=== hazard_stall_controller ===
Fig. 1: hazard_stall_controller, routing congestion map
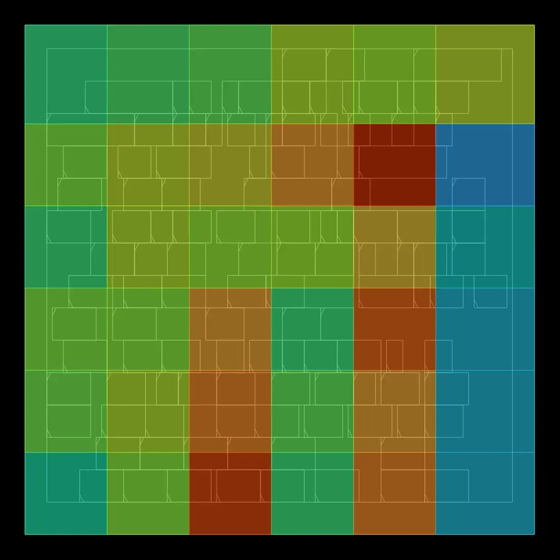

`config.mk`:
```
export PLATFORM = sky130hd
export DESIGN_NAME = hazard_stall_controller
export DESIGN_NICKNAME = d
export VERILOG_FILES = /design/src/rtl/hazard_stall_controller_pkg.sv /design/src/rtl/hazard_stall_controller_hazard_match.sv /design/src/rtl/hazard_stall_controller.sv
export SDC_FILE = /design/constraint.sdc
export NUM_CORES = 1
export LEC_CHECK = 0
export CAP_MARGIN = 10
export CORE_MARGIN = 1.5
export CORE_UTILIZATION = 38
export DETAILED_ROUTE_END_ITERATION = 12
export PLACE_DENSITY = 0.8
export SLEW_MARGIN = 20
export SYNTH_ARGS = -nofsm -noshare
export SYNTH_HDL_FRONTEND = slang
export SYNTH_SLANG_ARGS = --single-unit
```
`constraint.sdc`:
```
create_clock -name Clk -period 8.4 [get_ports Clk]
set_clock_uncertainty 0.1 [all_clocks]
set_input_delay 2.52 -clock Clk [delete_from_list [all_inputs] [get_ports Clk]]
set_output_delay 2.52 -clock Clk [all_outputs]
set_load 0.1 [all_outputs]
```
`src/rtl/hazard_stall_controller_pkg.sv`:
```
// Shared types and constants for the decode-stage hazard/stall controller.
// Optional statistics counters are enabled with `define HAZARD_STATS_EN.
package hazard_stall_controller_pkg;

  typedef enum logic [0:0] {
    ST_RUN    = 1'b0,
    ST_FREEZE = 1'b1
  } state_e;

  localparam int MC_CNT_W = 4;
  localparam int REG_ZERO = 0;

  // Saturating increment for the 32-bit statistics counters.
  function automatic logic [31:0] sat_inc32(input logic [31:0] v);
    return (v == 32'hFFFF_FFFF) ? v : v + 32'd1;
  endfunction

endpackage

```
`src/rtl/hazard_stall_controller_hazard_match.sv`:
```
// Combinational register-compare logic: load-use and decode-resolved branch hazards
// against the instructions in EX and MEM. Register 0 never hazards.
module hazard_match
  import hazard_stall_controller_pkg::*;
#(
  parameter int REG_ADDR_W = 5
) (
  input  logic [REG_ADDR_W-1:0] id_rs,
  input  logic [REG_ADDR_W-1:0] id_rt,
  input  logic                  id_uses_rs,
  input  logic                  id_uses_rt,
  input  logic                  id_branch,
  input  logic                  id_jumpreg,
  input  logic                  ex_regwrite,
  input  logic                  ex_memread,
  input  logic [REG_ADDR_W-1:0] ex_rd,
  input  logic                  mem_memread,
  input  logic [REG_ADDR_W-1:0] mem_rd,
  output logic                  ld_hz,
  output logic                  br_hz
);

  localparam logic [REG_ADDR_W-1:0] ZERO = REG_ADDR_W'(REG_ZERO);

  function automatic logic reg_match(input logic                  used,
                                     input logic [REG_ADDR_W-1:0] src,
                                     input logic [REG_ADDR_W-1:0] dst);
    return used && (src != ZERO) && (src == dst);
  endfunction

  logic rs_ex, rt_ex, rs_mem, rt_mem;
  logic rt_early, ex_prod;

  always_comb begin
    rs_ex    = reg_match(id_uses_rs, id_rs, ex_rd);
    rt_ex    = reg_match(id_uses_rt, id_rt, ex_rd);
    rs_mem   = reg_match(id_uses_rs, id_rs, mem_rd);
    rt_mem   = reg_match(id_uses_rt, id_rt, mem_rd);
    // A jump-register only consumes rs early; rt matters for conditional branches.
    rt_early = id_branch && !id_jumpreg;
    ex_prod  = ex_regwrite || ex_memread;
    ld_hz    = ex_memread && (rs_ex || rt_ex);
    br_hz    = (id_branch || id_jumpreg) &&
               ((ex_prod && (rs_ex || (rt_early && rt_ex))) ||
                (mem_memread && (rs_mem || (rt_early && rt_mem))));
  end

endmodule

```
`src/rtl/hazard_stall_controller.sv`:
```
// Decode-stage pipeline sequencer: stalls on hazards, redirects on branch/jump,
// freezes for multicycle EX ops. `define HAZARD_STATS_EN adds stall/flush counters.
module hazard_stall_controller
  import hazard_stall_controller_pkg::*;
#(
  parameter int REG_ADDR_W = 5,
  parameter int MC_LAT     = 4
) (
  input  logic                  Clk,
  input  logic                  Reset,
  input  logic [REG_ADDR_W-1:0] id_rs,
  input  logic [REG_ADDR_W-1:0] id_rt,
  input  logic                  id_uses_rs,
  input  logic                  id_uses_rt,
  input  logic                  id_branch,
  input  logic                  id_jump,
  input  logic                  id_jumpreg,
  input  logic                  id_branch_taken,
  input  logic                  ex_regwrite,
  input  logic                  ex_memread,
  input  logic [REG_ADDR_W-1:0] ex_rd,
  input  logic                  mem_memread,
  input  logic [REG_ADDR_W-1:0] mem_rd,
  input  logic                  mc_start,
  output logic                  pc_write,
  output logic                  ifid_write,
  output logic                  ifid_flush,
  output logic                  idex_bubble,
  output logic                  freeze,
  output logic                  pc_redirect
`ifdef HAZARD_STATS_EN
  ,
  output logic [31:0]           stall_cycles,
  output logic [31:0]           flush_count
`endif
);

  state_e                state_q, state_d;
  logic [MC_CNT_W-1:0]   mc_cnt_q, mc_cnt_d;
  logic                  ld_hz, br_hz, stall, redirect_req;

  hazard_match #(
    .REG_ADDR_W (REG_ADDR_W)
  ) u_hazard_match (
    .id_rs       (id_rs),
    .id_rt       (id_rt),
    .id_uses_rs  (id_uses_rs),
    .id_uses_rt  (id_uses_rt),
    .id_branch   (id_branch),
    .id_jumpreg  (id_jumpreg),
    .ex_regwrite (ex_regwrite),
    .ex_memread  (ex_memread),
    .ex_rd       (ex_rd),
    .mem_memread (mem_memread),
    .mem_rd      (mem_rd),
    .ld_hz       (ld_hz),
    .br_hz       (br_hz)
  );

  assign stall        = ld_hz || br_hz;
  assign redirect_req = id_jump || id_jumpreg || (id_branch && id_branch_taken);

  always_ff @(posedge Clk) begin
    if (Reset) begin
      state_q  <= ST_RUN;
      mc_cnt_q <= '0;
    end else begin
      state_q  <= state_d;
      mc_cnt_q <= mc_cnt_d;
    end
  end

  always_comb begin
    state_d  = state_q;
    mc_cnt_d = mc_cnt_q;
    case (state_q)
      ST_RUN: begin
        if (mc_start) begin
          state_d  = ST_FREEZE;
          mc_cnt_d = MC_CNT_W'(MC_LAT - 1);
        end
      end
      ST_FREEZE: begin
        // The cycle that sees mc_cnt=0 is the last frozen one.
        if (mc_cnt_q == '0) state_d = ST_RUN;
        else                mc_cnt_d = mc_cnt_q - 1'b1;
      end
      default: begin
        state_d  = ST_RUN;
        mc_cnt_d = '0;
      end
    endcase
  end

  always_comb begin
    pc_write    = 1'b0;
    ifid_write  = 1'b0;
    ifid_flush  = 1'b0;
    idex_bubble = 1'b0;
    freeze      = 1'b0;
    pc_redirect = 1'b0;
    if (Reset) begin
      ifid_flush  = 1'b1;
      idex_bubble = 1'b1;
    end else if (state_q == ST_FREEZE) begin
      freeze = 1'b1;
    end else if (stall) begin
      idex_bubble = 1'b1;
    end else if (redirect_req) begin
      pc_redirect = 1'b1;
      pc_write    = 1'b1;
      ifid_flush  = 1'b1;
      ifid_write  = 1'b1;
    end else begin
      pc_write   = 1'b1;
      ifid_write = 1'b1;
    end
  end

`ifdef HAZARD_STATS_EN
  logic [31:0] stall_cycles_q, stall_cycles_d;
  logic [31:0] flush_count_q, flush_count_d;

  // Outside reset, idex_bubble is asserted only by a stall and pc_redirect only by a redirect.
  always_comb begin
    stall_cycles_d = stall_cycles_q;
    flush_count_d  = flush_count_q;
    if (freeze || idex_bubble) stall_cycles_d = sat_inc32(stall_cycles_q);
    if (pc_redirect)           flush_count_d  = sat_inc32(flush_count_q);
  end

  always_ff @(posedge Clk) begin
    if (Reset) begin
      stall_cycles_q <= '0;
      flush_count_q  <= '0;
    end else begin
      stall_cycles_q <= stall_cycles_d;
      flush_count_q  <= flush_count_d;
    end
  end

  assign stall_cycles = stall_cycles_q;
  assign flush_count  = flush_count_q;
`endif

endmodule

```
=== mem_burst_reader ===
`src/rtl/mem_burst_reader.sv`:
```
// Burst read engine for the single-port synchronous memory: issues sequential
// wrapping reads and streams the returned words through a 3-entry valid/ready FIFO.
module mem_burst_reader #(
    parameter int WIDTH  = 32,
    parameter int SIZE   = 128,
    parameter int ADDR_W = $clog2(SIZE),
    parameter int LEN_W  = 8
) (
    input  logic              clk,
    input  logic              rst,
    input  logic              cmd_valid,
    output logic              cmd_ready,
    input  logic [ADDR_W-1:0] cmd_addr,
    input  logic [LEN_W-1:0]  cmd_len,
    output logic              cmd_err,
    output logic              mem_rd_en,
    output logic [ADDR_W-1:0] mem_rd_addr,
    input  logic [WIDTH-1:0]  mem_rd_data,
    output logic              out_valid,
    input  logic              out_ready,
    output logic [WIDTH-1:0]  out_data,
    output logic              out_last,
    output logic              busy
);

    localparam int CNT_W = LEN_W + 1;
    localparam logic [ADDR_W:0]   SIZE_L    = (ADDR_W+1)'(SIZE);
    localparam logic [ADDR_W-1:0] ADDR_LAST = ADDR_W'(SIZE - 1);
    localparam logic [CNT_W-1:0]  CNT_ONE   = CNT_W'(1);

    typedef enum logic [1:0] {
        IDLE  = 2'd0,
        RUN   = 2'd1,
        DRAIN = 2'd2
    } state_t;

    state_t             state_q, state_d;
    logic [ADDR_W-1:0]  issue_addr_q, issue_addr_d;
    logic [ADDR_W-1:0]  last_addr_q, last_addr_d;
    logic [CNT_W-1:0]   issue_left_q, issue_left_d;
    logic [CNT_W-1:0]   beat_left_q, beat_left_d;
    logic               pending_q;
    logic               cmd_err_q, cmd_err_d;

    logic [WIDTH-1:0]   fifo_q [0:2];
    logic [1:0]         rd_ptr_q, rd_ptr_d;
    logic [1:0]         wr_ptr_q, wr_ptr_d;
    logic [1:0]         cnt_q, cnt_d;

    logic cmd_fire;
    logic addr_ok;
    logic credit_ok;
    logic rd_fire;
    logic push;
    logic pop;

    function automatic logic [1:0] ptr_inc(input logic [1:0] p);
        return (p == 2'd2) ? 2'd0 : p + 2'd1;
    endfunction

    // A read is only issued if the FIFO can hold it plus the one in flight.
    always_comb begin
        cmd_ready = (state_q == IDLE);
        busy      = (state_q != IDLE);
        cmd_fire  = cmd_valid && cmd_ready;
        addr_ok   = ({1'b0, cmd_addr} < SIZE_L);
        credit_ok = (({1'b0, cnt_q} + {2'b00, pending_q}) <= 3'd2);
        rd_fire   = (state_q == RUN) && (issue_left_q != '0) && credit_ok;
        push      = pending_q;
        out_valid = (cnt_q != 2'd0);
        pop       = out_valid && out_ready;
        out_last  = out_valid && (beat_left_q == CNT_ONE);
        out_data  = out_valid ? fifo_q[rd_ptr_q] : '0;
        mem_rd_en   = rd_fire;
        mem_rd_addr = rd_fire ? issue_addr_q : last_addr_q;
        cmd_err     = cmd_err_q;
    end

    always_comb begin
        state_d      = state_q;
        issue_addr_d = issue_addr_q;
        last_addr_d  = last_addr_q;
        issue_left_d = issue_left_q;
        beat_left_d  = beat_left_q;
        cmd_err_d    = 1'b0;

        if (rd_fire) begin
            issue_addr_d = (issue_addr_q == ADDR_LAST) ? '0 : issue_addr_q + 1'b1;
            issue_left_d = issue_left_q - CNT_ONE;
            last_addr_d  = issue_addr_q;
        end
        if (pop) begin
            beat_left_d = beat_left_q - CNT_ONE;
        end

        unique case (state_q)
            IDLE: begin
                if (cmd_fire && addr_ok) begin
                    state_d      = RUN;
                    issue_addr_d = cmd_addr;
                    issue_left_d = {1'b0, cmd_len} + CNT_ONE;
                    beat_left_d  = {1'b0, cmd_len} + CNT_ONE;
                end else if (cmd_fire) begin
                    cmd_err_d = 1'b1;
                end
            end
            RUN: begin
                if (rd_fire && (issue_left_q == CNT_ONE)) begin
                    state_d = DRAIN;
                end
            end
            DRAIN: begin
                if (pop && out_last) begin
                    state_d = IDLE;
                end
            end
            default: state_d = IDLE;
        endcase
    end

    always_comb begin
        rd_ptr_d = pop  ? ptr_inc(rd_ptr_q) : rd_ptr_q;
        wr_ptr_d = push ? ptr_inc(wr_ptr_q) : wr_ptr_q;
        cnt_d    = cnt_q;
        if (push && !pop) begin
            cnt_d = cnt_q + 2'd1;
        end else if (pop && !push) begin
            cnt_d = cnt_q - 2'd1;
        end
    end

    always_ff @(posedge clk) begin
        if (rst) begin
            state_q      <= IDLE;
            issue_addr_q <= '0;
            last_addr_q  <= '0;
            issue_left_q <= '0;
            beat_left_q  <= '0;
            pending_q    <= 1'b0;
            cmd_err_q    <= 1'b0;
            rd_ptr_q     <= '0;
            wr_ptr_q     <= '0;
            cnt_q        <= '0;
        end else begin
            state_q      <= state_d;
            issue_addr_q <= issue_addr_d;
            last_addr_q  <= last_addr_d;
            issue_left_q <= issue_left_d;
            beat_left_q  <= beat_left_d;
            pending_q    <= rd_fire;
            cmd_err_q    <= cmd_err_d;
            rd_ptr_q     <= rd_ptr_d;
            wr_ptr_q     <= wr_ptr_d;
            cnt_q        <= cnt_d;
        end
    end

    // Storage needs no reset: entries are only visible while counted.
    always_ff @(posedge clk) begin
        if (!rst && push) begin
            fifo_q[wr_ptr_q] <= mem_rd_data;
        end
    end

endmodule

```
`config.mk`:
```
export PLATFORM = sky130hd
export DESIGN_NAME = mem_burst_reader
export DESIGN_NICKNAME = d
export VERILOG_FILES = /design/src/rtl/mem_burst_reader.sv
export SDC_FILE = /design/constraint.sdc
export NUM_CORES = 1
export LEC_CHECK = 0
export CORE_ASPECT_RATIO = 1.75
export CORE_MARGIN = 10
export CORE_UTILIZATION = 45
export DETAILED_ROUTE_END_ITERATION = 8
export GPL_ROUTABILITY_DRIVEN = 0
export MAX_ROUTING_LAYER = met4
export PLACE_DENSITY_LB_ADDON = 0.12
export RECOVER_POWER = 100
export REMOVE_ABC_BUFFERS = 1
export SLEW_MARGIN = 15
export SYNTH_ARGS = -nofsm -noshare
export SYNTH_HDL_FRONTEND = slang
export SYNTH_SLANG_ARGS = --single-unit
```
`constraint.sdc`:
```
create_clock -name clk -period 4.8 [get_ports clk]
set_input_delay 0.72 -clock clk [delete_from_list [all_inputs] [get_ports clk]]
set_output_delay 0.72 -clock clk [all_outputs]
set_load 0.02 [all_outputs]
```
=== decoder_activation_seq_flat ===
### src/rtl/decoder_pkg.sv
// Shared fixed-point definitions for the decoder datapath.
// Sign-magnitude words: bit 31 sign, bits 30:27 integer, bits 26:0 fraction.
package decoder_pkg;

    localparam int BITSIZE   = 32;
    localparam int FRAC_BITS = 27;

    localparam logic [BITSIZE-1:0] FX_ONE  = 32'h0800_0000;
    localparam logic [BITSIZE-1:0] FX_HALF = 32'h0400_0000;
    localparam logic [BITSIZE-1:0] FX_TWO  = 32'h1000_0000;

    typedef struct packed {
        logic               sign;
        logic [BITSIZE-2:0] mag;
    } sm_word_t;

    // Debug view of the activation sequencer: FSM state and the clamp flag of
    // the element currently being activated.
    typedef struct packed {
        logic [1:0] state;
        logic       elem_sat;
    } act_dbg_t;

endpackage

### src/rtl/decoder_activation_seq_if.sv
// Input and output vector handshakes of the activation stage.
interface decoder_activation_seq_if #(
    parameter int M_output = 9,
    parameter int BITSIZE  = 32
);
    // Both channels use valid/ready: a transfer happens on a rising clock edge
    // where valid and ready are both 1; the source holds valid and data stable
    // until that edge, and ready may depend on the sink's state only.
    logic                        in_valid;
    logic                        in_ready;
    logic [M_output*BITSIZE-1:0] in_data;
    logic                        out_valid;
    logic                        out_ready;
    logic [M_output*BITSIZE-1:0] out_data;

    modport master (
        output in_valid, in_data, out_ready,
        input  in_ready, out_valid, out_data
    );

    modport slave (
        input  in_valid, in_data, out_ready,
        output in_ready, out_valid, out_data
    );

endinterface

### src/rtl/hard_sigmoid_sm.sv
// Combinational hard-sigmoid on one sign-magnitude word: 0.5 + x/4 clamped to [0, 1].
module hard_sigmoid_sm
    import decoder_pkg::*;
(
    input  sm_word_t x,
    output sm_word_t y,
    output logic     sat
);

    logic [BITSIZE-2:0] q;

    always_comb begin
        q   = x.mag >> 2;
        sat = (x.mag >= FX_TWO[BITSIZE-2:0]);
        y   = '0;
        if (sat) begin
            y = x.sign ? sm_word_t'('0) : sm_word_t'(FX_ONE);
        end else if (x.sign) begin
            // q < 0.5 here, so the difference never goes negative.
            y = sm_word_t'(FX_HALF - {1'b0, q});
        end else begin
            y = sm_word_t'(FX_HALF + {1'b0, q});
        end
    end

endmodule

### src/rtl/decoder_activation_seq.sv
// Captures a decoder result vector, activates one element per cycle, then offers it downstream.
// Optional DEC_ACT_SATCOUNT_EN adds sat_count: number of clamped elements in the current vector.
module decoder_activation_seq
    import decoder_pkg::*;
#(
    parameter int M_output = 9,
    parameter int BITSIZE  = decoder_pkg::BITSIZE
) (
    input  logic                     clk,
    input  logic                     rst_n,
    decoder_activation_seq_if.slave  bus,
    output act_dbg_t                 dbg
`ifdef DEC_ACT_SATCOUNT_EN
    ,
    output logic [$clog2(M_output+1)-1:0] sat_count
`endif
);

    localparam int IDX_W = $clog2(M_output);
    localparam logic [IDX_W-1:0] LAST_IDX = IDX_W'(M_output - 1);

    localparam logic [1:0] IDLE = 2'd0;
    localparam logic [1:0] RUN  = 2'd1;
    localparam logic [1:0] DONE = 2'd2;

    logic [1:0]                  state;
    logic [IDX_W-1:0]            idx;
    logic [M_output*BITSIZE-1:0] in_buf;
    logic [M_output*BITSIZE-1:0] out_reg;
    sm_word_t                    cur;
    sm_word_t                    act_y;
    logic                        act_sat;

`ifdef DEC_ACT_SATCOUNT_EN
    logic [$clog2(M_output+1)-1:0] sat_cnt;
    assign sat_count = sat_cnt;
`endif

    assign cur = sm_word_t'(in_buf[int'(idx)*BITSIZE +: BITSIZE]);

    hard_sigmoid_sm u_act (
        .x   (cur),
        .y   (act_y),
        .sat (act_sat)
    );

    assign bus.in_ready  = (state == IDLE);
    assign bus.out_valid = (state == DONE);
    assign bus.out_data  = out_reg;

    assign dbg.state    = state;
    assign dbg.elem_sat = act_sat;

    always_ff @(posedge clk or negedge rst_n) begin
        if (!rst_n) begin
            state   <= IDLE;
            idx     <= '0;
            in_buf  <= '0;
            out_reg <= '0;
`ifdef DEC_ACT_SATCOUNT_EN
            sat_cnt <= '0;
`endif
        end else begin
            case (state)
                IDLE: begin
                    if (bus.in_valid) begin
                        in_buf  <= bus.in_data;
                        idx     <= '0;
                        state   <= RUN;
`ifdef DEC_ACT_SATCOUNT_EN
                        sat_cnt <= '0;
`endif
                    end
                end
                RUN: begin
                    // out_reg keeps the previous vector in slots not yet rewritten.
                    out_reg[int'(idx)*BITSIZE +: BITSIZE] <= act_y;
`ifdef DEC_ACT_SATCOUNT_EN
                    if (act_sat) sat_cnt <= sat_cnt + 1'b1;
`endif
                    if (idx == LAST_IDX) begin
                        state <= DONE;
                    end else begin
                        idx <= idx + 1'b1;
                    end
                end
                DONE: begin
                    if (bus.out_ready) state <= IDLE;
                end
                default: state <= IDLE;
            endcase
        end
    end

endmodule

### src/flat_wrapper.sv
// flat-port wrapper written by rule: the top's interface ports become plain ports
module decoder_activation_seq_flat import decoder_pkg::*;
#(
    parameter int M_output = 9,
    parameter int BITSIZE  = decoder_pkg::BITSIZE
)
  (clk, rst_n, dbg, bus_in_valid, bus_in_data, bus_out_ready, bus_in_ready, bus_out_valid, bus_out_data);
  decoder_activation_seq_if #(.M_output(M_output), .BITSIZE(BITSIZE)) bus_i ();
  input  logic clk;
  input  logic rst_n;
  output act_dbg_t dbg;
  input wire logic [$bits(bus_i.in_valid)-1:0] bus_in_valid;
  input wire logic [$bits(bus_i.in_data)-1:0] bus_in_data;
  input wire logic [$bits(bus_i.out_ready)-1:0] bus_out_ready;
  output wire logic [$bits(bus_i.in_ready)-1:0] bus_in_ready;
  output wire logic [$bits(bus_i.out_valid)-1:0] bus_out_valid;
  output wire logic [$bits(bus_i.out_data)-1:0] bus_out_data;
  assign bus_i.in_valid = bus_in_valid;
  assign bus_i.in_data = bus_in_data;
  assign bus_i.out_ready = bus_out_ready;
  assign bus_in_ready = bus_i.in_ready;
  assign bus_out_valid = bus_i.out_valid;
  assign bus_out_data = bus_i.out_data;
  decoder_activation_seq #(.M_output(M_output), .BITSIZE(BITSIZE)) u_core (.clk(clk), .rst_n(rst_n), .bus(bus_i), .dbg(dbg));
endmodule
### config.mk
export PLATFORM = sky130hd
export DESIGN_NAME = decoder_activation_seq_flat
export DESIGN_NICKNAME = d
export VERILOG_FILES = /design/src/rtl/decoder_pkg.sv /design/src/rtl/decoder_activation_seq_if.sv /design/src/rtl/hard_sigmoid_sm.sv /design/src/rtl/decoder_activation_seq.sv /design/src/flat_wrapper.sv
export SDC_FILE = /design/constraint.sdc
export NUM_CORES = 1
export LEC_CHECK = 0
export CAP_MARGIN = 10
export CORE_UTILIZATION = 35
export CTS_CLUSTER_SIZE = 24
export DETAILED_ROUTE_END_ITERATION = 7
export HOLD_SLACK_MARGIN = 0.02
export MAX_ROUTING_LAYER = met4
export PLACE_DENSITY = 0.63
export SETUP_SLACK_MARGIN = 0.1
export SYNTH_ARGS = -nofsm -noshare
export SYNTH_HDL_FRONTEND = slang
export SYNTH_HIERARCHICAL = 1
export SYNTH_SLANG_ARGS = --single-unit
### constraint.sdc
create_clock -name clk -period 4.2 [get_ports clk]
set_input_delay 1.05 -clock clk [delete_from_list [all_inputs] [get_ports clk]]
set_output_delay 1.05 -clock clk [all_outputs]
set_load 0.01 [all_outputs]
=== scan_sequencer ===
--- config.mk ---
export PLATFORM = sky130hd
export DESIGN_NAME = scan_sequencer
export DESIGN_NICKNAME = d
export VERILOG_FILES = /design/src/rtl/scan_sequencer.sv
export SDC_FILE = /design/constraint.sdc
export NUM_CORES = 1
export LEC_CHECK = 0
export CORE_MARGIN = 2
export CORE_UTILIZATION = 32
export DETAILED_ROUTE_END_ITERATION = 8
export PLACE_DENSITY = 0.62
export SETUP_SLACK_MARGIN = 0.1
export SYNTH_ARGS = -nofsm -noshare
export SYNTH_HDL_FRONTEND = slang
export SYNTH_SLANG_ARGS = --single-unit
export TNS_END_PERCENT = 5
--- constraint.sdc ---
create_clock -name clk -period 1.88 [get_ports clk]
set_input_delay 0.47 -clock clk [delete_from_list [all_inputs] [get_ports clk]]
set_output_delay 0.47 -clock clk [all_outputs]
set_load 0.05 [all_outputs]
--- src/rtl/scan_sequencer.sv ---
// Steps a one-hot decoder index through 0..2**N-1, holding each index for a latched dwell time.
// One-shot scans end with a done pulse; continuous scans pulse wrap on each return to index 0.
module scan_sequencer #(
  parameter int unsigned N       = 3,
  parameter int unsigned DWELL_W = 8
) (
  input  logic               clk,
  input  logic               reset_n,
  input  logic               start,
  input  logic               stop,
  input  logic               continuous,
  input  logic [DWELL_W-1:0] dwell,
  output logic [N-1:0]       sel,
  output logic               enable,
  output logic               busy,
  output logic               done,
  output logic               wrap
);

  localparam logic [N-1:0] SEL_LAST = '1;

  typedef enum logic {
    IDLE = 1'b0,
    SCAN = 1'b1
  } state_t;

  state_t             state_q, state_d;
  logic [N-1:0]       sel_d;
  logic [DWELL_W-1:0] dwell_cnt_q, dwell_cnt_d;
  logic [DWELL_W-1:0] dwell_lat_q, dwell_lat_d;
  logic               enable_d, busy_d, done_d, wrap_d;

  // State and registered outputs
  always_ff @(posedge clk or negedge reset_n) begin
    if (!reset_n) begin
      state_q     <= IDLE;
      sel         <= '0;
      enable      <= 1'b0;
      busy        <= 1'b0;
      done        <= 1'b0;
      wrap        <= 1'b0;
      dwell_cnt_q <= '0;
      dwell_lat_q <= '0;
    end else begin
      state_q     <= state_d;
      sel         <= sel_d;
      enable      <= enable_d;
      busy        <= busy_d;
      done        <= done_d;
      wrap        <= wrap_d;
      dwell_cnt_q <= dwell_cnt_d;
      dwell_lat_q <= dwell_lat_d;
    end
  end

  // Next-state and next-output logic
  always_comb begin
    state_d     = state_q;
    sel_d       = sel;
    dwell_cnt_d = dwell_cnt_q;
    dwell_lat_d = dwell_lat_q;
    enable_d    = 1'b0;
    busy_d      = 1'b0;
    done_d      = 1'b0;
    wrap_d      = 1'b0;

    unique case (state_q)
      IDLE: begin
        if (start && !stop) begin
          state_d     = SCAN;
          sel_d       = '0;
          enable_d    = 1'b1;
          busy_d      = 1'b1;
          dwell_cnt_d = DWELL_W'(1);
          dwell_lat_d = (dwell == '0) ? DWELL_W'(1) : dwell;
        end
      end

      SCAN: begin
        enable_d = 1'b1;
        busy_d   = 1'b1;
        if (stop) begin
          state_d  = IDLE;
          sel_d    = '0;
          enable_d = 1'b0;
          busy_d   = 1'b0;
        end else if (dwell_cnt_q < dwell_lat_q) begin
          dwell_cnt_d = DWELL_W'(dwell_cnt_q + DWELL_W'(1));
        end else if (sel != SEL_LAST) begin
          sel_d       = N'(sel + N'(1));
          dwell_cnt_d = DWELL_W'(1);
        end else if (continuous) begin
          sel_d       = '0;
          dwell_cnt_d = DWELL_W'(1);
          wrap_d      = 1'b1;
        end else begin
          // End of a one-shot scan: done lands in the first cycle with enable low
          state_d  = IDLE;
          sel_d    = '0;
          enable_d = 1'b0;
          busy_d   = 1'b0;
          done_d   = 1'b1;
        end
      end

      default: state_d = IDLE;
    endcase
  end

endmodule

Fig. 2: scan_sequencer, placement by cell class
(8 px per um) Fill, decap, tap and diode cells in gray.
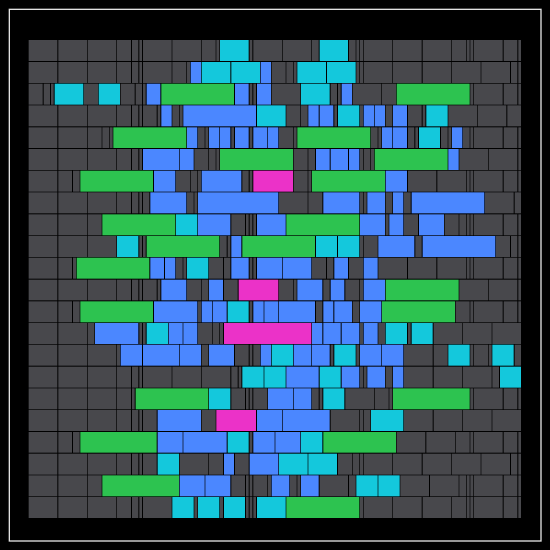
- flip-flops: green (cells 22)
- all other logic: blue (cells 101)
- clock drivers and dummy loads: magenta (cells 4)
- other buffers and delay cells: cyan (cells 44)

==> results.py, scan_sequencer <==
# Physical implementation metrics
metrics = {
    "floorplan": {
        "die_w_um": 66.28,
        "taps": 48,
    },
    "setup_path": {
        "ff2ff_setup_slack_ps": -100,
        "max_stage_delay_ps": 440,
        "crit_path_start_kind": "register",
        "end_kind": "register",
    },
    "timing": {
        "setup_slack_ps": -100.8,
        "period_used_pct": 105.4,
        "finalSetupViolCount": 7,
    },
    "status": {
        "status": "complete, but fails checks",
        "violations": "negative setup slack",
    },
    "final_layout": {
        "layout.clock.cell_area_share_pct": 3.912,
        "largest_class": "logic gates",
        "n_all_inverters": 8,
    },
    "synth": {
        "largest_area_cell": "dfrtp_1",
        "top_cells_by_count": "dfrtp_1, nand2_1, ha_1, nor3_1, o21ai_0",
    },
    "power_and_ir_drop": {
        "design_power_total_uw": 1844,
        "seq_power_share_pct": 33.0,
    },
    "clocking": {
        "clock_tree.buffer_depth": 2,
        "path_clk_slew_ps": 80,
    },
    "placement": {
        "portBuffers": 19,
    },
}
## scan_sequencer: flip-flops by register name, indices dropped and copies added, names as in the netlist
name         flops
dwell_lat_q      8
wrap             1
sel              3
dwell_cnt_q      8
state_q          1
done             1
## scan_sequencer: critical path, delay by kind of cell (launching register included)
kind            cells  cell delay, ps
fa+ha+maj           1             240
compound gates      2             690
flops               1             430
simple gates        2             510
## scan_sequencer: per-layer routing
metal	share of wire, %	wire (um)	up-vias
li1	-	-	548
met1	44	1343	542
met2	52	1577	17
met3	2.3	69	5
met4	1.6	48	0
met5	0	0	-
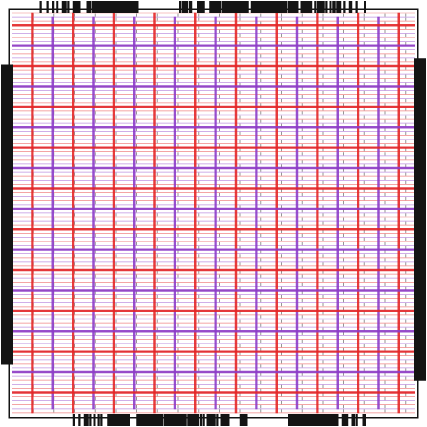
Fig. 3. Power grid (decoder_activation_seq_flat).
(1.5 px per um) Pins as bars on the die edge. Tap cells in gray.
- VDD: purple
- VSS: red
- met4 straps: 19
- met1 rails: 99
- signal pins: 585
core area: 71610 um2
die extent in x: 271.3 um
Max VDD drop: 0.4201 mV
Chip Height: 271.3 um

==> results.py, decoder_activation_seq_flat <==
# Physical implementation metrics
metrics = {
    "status": {
        "status": "complete, but fails checks",
        "violations": "negative setup slack",
    },
    "synth": {
        "netlist_top_cells_area": "dfrtp_1, nand2_1, mux2_2",
        "edf_count": 0,
        "synthTopLogicFamily": "simple AND/OR/NAND/NOR gates",
    },
    "setup_path": {
        "critPathRequiredTime_ps": 3150,
        "end_kind": "primary output",
        "worst-path-buf-inv": 3,
    },
    "floorplan": {
        "rows": 98,
    },
    "timing": {
        "finalSetupViolCount": 1,
        "setup_slack_ps": -217.9,
        "hold_viol_final": 0,
    },
    "placement": {
        "dp_hpwl_mm": 70.99,
    },
    "power_and_ir_drop": {
        "maxPowerGroup": "combinational cells",
        "clk-power_uw": 5640,
        "comb-power_uw": 11000,
        "netSwitchingPower_uw": 10080,
    },
    "final_layout": {
        "combGateArea_um2": 10350,
    },
    "clocking": {
        "hold_buffers": 0,
        "cts-resized-gates": 50,
    },
}
==> decoder_activation_seq_flat: layout make-up <==
cell class                 count  share of cell area [%]
antenna                        1                0.007029
clock buffer                  92                   5.156
clock inverter                16                  0.6888
inverter                      19                  0.2003
multi-input combinational   1844                   29.06
sequential                   582                   40.93
tap                          950                   3.339
timing repair buffer         742                   20.62
==> decoder_activation_seq_flat: per-layer routing <==
metal / vias to the layer above / global-route usage [%] / part of all wire, %
met3: 158 / 4.449 / 5.6
met2: 719 / 42.82 / 50
met4: 0 / 9.181 / 3.7
met1: 10060 / 31.30 / 41
met5: - / - / 0
li1: 9791 / - / -
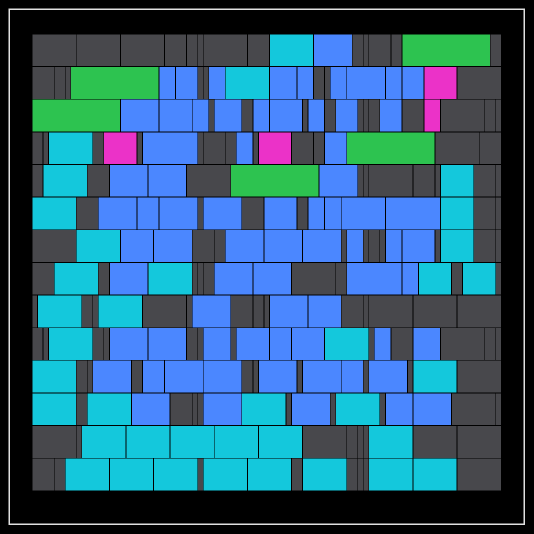
Fig. 4. Placement by cell class (hazard_stall_controller).
(12 px per um) Fill, decap, tap and diode cells in gray.
- clock drivers and dummy loads: magenta (cells 4)
- other buffers and delay cells: cyan (cells 37)
- all other logic: blue (cells 71)
- flip-flops: green (cells 5)

Notes on Fig. 1 above:
wire length per cell: 11.89 um
global routing met1 resource utilization: 23.65%

==> results.py, hazard_stall_controller <==
# Physical implementation metrics
metrics = {
    "power_and_ir_drop": {
        "netSwitchingPower_uw": 49.05,
        "seq_power_share_pct": 23.0,
    },
    "setup_path": {
        "critPathLaunch": "id_rs[1]",
        "path_class": "in -> out",
        "critPathRequiredTime_ps": 5780,
    },
    "grt": {
        "use_met3_pct": 5.106,
    },
    "clocking": {
        "post_cts_buffers": 0,
        "cts_buffers": 3,
        "h-tree-depth": 1,
    },
    "timing": {
        "whs_ps": 368.2,
    },
    "run": {
        "drv_cap": 0,
        "warnings": 26,
    },
    "status": {
        "status": "finished, final reports clean",
    },
    "final_layout": {
        "buffers": 37,
        "seq_share_pct": 9.938,
    },
    "floorplan": {
        "fp.dieH_um": 42.80,
        "rows": 14,
    },
    "synth": {
        "synth-simple-area-share_pct": 28.69,
        "synth_cells": 78,
    },
}
==> hazard_stall_controller: state kept, by name (all words and copies together) (netlist names) <==
name,cells
state_q,1
mc_cnt_q,4
==> hazard_stall_controller: critical path, stage by stage <==
cell and delay [ps]:
clkdlybuf4s50_1 530, xnor2_1 140, nand3_1 90, or4_2 680, a21oi_2 240, o31ai_1 100
buf_4 240
==> hazard_stall_controller: through the flow <==
step,std cells,util [%],setup slack [ps]
2_1_floorplan,78,-,98.96
3_3_place_gp,129,65.88,1245
3_5_place_dp,129,65.88,1219
4_1_cts,133,67.65,1219
5_1_grt,133,67.65,1125
6_report,133,67.65,1230
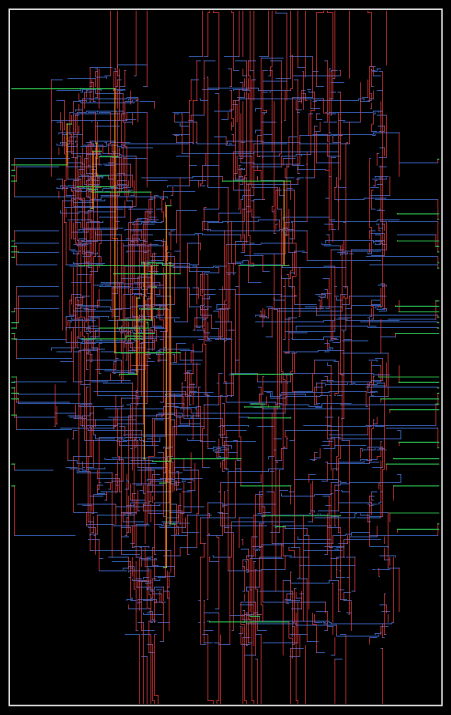
Fig. 5. Routed metal, one color a layer (mem_burst_reader).
(4 px per um)
- met2: red (wire length 7660 um)
- met1: blue (wire length 5310 um)
- met3: green (wire length 543 um)
- met4: orange (wire length 357 um)
total routed wirelength: 13.87 mm
wire length per cell: 17.18 um
via count: 4380

==> results.py, mem_burst_reader <==
# Physical implementation metrics
metrics = {
    "status": {
        "status": "complete, but fails checks",
        "violations": "max-capacitance violations, max-slew violations",
    },
    "power_and_ir_drop": {
        "intPower_uw": 2618,
        "maxPowerGroup": "registers",
        "p_clk_share_pct": 34.9,
    },
    "min_path": {
        "whs_path_depth": 2,
        "hp-start": "last_addr_q[3]",
    },
    "floorplan": {
        "fp_util_pct": 45.63,
        "ios": 96,
    },
    "detailed_routing": {
        "first_pass_iters": 4,
        "maxUsedRoutingLayer": "met4",
    },
    "synth": {
        "ys_warn_count": 0,
        "syn_avg_cell_area_um2": 11.42,
        "largest_area_cell": "edfxtp_1",
        "top_cells_by_count": "edfxtp_1, nor2_1, a21oi_1, dfxtp_1, mux2i_1",
        "synth-simple-area-share_pct": 15.06,
        "ys_types": 56,
        "netlist_top_cells_area": "edfxtp_1, dfxtp_1, nor2_1",
        "post_synth_ao_oa_area_fraction_pct": 10.98,
    },
    "timing": {
        "period_needed_ps": 4161,
        "maxSlewViolCount": 133,
    },
    "placement": {
        "placed_cells": 776,
        "portBuffers": 94,
    },
    "clocking": {
        "clock_tree.root_cell": "clkbuf_16",
    },
    "setup_path": {
        "reg2regPathDepth": 2,
        "crit_arrival_ps": 3440,
        "crit_path_max_fanout": 21,
        "end_kind": "primary output",
    },
    "grt": {
        "use_met3_pct": 3.872,
        "grt_pass1_wl_mm": 22.80,
        "grt_busiest_layer": "met2",
    },
    "run": {
        "drv_cap": 4,
    },
    "final_layout": {
        "clkbuf_count": 17,
        "fillers": 1123,
        "buffers": 101,
    },
}
mem_burst_reader: metrics by stage:
| step | hold WS, ps | setup slack [ps] | total power, uW | util, % | cell area (um2) |
|---|---|---|---|---|---|
| 2_1_floorplan | 459.6 | 1377 | 2090 | - | 5943 |
| 3_3_place_gp | 484.3 | 1287 | 2567 | 53.91 | 7177 |
| 3_5_place_dp | 494.5 | 1213 | 2585 | 53.91 | 7177 |
| 4_1_cts | 503.6 | 754.3 | 3929 | 58.50 | 7787 |
| 5_1_grt | 533.1 | 412.7 | 4027 | 58.20 | 7749 |
| 6_report | 498.1 | 639.4 | 3821 | 58.20 | 7749 |

==> gallery <==
Routed clock nets over the placement.
(a)
(6 px per um)
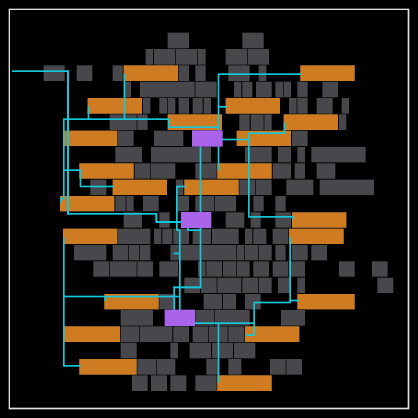
(b)
(3 px per um)
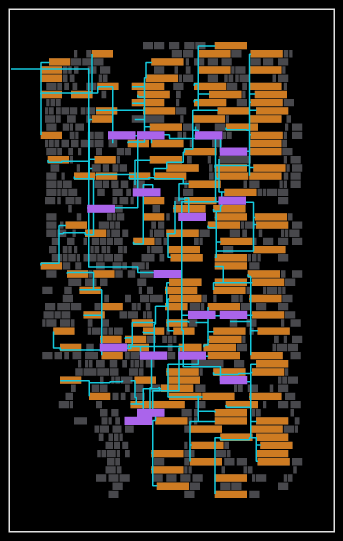
(c)
(1.5 px per um)
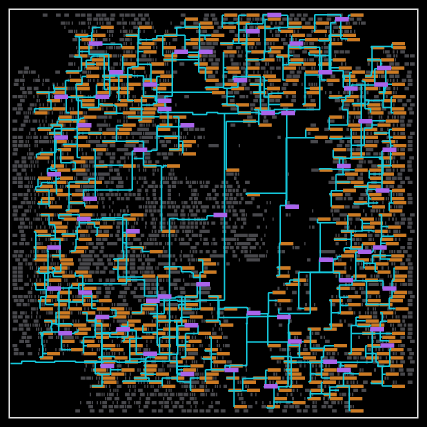
(d)
(10 px per um)
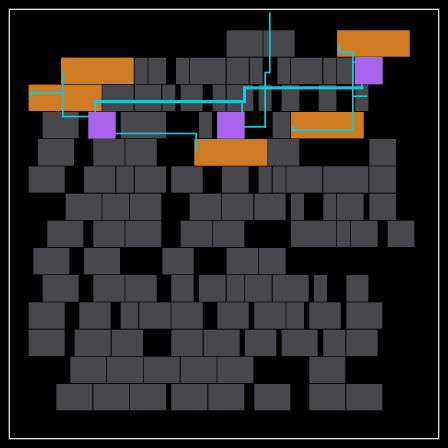
(d) -> hazard_stall_controller
(a) -> scan_sequencer
(b) -> mem_burst_reader
(c) -> decoder_activation_seq_flat


=== kogge_stone_adder_flat ===
### config.mk
export PLATFORM = sky130hd
export DESIGN_NAME = kogge_stone_adder_flat
export DESIGN_NICKNAME = d
export VERILOG_FILES = /design/src/rtl/kogge_stone_adder_if.sv /design/src/rtl/kogge_stone_adder.sv /design/src/flat_wrapper.sv
export SDC_FILE = /design/constraint.sdc
export NUM_CORES = 1
export LEC_CHECK = 0
export ABC_CLOCK_PERIOD_IN_PS = 1050
export CAP_MARGIN = 20
export CORE_MARGIN = 2
export CORE_UTILIZATION = 43
export CTS_BUF_LIST = sky130_fd_sc_hd__clkbuf_8
export CTS_CLUSTER_SIZE = 40
export DETAILED_ROUTE_END_ITERATION = 10
export GPL_ROUTABILITY_DRIVEN = 0
export PLACE_DENSITY = 0.85
export SLEW_MARGIN = 20
export SYNTH_ARGS = -nofsm -noshare
export SYNTH_HDL_FRONTEND = slang
export SYNTH_SLANG_ARGS = --single-unit
### constraint.sdc
create_clock -name clk -period 1.05 [get_ports clk]
set_clock_uncertainty 0.2 [all_clocks]
set_input_delay 0.1575 -clock clk [delete_from_list [all_inputs] [get_ports clk]]
set_output_delay 0.1575 -clock clk [all_outputs]
set_load 0.005 [all_outputs]
### src/rtl/kogge_stone_adder_if.sv
// Operand/result bundle for the registered Kogge-Stone adder.
interface kogge_stone_adder_if #(
  parameter int unsigned N = 8
);
  logic [N-1:0] A;
  logic [N-1:0] B;
  logic         cin;
  logic [N-1:0] sum;
  logic         cout;

  modport master (output A, output B, output cin, input sum, input cout);
  modport slave  (input A, input B, input cin, output sum, output cout);
endinterface

### src/rtl/kogge_stone_adder.sv
// N-bit adder on a Kogge-Stone parallel-prefix carry network; sum and carry-out
// are registered, cleared asynchronously by rst_n.
module kogge_stone_adder #(
  parameter int unsigned N = 8
) (
  input logic               clk,
  input logic               rst_n,
  kogge_stone_adder_if.slave bus
);
  localparam int unsigned LEVELS = (N > 1) ? $clog2(N) : 0;

  logic [N-1:0] g;
  logic [N-1:0] p;
  logic [N-1:0] g0;
  logic [N-1:0] gf;
  logic [N-1:0] c;
  logic [N-1:0] s;

  assign g = bus.A & bus.B;
  assign p = bus.A ^ bus.B;

  // cin is folded into bit 0 so every Gf[i] already includes it
  always_comb begin
    g0    = g;
    g0[0] = g[0] | (p[0] & bus.cin);
  end

  // Each level lives in its own generate scope so signals never depend on
  // other bits of themselves.
  for (genvar k = 0; k < LEVELS; k++) begin : g_lvl
    localparam int unsigned D = 1 << k;
    logic [N-1:0] gi;
    logic [N-1:0] pi;
    logic [N-1:0] gn;
    logic [N-1:0] pn;

    if (k == 0) begin : g_first
      assign gi = g0;
      assign pi = p;
    end else begin : g_next
      assign gi = g_lvl[k-1].gn;
      assign pi = g_lvl[k-1].pn;
    end

    always_comb begin
      gn = gi;
      pn = pi;
      for (int unsigned i = D; i < N; i++) begin
        gn[i] = gi[i] | (pi[i] & gi[i-D]);
        pn[i] = pi[i] & pi[i-D];
      end
    end
  end

  if (LEVELS == 0) begin : g_no_prefix
    assign gf = g0;
  end else begin : g_prefix_out
    assign gf = g_lvl[LEVELS-1].gn;
  end

  always_comb begin
    c    = '0;
    c[0] = bus.cin;
    for (int unsigned i = 1; i < N; i++) begin
      c[i] = gf[i-1];
    end
  end

  assign s = p ^ c;

  always_ff @(posedge clk or negedge rst_n) begin
    if (!rst_n) begin
      bus.sum  <= '0;
      bus.cout <= 1'b0;
    end else begin
      bus.sum  <= s;
      bus.cout <= gf[N-1];
    end
  end
endmodule

### src/flat_wrapper.sv
// flat-port wrapper written by rule: the top's interface ports become plain ports
module kogge_stone_adder_flat 
#(
  parameter int unsigned N = 8
)
  (clk, rst_n, bus_A, bus_B, bus_cin, bus_sum, bus_cout);
  kogge_stone_adder_if #(.N(N)) bus_i ();
  input logic clk;
  input logic rst_n;
  input wire logic [$bits(bus_i.A)-1:0] bus_A;
  input wire logic [$bits(bus_i.B)-1:0] bus_B;
  input wire logic [$bits(bus_i.cin)-1:0] bus_cin;
  output wire logic [$bits(bus_i.sum)-1:0] bus_sum;
  output wire logic [$bits(bus_i.cout)-1:0] bus_cout;
  assign bus_i.A = bus_A;
  assign bus_i.B = bus_B;
  assign bus_i.cin = bus_cin;
  assign bus_sum = bus_i.sum;
  assign bus_cout = bus_i.cout;
  kogge_stone_adder #(.N(N)) u_core (.clk(clk), .rst_n(rst_n), .bus(bus_i));
endmodule
=== regfile ===
<file path="config.mk">
export PLATFORM = sky130hd
export DESIGN_NAME = regfile
export DESIGN_NICKNAME = d
export VERILOG_FILES = /design/src/rtl/regfile_pkg.sv /design/src/rtl/regfile_read_port.sv /design/src/rtl/regfile.sv
export SDC_FILE = /design/constraint.sdc
export NUM_CORES = 2
export LEC_CHECK = 0
export CORE_ASPECT_RATIO = 0.6
export CORE_UTILIZATION = 52
export DETAILED_ROUTE_END_ITERATION = 8
export PLACE_DENSITY_LB_ADDON = 0.12
export SYNTH_ARGS = -nofsm -noshare
export SYNTH_HDL_FRONTEND = slang
export SYNTH_SLANG_ARGS = --single-unit
</file>
<file path="constraint.sdc">
create_clock -name clk_in -period 3.7 [get_ports clk_in]
set_input_delay 0.37 -clock clk_in [delete_from_list [all_inputs] [get_ports clk_in]]
set_output_delay 0.37 -clock clk_in [all_outputs]
set_load 0.01 [all_outputs]
</file>
<file path="src/rtl/regfile_pkg.sv">
// Shared defines and package for the register file slice.
// Defines ROB_WIDTH / ROB_SIZE / REG_NUM once (guarded) so every file of the
// slice takes them from one place.
// Optional feature macro: REGFILE_DEBUG_EN (see regfile.sv).
`ifndef REGFILE_SHARED_DEFINES
`define REGFILE_SHARED_DEFINES
`define ROB_WIDTH 4
`define ROB_SIZE 16
`define REG_NUM 32
`endif

package regfile_pkg;
  localparam int XLEN       = 32;
  localparam int REG_ID_W   = 5;
  localparam int ROB_SIZE_P = `ROB_SIZE;

  // True when the 5-bit register id addresses an implemented register.
  function automatic logic reg_id_ok(input logic [REG_ID_W-1:0] id, input int n);
    return int'(id) < n;
  endfunction

  // x0 is hard-wired; only nonzero, implemented ids may be written.
  function automatic logic reg_writable(input logic [REG_ID_W-1:0] id, input int n);
    return (id != '0) && reg_id_ok(id, n);
  endfunction
endpackage

</file>
<file path="src/rtl/regfile_read_port.sv">
// One operand read port: resolves a source register to a ready value or the
// ROB tag it is waiting on. Priority: x0, idle register, same-cycle commit
// bypass, ROB search hit, otherwise not ready.
module regfile_read_port
  import regfile_pkg::*;
#(
  parameter int ROB_W = `ROB_WIDTH
) (
  input  logic [REG_ID_W-1:0] rs_id,
  input  logic                reg_busy,
  input  logic [XLEN-1:0]     reg_val,
  input  logic [ROB_W-1:0]    reg_dep,
  input  logic                commit_ready,
  input  logic [REG_ID_W-1:0] commit_reg_id,
  input  logic [ROB_W-1:0]    commit_rob_id,
  input  logic [XLEN-1:0]     commit_val,
  input  logic                search_ready,
  input  logic [XLEN-1:0]     search_val,
  output logic                rs_ready,
  output logic [XLEN-1:0]     rs_val,
  output logic [ROB_W-1:0]    rs_dep
);

  // Priority resolution of the operand source.
  always_comb begin
    rs_ready = 1'b0;
    rs_val   = '0;
    rs_dep   = reg_dep;
    if (rs_id == '0) begin
      rs_ready = 1'b1;
      rs_dep   = '0;
    end else if (!reg_busy) begin
      rs_ready = 1'b1;
      rs_val   = reg_val;
    end else if (commit_ready && (commit_reg_id == rs_id) && (commit_rob_id == reg_dep)) begin
      rs_ready = 1'b1;
      rs_val   = commit_val;
    end else if (search_ready) begin
      rs_ready = 1'b1;
      rs_val   = search_val;
    end
  end

endmodule

</file>
<file path="src/rtl/regfile.sv">
// Architectural register file with rename tags (busy/dep per register),
// two combinational read ports with commit bypass and ROB search, commit
// write-back and mispredict flush.
// Optional feature macro: REGFILE_DEBUG_EN adds output dbg_a0 (= x10) and a
// simulation print of every commit.
module regfile
  import regfile_pkg::*;
#(
  parameter int REG_NUM = `REG_NUM,
  parameter int ROB_W   = `ROB_WIDTH
) (
  input  logic                clk_in,
  input  logic                rst_in,
  input  logic                rdy_in,
  input  logic                dec_ready,
  input  logic [REG_ID_W-1:0] rd,
  input  logic [ROB_W-1:0]    empty_rob_id,
  input  logic [REG_ID_W-1:0] rs1_id,
  input  logic [REG_ID_W-1:0] rs2_id,
  output logic                rs1_ready,
  output logic [XLEN-1:0]     rs1_val,
  output logic [ROB_W-1:0]    rs1_dep,
  output logic                rs2_ready,
  output logic [XLEN-1:0]     rs2_val,
  output logic [ROB_W-1:0]    rs2_dep,
  input  logic                commit_ready,
  input  logic [ROB_W-1:0]    commit_rob_id,
  input  logic [REG_ID_W-1:0] commit_reg_id,
  input  logic [XLEN-1:0]     commit_val,
  output logic [ROB_W-1:0]    search_rob_id_1,
  input  logic                search_ready_1,
  input  logic [XLEN-1:0]     search_val_1,
  output logic [ROB_W-1:0]    search_rob_id_2,
  input  logic                search_ready_2,
  input  logic [XLEN-1:0]     search_val_2,
  input  logic                clear
`ifdef REGFILE_DEBUG_EN
  ,output logic [XLEN-1:0]    dbg_a0
`endif
);

  logic [XLEN-1:0]  val_q  [REG_NUM];
  logic             busy_q [REG_NUM];
  logic [ROB_W-1:0] dep_q  [REG_NUM];

  logic             busy_1, busy_2;
  logic [XLEN-1:0]  val_1, val_2;
  logic [ROB_W-1:0] dep_1, dep_2;

  logic do_commit;
  logic do_rename;

  assign do_commit = commit_ready && reg_writable(commit_reg_id, REG_NUM);
  // A flush squashes the instruction being renamed in the same cycle.
  assign do_rename = dec_ready && !clear && reg_writable(rd, REG_NUM);

  // Fetch the addressed entries for both read ports (pre-edge state).
  always_comb begin
    busy_1 = 1'b0;
    val_1  = '0;
    dep_1  = '0;
    busy_2 = 1'b0;
    val_2  = '0;
    dep_2  = '0;
    if (reg_id_ok(rs1_id, REG_NUM)) begin
      busy_1 = busy_q[rs1_id];
      val_1  = val_q[rs1_id];
      dep_1  = dep_q[rs1_id];
    end
    if (reg_id_ok(rs2_id, REG_NUM)) begin
      busy_2 = busy_q[rs2_id];
      val_2  = val_q[rs2_id];
      dep_2  = dep_q[rs2_id];
    end
  end

  assign search_rob_id_1 = dep_1;
  assign search_rob_id_2 = dep_2;

  regfile_read_port #(.ROB_W(ROB_W)) u_read_port_1 (
    .rs_id         (rs1_id),
    .reg_busy      (busy_1),
    .reg_val       (val_1),
    .reg_dep       (dep_1),
    .commit_ready  (commit_ready),
    .commit_reg_id (commit_reg_id),
    .commit_rob_id (commit_rob_id),
    .commit_val    (commit_val),
    .search_ready  (search_ready_1),
    .search_val    (search_val_1),
    .rs_ready      (rs1_ready),
    .rs_val        (rs1_val),
    .rs_dep        (rs1_dep)
  );

  regfile_read_port #(.ROB_W(ROB_W)) u_read_port_2 (
    .rs_id         (rs2_id),
    .reg_busy      (busy_2),
    .reg_val       (val_2),
    .reg_dep       (dep_2),
    .commit_ready  (commit_ready),
    .commit_reg_id (commit_reg_id),
    .commit_rob_id (commit_rob_id),
    .commit_val    (commit_val),
    .search_ready  (search_ready_2),
    .search_val    (search_val_2),
    .rs_ready      (rs2_ready),
    .rs_val        (rs2_val),
    .rs_dep        (rs2_dep)
  );

  // All register state: flush, then commit, then rename. Later non-blocking
  // writes win, so a same-cycle rename of the committed register keeps it
  // busy under the new tag while the committed value still lands.
  always_ff @(posedge clk_in or negedge rst_in) begin
    if (!rst_in) begin
      for (int i = 0; i < REG_NUM; i++) begin
        val_q[i]  <= '0;
        busy_q[i] <= 1'b0;
        dep_q[i]  <= '0;
      end
    end else if (rdy_in) begin
      if (clear) begin
        for (int i = 0; i < REG_NUM; i++) begin
          busy_q[i] <= 1'b0;
        end
      end
      if (do_commit) begin
        val_q[commit_reg_id] <= commit_val;
        // An older producer committing must not release a newer rename.
        if (!clear && (dep_q[commit_reg_id] == commit_rob_id)) begin
          busy_q[commit_reg_id] <= 1'b0;
        end
      end
      if (do_rename) begin
        busy_q[rd] <= 1'b1;
        dep_q[rd]  <= empty_rob_id;
      end
    end
  end

`ifdef REGFILE_DEBUG_EN
  assign dbg_a0 = val_q[10];

  // Trace of every committed write-back.
  always @(posedge clk_in) begin
    if (rst_in && rdy_in && do_commit) begin
      $display("commit x%0d = %h", commit_reg_id, commit_val);
    end
  end
`endif

endmodule

</file>
=== adder_rr_sched_flat ===
**config.mk**
```make
export PLATFORM = sky130hd
export DESIGN_NAME = adder_rr_sched_flat
export DESIGN_NICKNAME = d
export VERILOG_FILES = /design/src/rtl/adder_rr_sched_pkg.sv /design/src/rtl/adder_rr_sched_if.sv /design/src/rtl/adder_rr_sched_rr_arbiter.sv /design/src/rtl/adder_rr_sched.sv /design/src/flat_wrapper.sv
export SDC_FILE = /design/constraint.sdc
export NUM_CORES = 1
export LEC_CHECK = 0
export ABC_AREA = 1
export CORE_ASPECT_RATIO = 0.8
export CORE_MARGIN = 3
export CORE_UTILIZATION = 40
export DETAILED_ROUTE_END_ITERATION = 8
export PLACE_DENSITY = 0.76
export SLEW_MARGIN = 20
export SYNTH_ARGS = -nofsm -noshare
export SYNTH_HDL_FRONTEND = slang
export SYNTH_HIERARCHICAL = 1
export SYNTH_SLANG_ARGS = --single-unit
```
**constraint.sdc**
```tcl
create_clock -name clk -period 1.81 [get_ports clk]
set_input_delay 0.181 -clock clk [delete_from_list [all_inputs] [get_ports clk]]
set_output_delay 0.181 -clock clk [all_outputs]
set_load 0.01 [all_outputs]
```
**src/rtl/adder_rr_sched_pkg.sv**
```systemverilog
// adder_sched_pkg: shared types and default sizes for the round-robin adder scheduler
package adder_sched_pkg;
  localparam int N_REQ_DEF = 4;
  localparam int DW_DEF = 4;
  localparam int IDW_DEF = $clog2(N_REQ_DEF);
  typedef enum logic [1:0] {IDLE, ISSUE, WAIT, RESP} sched_state_e;
  typedef struct packed {
    logic [IDW_DEF-1:0] id;
    logic [DW_DEF:0] c;
  } rsp_t;
endpackage

```
**src/rtl/adder_rr_sched_if.sv**
```systemverilog
// adder_rr_sched_if: requester, adder and response channels of the scheduler
interface adder_rr_sched_if import adder_sched_pkg::*; #(
  parameter int N_REQ = N_REQ_DEF,
  parameter int DW = DW_DEF,
  parameter int IDW = $clog2(N_REQ)
);
  logic [N_REQ-1:0] req_valid;
  logic [N_REQ-1:0] req_ready;
  logic [N_REQ*DW-1:0] req_a;
  logic [N_REQ*DW-1:0] req_b;
  logic [DW-1:0] add_a;
  logic [DW-1:0] add_b;
  logic add_valid;
  logic [DW:0] add_c;
  logic rsp_valid;
  logic rsp_ready;
  logic [IDW-1:0] rsp_id;
  logic [DW:0] rsp_c;
  modport slave (
    input req_valid, req_a, req_b, add_c, rsp_ready,
    output req_ready, add_a, add_b, add_valid, rsp_valid, rsp_id, rsp_c
  );
  modport master (
    output req_valid, req_a, req_b, add_c, rsp_ready,
    input req_ready, add_a, add_b, add_valid, rsp_valid, rsp_id, rsp_c
  );
endinterface

```
**src/rtl/adder_rr_sched_rr_arbiter.sv**
```systemverilog
// rr_arbiter: circular first-valid grant from a pointer that advances past each accepted grant
module rr_arbiter #(
  parameter int N_REQ = 4,
  parameter int IDW = $clog2(N_REQ)
) (
  input  logic clk,
  input  logic reset,
  input  logic [N_REQ-1:0] req,
  input  logic accept,
  output logic any,
  output logic [IDW-1:0] grant
);
  logic [IDW-1:0] ptr;
  logic [IDW-1:0] idx;
  // scan from farthest to nearest so the last hit is the closest to ptr
  always_comb begin
    any = 1'b0;
    grant = '0;
    idx = '0;
    for (int k = N_REQ - 1; k >= 0; k--) begin
      idx = IDW'((int'(ptr) + k) % N_REQ);
      if (req[idx]) begin
        any = 1'b1;
        grant = idx;
      end
    end
  end
  always_ff @(posedge clk or negedge reset)
    if (!reset) ptr <= '0;
    else if (accept) ptr <= (int'(grant) == N_REQ - 1) ? '0 : grant + IDW'(1);
endmodule

```
**src/rtl/adder_rr_sched.sv**
```systemverilog
// adder_rr_sched: shares one registered adder among N_REQ requesters, one operation in flight
module adder_rr_sched import adder_sched_pkg::*; #(
  parameter int N_REQ = N_REQ_DEF,
  parameter int DW = DW_DEF,
  parameter int ADD_LAT = 1,
  parameter int IDW = $clog2(N_REQ)
) (
  input  logic clk,
  input  logic reset,
  adder_rr_sched_if.slave bus,
  output logic busy,
  output logic [15:0] ops_done
);
  localparam int CW = $clog2(ADD_LAT + 1);
  if (ADD_LAT < 1) begin : g_lat_chk
    $error("ADD_LAT must be >= 1");
  end
  sched_state_e state, state_n;
  logic any, accept, done;
  logic [IDW-1:0] grant, id_q;
  logic [DW-1:0] a_q, b_q;
  logic [CW-1:0] cnt;
  rr_arbiter #(.N_REQ(N_REQ), .IDW(IDW)) u_arb (
    .clk(clk), .reset(reset), .req(bus.req_valid), .accept(accept), .any(any), .grant(grant)
  );
  always_comb begin
    accept = state == IDLE && any;
    done = state == WAIT && cnt == CW'(1);
    state_n = state == IDLE  ? (any ? ISSUE : IDLE) :
              state == ISSUE ? WAIT :
              state == WAIT  ? (done ? RESP : WAIT) :
                               (bus.rsp_ready ? IDLE : RESP);
  end
  always_ff @(posedge clk or negedge reset)
    if (!reset) state <= IDLE;
    else state <= state_n;
  always_ff @(posedge clk or negedge reset)
    if (!reset) begin
      a_q <= '0;
      b_q <= '0;
      id_q <= '0;
      cnt <= '0;
      bus.rsp_c <= '0;
      bus.rsp_id <= '0;
      ops_done <= '0;
    end else begin
      if (accept) begin
        a_q <= bus.req_a[grant*DW +: DW];
        b_q <= bus.req_b[grant*DW +: DW];
        id_q <= grant;
      end
      cnt <= state == ISSUE ? CW'(ADD_LAT) : state == WAIT ? cnt - CW'(1) : cnt;
      if (done) begin
        bus.rsp_c <= bus.add_c;
        bus.rsp_id <= id_q;
      end
      if (state == RESP && bus.rsp_ready) ops_done <= ops_done + 16'd1;
    end
  // reset gates the grant since IDLE alone would let it through during reset
  assign bus.req_ready = (accept && reset) ? N_REQ'(1) << grant : '0;
  assign bus.add_valid = state == ISSUE;
  assign bus.add_a = a_q;
  assign bus.add_b = b_q;
  assign bus.rsp_valid = state == RESP;
  assign busy = state != IDLE;
endmodule

```
**src/flat_wrapper.sv**
```systemverilog
// flat-port wrapper written by rule: the top's interface ports become plain ports
module adder_rr_sched_flat import adder_sched_pkg::*;
#(
  parameter int N_REQ = N_REQ_DEF,
  parameter int DW = DW_DEF,
  parameter int ADD_LAT = 1,
  parameter int IDW = $clog2(N_REQ)
)
  (clk, reset, busy, ops_done, bus_req_valid, bus_req_a, bus_req_b, bus_add_c, bus_rsp_ready, bus_req_ready, bus_add_a, bus_add_b, bus_add_valid, bus_rsp_valid, bus_rsp_id, bus_rsp_c);
  adder_rr_sched_if #(.N_REQ(N_REQ), .DW(DW), .IDW(IDW)) bus_i ();
  input  logic clk;
  input  logic reset;
  output logic busy;
  output logic [15:0] ops_done;
  input wire logic [$bits(bus_i.req_valid)-1:0] bus_req_valid;
  input wire logic [$bits(bus_i.req_a)-1:0] bus_req_a;
  input wire logic [$bits(bus_i.req_b)-1:0] bus_req_b;
  input wire logic [$bits(bus_i.add_c)-1:0] bus_add_c;
  input wire logic [$bits(bus_i.rsp_ready)-1:0] bus_rsp_ready;
  output wire logic [$bits(bus_i.req_ready)-1:0] bus_req_ready;
  output wire logic [$bits(bus_i.add_a)-1:0] bus_add_a;
  output wire logic [$bits(bus_i.add_b)-1:0] bus_add_b;
  output wire logic [$bits(bus_i.add_valid)-1:0] bus_add_valid;
  output wire logic [$bits(bus_i.rsp_valid)-1:0] bus_rsp_valid;
  output wire logic [$bits(bus_i.rsp_id)-1:0] bus_rsp_id;
  output wire logic [$bits(bus_i.rsp_c)-1:0] bus_rsp_c;
  assign bus_i.req_valid = bus_req_valid;
  assign bus_i.req_a = bus_req_a;
  assign bus_i.req_b = bus_req_b;
  assign bus_i.add_c = bus_add_c;
  assign bus_i.rsp_ready = bus_rsp_ready;
  assign bus_req_ready = bus_i.req_ready;
  assign bus_add_a = bus_i.add_a;
  assign bus_add_b = bus_i.add_b;
  assign bus_add_valid = bus_i.add_valid;
  assign bus_rsp_valid = bus_i.rsp_valid;
  assign bus_rsp_id = bus_i.rsp_id;
  assign bus_rsp_c = bus_i.rsp_c;
  adder_rr_sched #(.N_REQ(N_REQ), .DW(DW), .ADD_LAT(ADD_LAT), .IDW(IDW)) u_core (.clk(clk), .reset(reset), .bus(bus_i), .busy(busy), .ops_done(ops_done));
endmodule
```
=== icache_refill_engine ===
### src/rtl/icache_refill_engine.sv
// icache_refill_engine: fetches one cache block from memory and delivers it to the I-cache as word pairs
module icache_refill_engine #(
    parameter int CACHE_BLOCK_SIZE = 64,
    parameter int PC_LENGTH        = 32,
    parameter int INST_LENGTH      = 32,
    localparam int NWORDS          = CACHE_BLOCK_SIZE / 4,
    localparam int WORD_OFFSET     = $clog2(NWORDS),
    localparam int AW              = WORD_OFFSET - 1
) (
    input  logic                   clk,
    input  logic                   rst,
    input  logic                   miss_req,
    input  logic [PC_LENGTH-1:0]   miss_addr,
    input  logic                   flush,
    output logic                   refill_busy,
    output logic                   mem_req,
    output logic [PC_LENGTH-1:0]   mem_addr,
    input  logic                   mem_gnt,
    input  logic                   mem_rvalid,
    input  logic [INST_LENGTH-1:0] mem_rdata,
    output logic                   update,
    output logic [INST_LENGTH-1:0] w1_update,
    output logic [INST_LENGTH-1:0] w2_update,
    output logic [AW-1:0]          addr_update,
    output logic                   refill_done
);
    typedef enum logic [1:0] {IDLE, REQ, FILL, DONE} state_t;

    localparam logic [WORD_OFFSET-1:0] LAST = WORD_OFFSET'(NWORDS - 1);
    localparam logic [PC_LENGTH-1:0]   OFFS = PC_LENGTH'(CACHE_BLOCK_SIZE - 1);

    state_t                 state_q, state_d;
    logic [WORD_OFFSET-1:0] cnt_q, cnt_d;
    logic                   drop_q, drop_d;
    logic [INST_LENGTH-1:0] hold_q, hold_d;
    logic [PC_LENGTH-1:0]   addr_q, addr_d;
    logic                   upd_q, upd_d;
    logic [INST_LENGTH-1:0] w1_q, w1_d;
    logic [INST_LENGTH-1:0] w2_q, w2_d;
    logic [AW-1:0]          k_q, k_d;
    logic                   done_q, done_d;
    logic                   kill;

    // a flush arriving with a word already suppresses that word's pair
    assign kill        = drop_q | flush;
    assign mem_req     = state_q == REQ;
    assign refill_busy = state_q != IDLE;
    assign mem_addr    = addr_q;
    assign update      = upd_q;
    assign w1_update   = w1_q;
    assign w2_update   = w2_q;
    assign addr_update = k_q;
    assign refill_done = done_q;

    // next-state, word collection and pair packing
    always_comb begin
        state_d = state_q;
        cnt_d   = cnt_q;
        drop_d  = drop_q;
        hold_d  = hold_q;
        addr_d  = addr_q;
        upd_d   = 1'b0;
        w1_d    = w1_q;
        w2_d    = w2_q;
        k_d     = k_q;
        done_d  = 1'b0;
        case (state_q)
            IDLE: if (miss_req) begin
                state_d = REQ;
                addr_d  = miss_addr & ~OFFS;
                cnt_d   = '0;
                drop_d  = 1'b0;
            end
            REQ: state_d = flush ? IDLE : mem_gnt ? FILL : REQ;
            FILL: begin
                drop_d = kill;
                if (mem_rvalid) begin
                    cnt_d = cnt_q + WORD_OFFSET'(1);
                    if (!cnt_q[0]) begin
                        hold_d = mem_rdata;
                    end else if (!kill) begin
                        upd_d = 1'b1;
                        w1_d  = hold_q;
                        w2_d  = mem_rdata;
                        k_d   = cnt_q[WORD_OFFSET-1:1];
                    end
                    if (cnt_q == LAST) begin
                        state_d = DONE;
                        done_d  = !kill;
                    end
                end
            end
            default: begin
                drop_d  = kill;
                state_d = IDLE;
            end
        endcase
    end

    // state and datapath registers, cleared asynchronously
    always_ff @(posedge clk or posedge rst) begin
        if (rst) begin
            state_q <= IDLE;
            cnt_q   <= '0;
            drop_q  <= 1'b0;
            hold_q  <= '0;
            addr_q  <= '0;
            upd_q   <= 1'b0;
            w1_q    <= '0;
            w2_q    <= '0;
            k_q     <= '0;
            done_q  <= 1'b0;
        end else begin
            state_q <= state_d;
            cnt_q   <= cnt_d;
            drop_q  <= drop_d;
            hold_q  <= hold_d;
            addr_q  <= addr_d;
            upd_q   <= upd_d;
            w1_q    <= w1_d;
            w2_q    <= w2_d;
            k_q     <= k_d;
            done_q  <= done_d;
        end
    end
endmodule
### config.mk
export PLATFORM = sky130hd
export DESIGN_NAME = icache_refill_engine
export DESIGN_NICKNAME = d
export VERILOG_FILES = /design/src/rtl/icache_refill_engine.sv
export SDC_FILE = /design/constraint.sdc
export NUM_CORES = 1
export LEC_CHECK = 0
export ABC_AREA = 1
export CORE_MARGIN = 2
export CORE_UTILIZATION = 41
export DETAILED_ROUTE_END_ITERATION = 8
export GPL_ROUTABILITY_DRIVEN = 0
export PLACE_DENSITY = 0.76
export SYNTH_ARGS = -nofsm -noshare
export SYNTH_HDL_FRONTEND = slang
export SYNTH_SLANG_ARGS = --single-unit
### constraint.sdc
create_clock -name clk -period 4.39 [get_ports clk]
set_input_delay 0.878 -clock clk [delete_from_list [all_inputs] [get_ports clk]]
set_output_delay 0.878 -clock clk [all_outputs]
set_load 0.005 [all_outputs]

==> layout pictures side by side <==
Routed metal, one color a layer.
shot_01.png
(4 px per um)
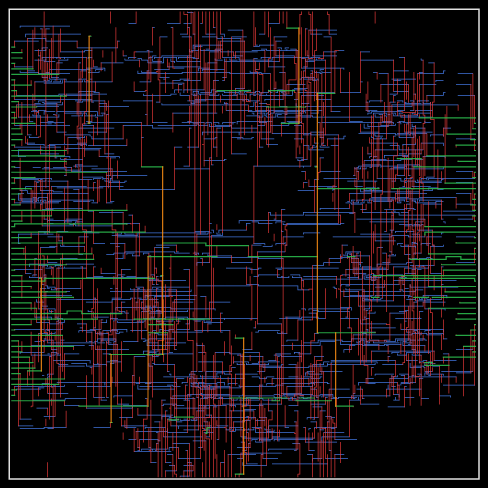
shot_02.png
(6 px per um)
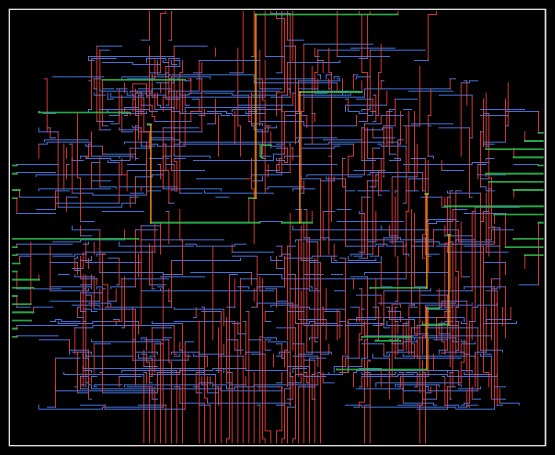
shot_03.png
(12 px per um)
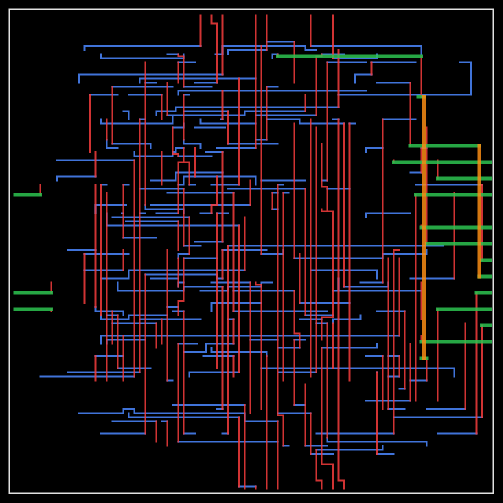
shot_04.png
(1.5 px per um)
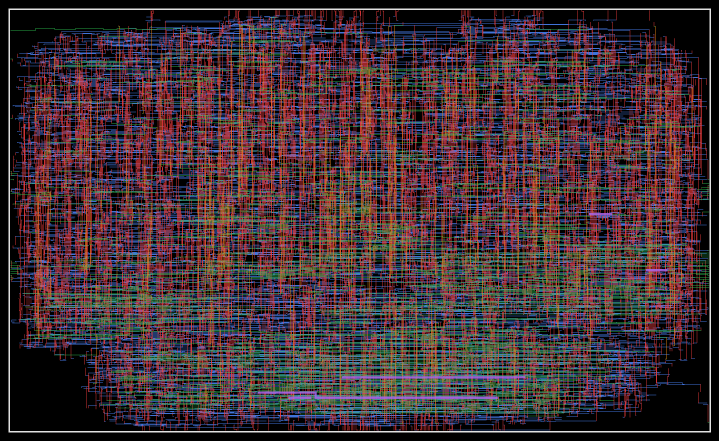
shot_04.png: regfile
shot_03.png: kogge_stone_adder_flat
shot_02.png: adder_rr_sched_flat
shot_01.png: icache_refill_engine
Of these, most wire: shot_04.png
Of these, smallest die: shot_03.png

Key to shot_03.png:
- met3: green (wire length 69.5 um)
- met4: orange (wire length 32.6 um)
- met1: blue (wire length 708 um)
- met2: red (wire length 861 um)

Fig. 6: adder_rr_sched_flat, power grid
(6 px per um) Pins as bars on the die edge. Tap cells in gray.
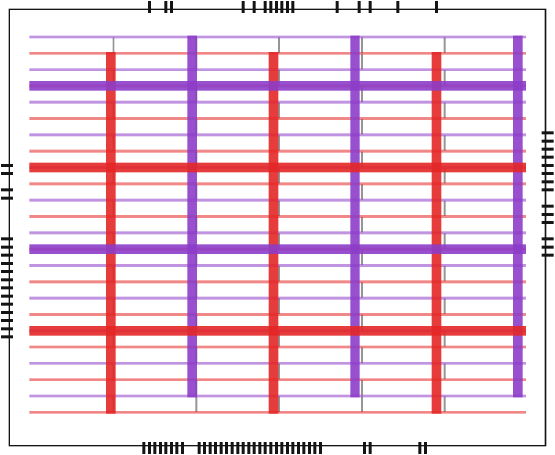
- VSS: red
- VDD: purple
- signal pins: 82
- met1 rails: 24
- tap cells: 62
- met5 straps: 4
die extent in x: 89.12 um
core area: 5180 um2

==> results.py, adder_rr_sched_flat <==
# Physical implementation metrics
metrics = {
    "synth": {
        "synthTopLogicFamily": "simple AND/OR/NAND/NOR gates",
        "top_area_share_pct": 43.01,
    },
    "final_layout": {
        "fin_util_pct": 71.35,
        "combGateArea_um2": 1335,
        "logic_gates": 217,
    },
    "clocking": {
        "h-tree-depth": 2,
        "cts_num_sinks": 38,
        "clock_tree.root_cell": "clkbuf_8",
    },
    "min_path": {
        "hold_class": "in -> async",
    },
    "setup_path": {
        "endpoint": "bus_req_ready[1]",
        "worst-path-buf-inv": 6,
        "critPathLaunch": "u_core/u_arb/ptr[1]",
        "cpMostUsedCell": "nand2_2",
    },
    "grt": {
        "grt_max_degree": 39,
    },
    "timing": {
        "hold_viol_final": 30,
        "setup_slack_ps": -278.0,
        "whs_ps": -16.15,
        "finalSetupViolCount": 13,
    },
    "detailed_routing": {
        "first_pass_iters": 4,
        "routedWlPerCell_um": 14.12,
        "routed-wl-met2_mm": 3.301,
        "maxUsedRoutingLayer": "met4",
    },
    "status": {
        "status": "complete, but fails checks",
        "violations": "negative hold slack, negative setup slack",
    },
    "placement": {
        "routabilityCongestion": 0.8489,
    },
    "power_and_ir_drop": {
        "seq_power_uw": 1410,
        "power_density_nw_per_um2": 1838,
        "p_clk_share_pct": 13.2,
    },
    "floorplan": {
        "fp_util_pct": 42.68,
        "ios": 82,
    },
}
[adder_rr_sched_flat: timing repair]
item	CTS	global route
buffers inserted	3	7
gates cloned	0	0
gates resized	45	55
endpoints found under the setup margin	14	13
pin swaps	18	19
[adder_rr_sched_flat: cell usage in the layout, fill, tap and decap left out, drive strengths merged]
cell,instances
clkinvlp,1
bufinv,2
nor3b,1
ha,5
nor3,7
xnor2,6
nor2,17
dlygate4sd2,1
buf,31
xor2,3
clkinv,1
inv,32
or2,1
clkdlybuf4s50,75
mux2,7
nand4,18
clkbuf,6
nand2,128
nand3,15
o211ai,1
o21ai,8
dfrtp,38
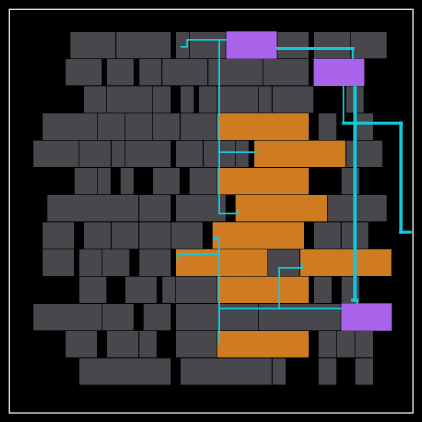
Fig. 7. Routed clock nets over the placement (kogge_stone_adder_flat).
(10 px per um)
- clock wires: cyan (length 139 um)
- cells driving clock nets: purple (count 3)
- flip-flops: orange (count 9)
- routed clock nets: 4

==> results.py, kogge_stone_adder_flat <==
# Physical implementation metrics
metrics = {
    "status": {
        "status": "complete, but fails checks",
        "violations": "negative setup slack",
    },
    "power_and_ir_drop": {
        "p_clk_share_pct": 30.1,
        "seq_power_share_pct": 32.9,
        "leakagePower_uw": 0.0005019,
        "seq_power_uw": 433,
    },
    "synth": {
        "ys_seq_share_pct": 39.91,
        "ys_types": 21,
        "top_cells_by_count": "dfrtp_1, ha_1, inv_1, xnor2_1, a21oi_1",
        "synthFlopType": "dfrtp_1",
        "synth_area_um2": 564.3,
        "top_area_share_pct": 39.91,
        "ys.flops": 9,
    },
    "timing": {
        "setup_slack_ps": -591.8,
        "finalSetupViolCount": 17,
        "hold_viol_final": 0,
        "maxSlewViolCount": 0,
    },
    "placement": {
        "place_area_um2": 918.4,
    },
    "clocking": {
        "hold_buffers": 0,
        "clock_tree.root_cell": "clkbuf_8",
    },
    "final_layout": {
        "combGateArea_um2": 404.1,
        "comb_area_share_pct": 39.01,
    },
    "setup_path": {
        "critPathRequiredTime_ps": 1000,
        "critPathLaunch": "bus_A[0]",
        "end_kind": "register",
        "crit_path_max_fanout": 2,
    },
}
[kogge_stone_adder_flat: sequential cells by signal, indices dropped and copies added, names as in the netlist]
| name | count |
|---|---|
| u_core.bus.sum | 8 |
| u_core.bus.cout | 1 |
[kogge_stone_adder_flat: layer usage]
metal	up-vias	share of wire (%)	global-route usage, %
met5	-	0	0
li1	258	-	-
met4	0	1.9	12.50
met2	18	51	35.48
met1	252	42	25.77
met3	4	4.1	1.667
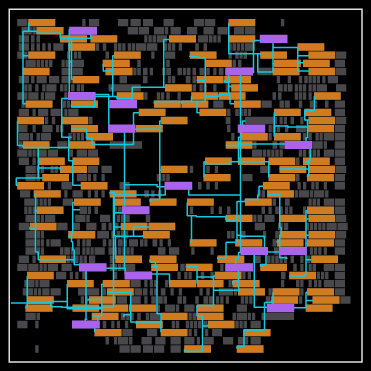
Fig. 8. Routed clock nets over the placement (icache_refill_engine).
(3 px per um)
- clock wires: cyan (length 1580 um)
- cells driving clock nets: purple (count 17)
- flip-flops: orange (count 134)
- routed clock nets: 18
- flops lie: widely spread

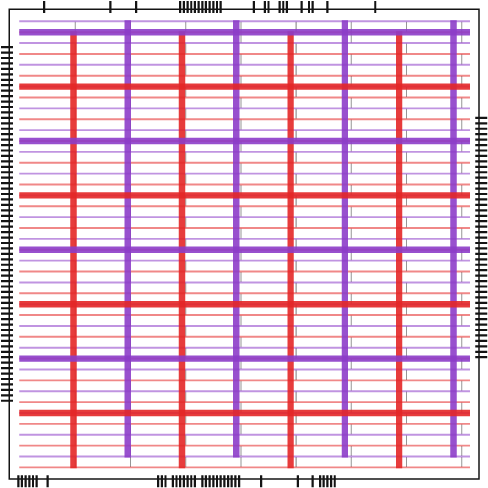
Fig. 9. Power grid (icache_refill_engine).
(4 px per um) Pins as bars on the die edge. Tap cells in gray.
- VDD: purple
- VSS: red
- met4 straps: 8
- met5 straps: 8
- signal pins: 173
- met1 rails: 42
- rows: 41
Max VDD drop: 0.3200 mV
core area: 12570 um2
Chip Height: 117.1 um
die extent in x: 117.1 um

==> results.py, icache_refill_engine <==
# Physical implementation metrics
metrics = {
    "status": {
        "status": "finished, final reports clean",
    },
    "grt": {
        "overflow": 0,
    },
    "synth": {
        "ys.flops": 134,
        "synth-simple-area-share_pct": 30.41,
    },
    "final_layout": {
        "seq_share_pct": 44.29,
        "drive_gt1_share_pct": 5.505,
    },
    "run": {
        "drv_cap": 0,
    },
    "clocking": {
        "cts_buffers": 17,
        "cts-resized-gates": 0,
    },
    "setup_path": {
        "crit_arrival_ps": 3380,
        "reg2regPathDepth": 7,
        "end_kind": "register",
        "crit_path_max_fanout": 40,
        "reg2reg_from": "state_q[0]",
    },
    "placement": {
        "place_area_um2": 6944,
        "portBuffers": 160,
    },
    "timing": {
        "setup_slack_ps": 1307,
    },
    "power_and_ir_drop": {
        "leakagePower_uw": 0.003868,
    },
    "floorplan": {
        "ios": 173,
    },
    "detailed_routing": {
        "num_vias": 4447,
    },
}
icache_refill_engine: cells by family (layout without fill, tap and decap cells):
group,Yosys count,count (layout)
xor gates and xnor gates,1,1
adders and majority gates,1,1
other,1,6
and+or+nand+nor,407,407
DFF,134,134
AOI/OAI and AO/OA,5,5
buffers and inverters,45,209
icache_refill_engine: critical path: cells and delay by family:
family,cells,cell delay (ps)
buf+inv,3,1410
simple gates,4,1070
icache_refill_engine: routing by layer:
metal	wire [um]	GRT usage, %
met1	5419	24.58
met4	282	9.098
met2	6157	32.56
met3	1110	7.209
met5	0	0
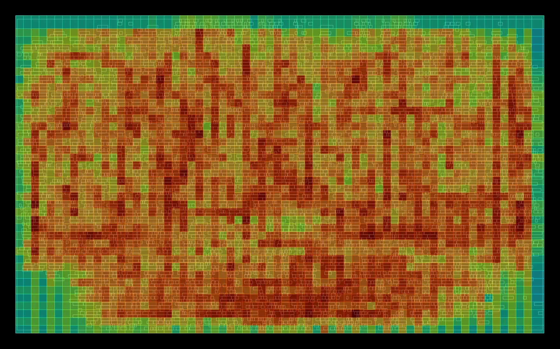
Fig. 10. Routing congestion map (regfile).
Core Util, Final: 62.63%
Top Usage Layer GRT: met1
global routing met1 resource utilization: 58.12%
met2 Resource Use GR: 53.59%
wire length per cell: 36.03 um

==> results.py, regfile <==
# Physical implementation metrics
metrics = {
    "synth": {
        "syn_nets": 5177,
        "ys_seq_share_pct": 44.05,
        "synthArstFlopShare_pct": 100.0,
        "syn_avg_cell_area_um2": 13.33,
        "synth.most_common_cell": "dfrtp_1",
    },
    "grt": {
        "overflow": 0,
        "grt_use_total_pct": 40.04,
    },
    "final_layout": {
        "final_area_um2": 79780,
        "diodes": 1,
        "ff_count": 1184,
        "combGateArea_um2": 35460,
        "final_nets": 5555,
        "final_common_cell": "dfrtp_1",
        "top_register": "val_q",
        "fillers": 9691,
    },
    "timing": {
        "setup_slack_ps": -599.4,
        "finalSetupViolCount": 66,
        "tightest_slew_ps": 1159,
    },
    "power_and_ir_drop": {
        "seq_power_share_pct": 43.4,
        "vdd_drop_max_mv": 0.3828,
        "leakagePower_uw": 0.03493,
        "seq_power_uw": 15700,
    },
    "setup_path": {
        "path_class": "reg -> out",
        "crit_arrival_ps": 3930,
        "reg2reg_from": "dep_q[33]",
        "cp_slowest_cell": "a221oi_4",
        "crit_family": "AND-OR/OR-AND gates",
    },
    "detailed_routing": {
        "first_iter_violations": 6899,
        "ant_nets": 0,
        "drc": 0,
        "finalWirelength_mm": 260.2,
    },
    "floorplan": {
        "fp_util_pct": 52.80,
        "taps": 1699,
        "rows": 101,
    },
    "status": {
        "status": "complete, but fails checks",
        "violations": "negative setup slack",
    },
    "placement": {
        "placed_cells": 6959,
        "dp_hpwl_mm": 164.5,
        "portBuffers": 213,
    },
    "run": {
        "warnings": 31,
        "drv_cap": 0,
    },
}
regfile: timing repair:
action,CTS,global route
endpoints found under the setup margin,68,66
gates resized,364,54
buffers inserted,29,17
pin swaps,65,64
endpoints found under the hold margin,67,0
hold buffers,1,0
cloned,5,3
regfile: cells by family (layout without fill, tap and decap cells):
| group | after synthesis | in the layout |
|---|---|---|
| xor+xnor | 13 | 13 |
| flops | 1184 | 1184 |
| buf+inv | 617 | 1094 |
| other cells | 0 | 1 |
| mux | 1712 | 1712 |
| compound gates | 776 | 776 |
| simple gates | 743 | 743 |


==> gallery <==
Placement by cell class.
panel A
(4 px per um) Fill, decap, tap and diode cells in gray.
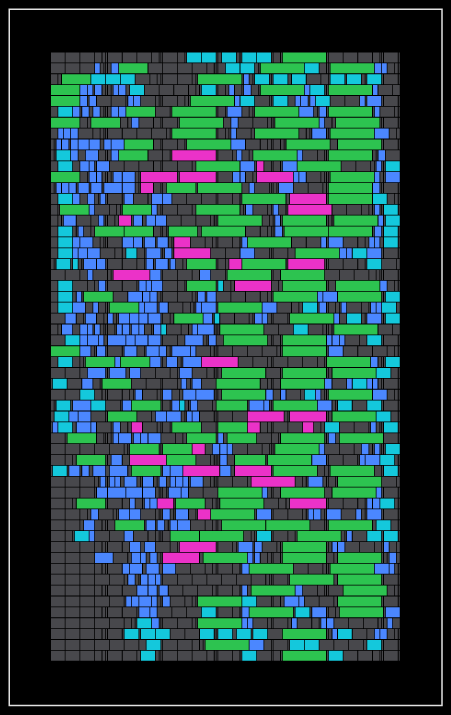
panel B
(1.5 px per um) Fill, decap, tap and diode cells in gray.
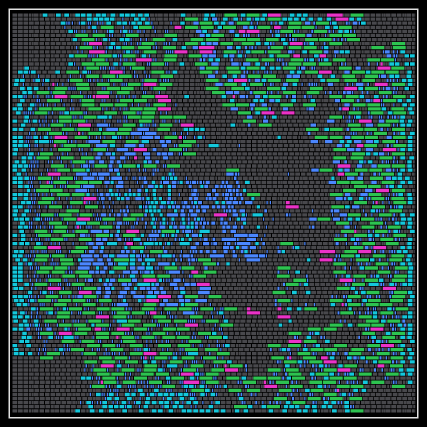
panel C
(4 px per um) Fill, decap, tap and diode cells in gray.
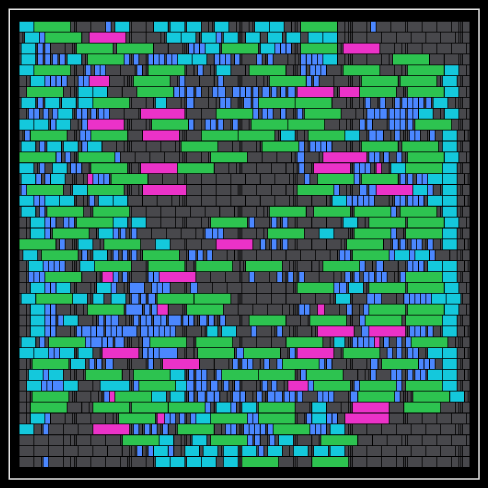
panel D
(6 px per um) Fill, decap, tap and diode cells in gray.
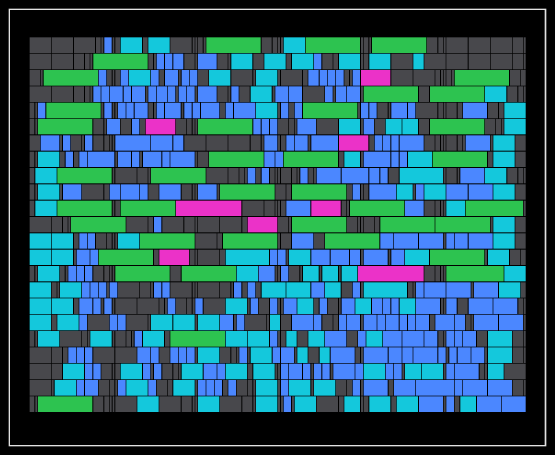
panel E
(12 px per um) Fill, decap, tap and diode cells in gray.
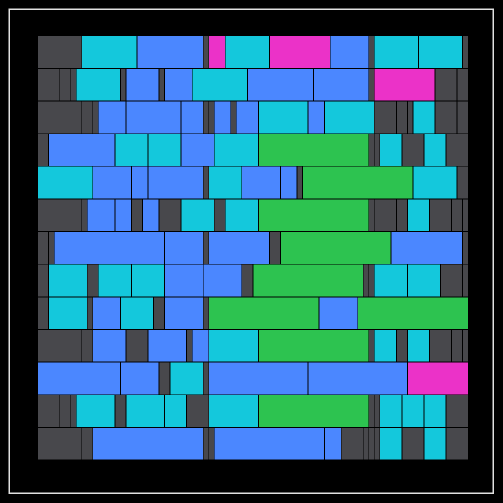
panel F
(1.5 px per um) Fill, decap, tap and diode cells in gray.
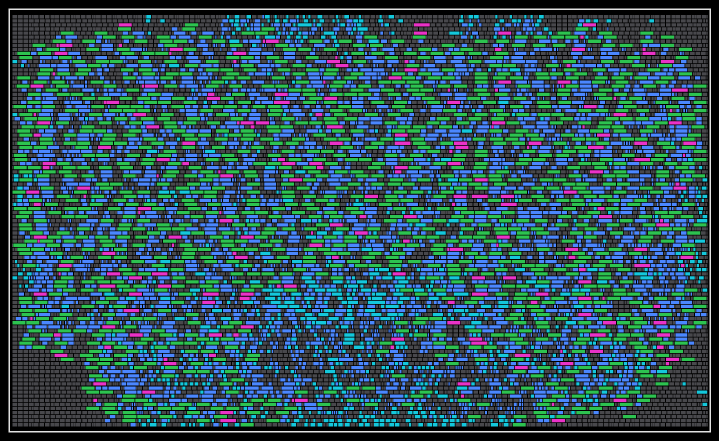
- lowest utilization: panel B
- most sequential cells: panel F
icache_refill_engine: panel C
kogge_stone_adder_flat: panel E
regfile: panel F
mem_burst_reader: panel A
adder_rr_sched_flat: panel D
decoder_activation_seq_flat: panel B

Key to panel A:
- flip-flops: green (cells 139)
- all other logic: blue (cells 362)
- other buffers and delay cells: cyan (cells 101)
- clock drivers and dummy loads: magenta (cells 31)


==> screenshots <==
Power grid.
Plate I
(8 px per um) Pins as bars on the die edge. Tap cells in gray.
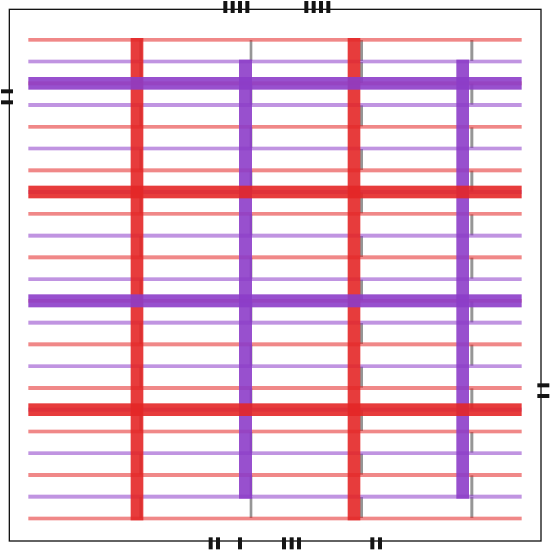
Plate II
(4 px per um) Pins as bars on the die edge. Tap cells in gray.
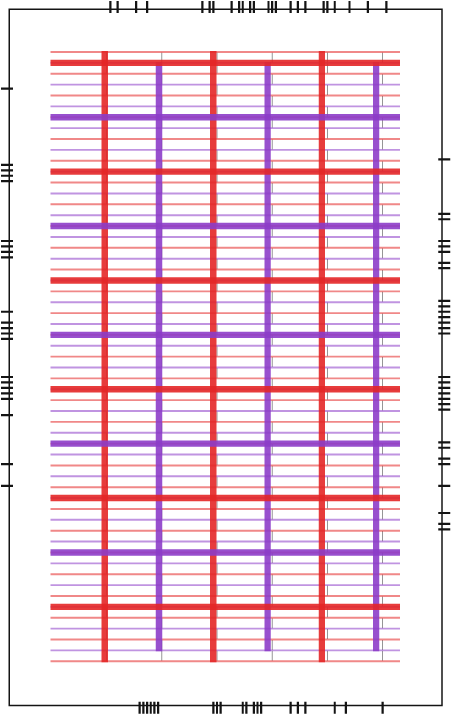
Plate III
(12 px per um) Pins as bars on the die edge. Tap cells in gray.
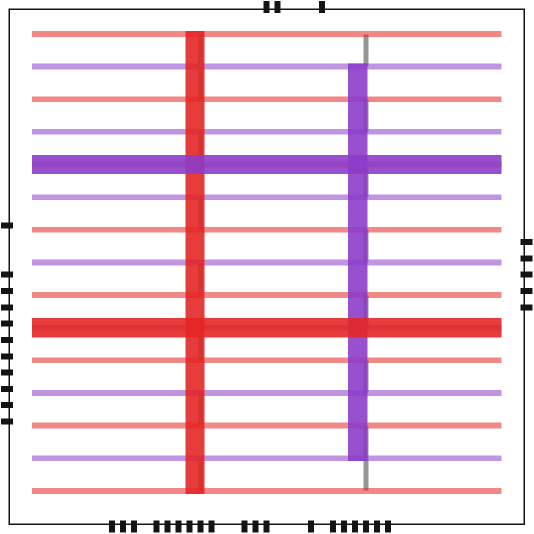
Plate IV
(1.5 px per um) Pins as bars on the die edge. Tap cells in gray.
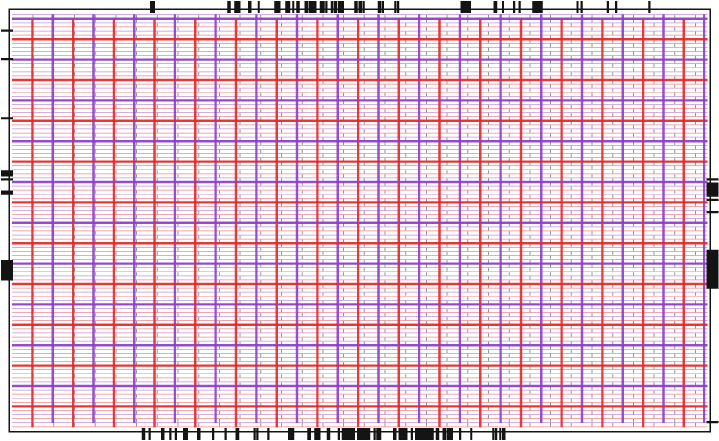
Plate V
(12 px per um) Pins as bars on the die edge. Tap cells in gray.
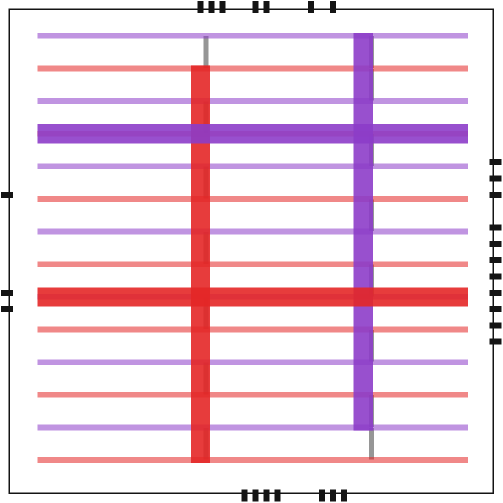
Plate III is hazard_stall_controller.
Plate I is scan_sequencer.
Plate II is mem_burst_reader.
Plate IV is regfile.
Plate V is kogge_stone_adder_flat.
- most pins: Plate IV

Power is estimated from default activity; no workload was simulated.
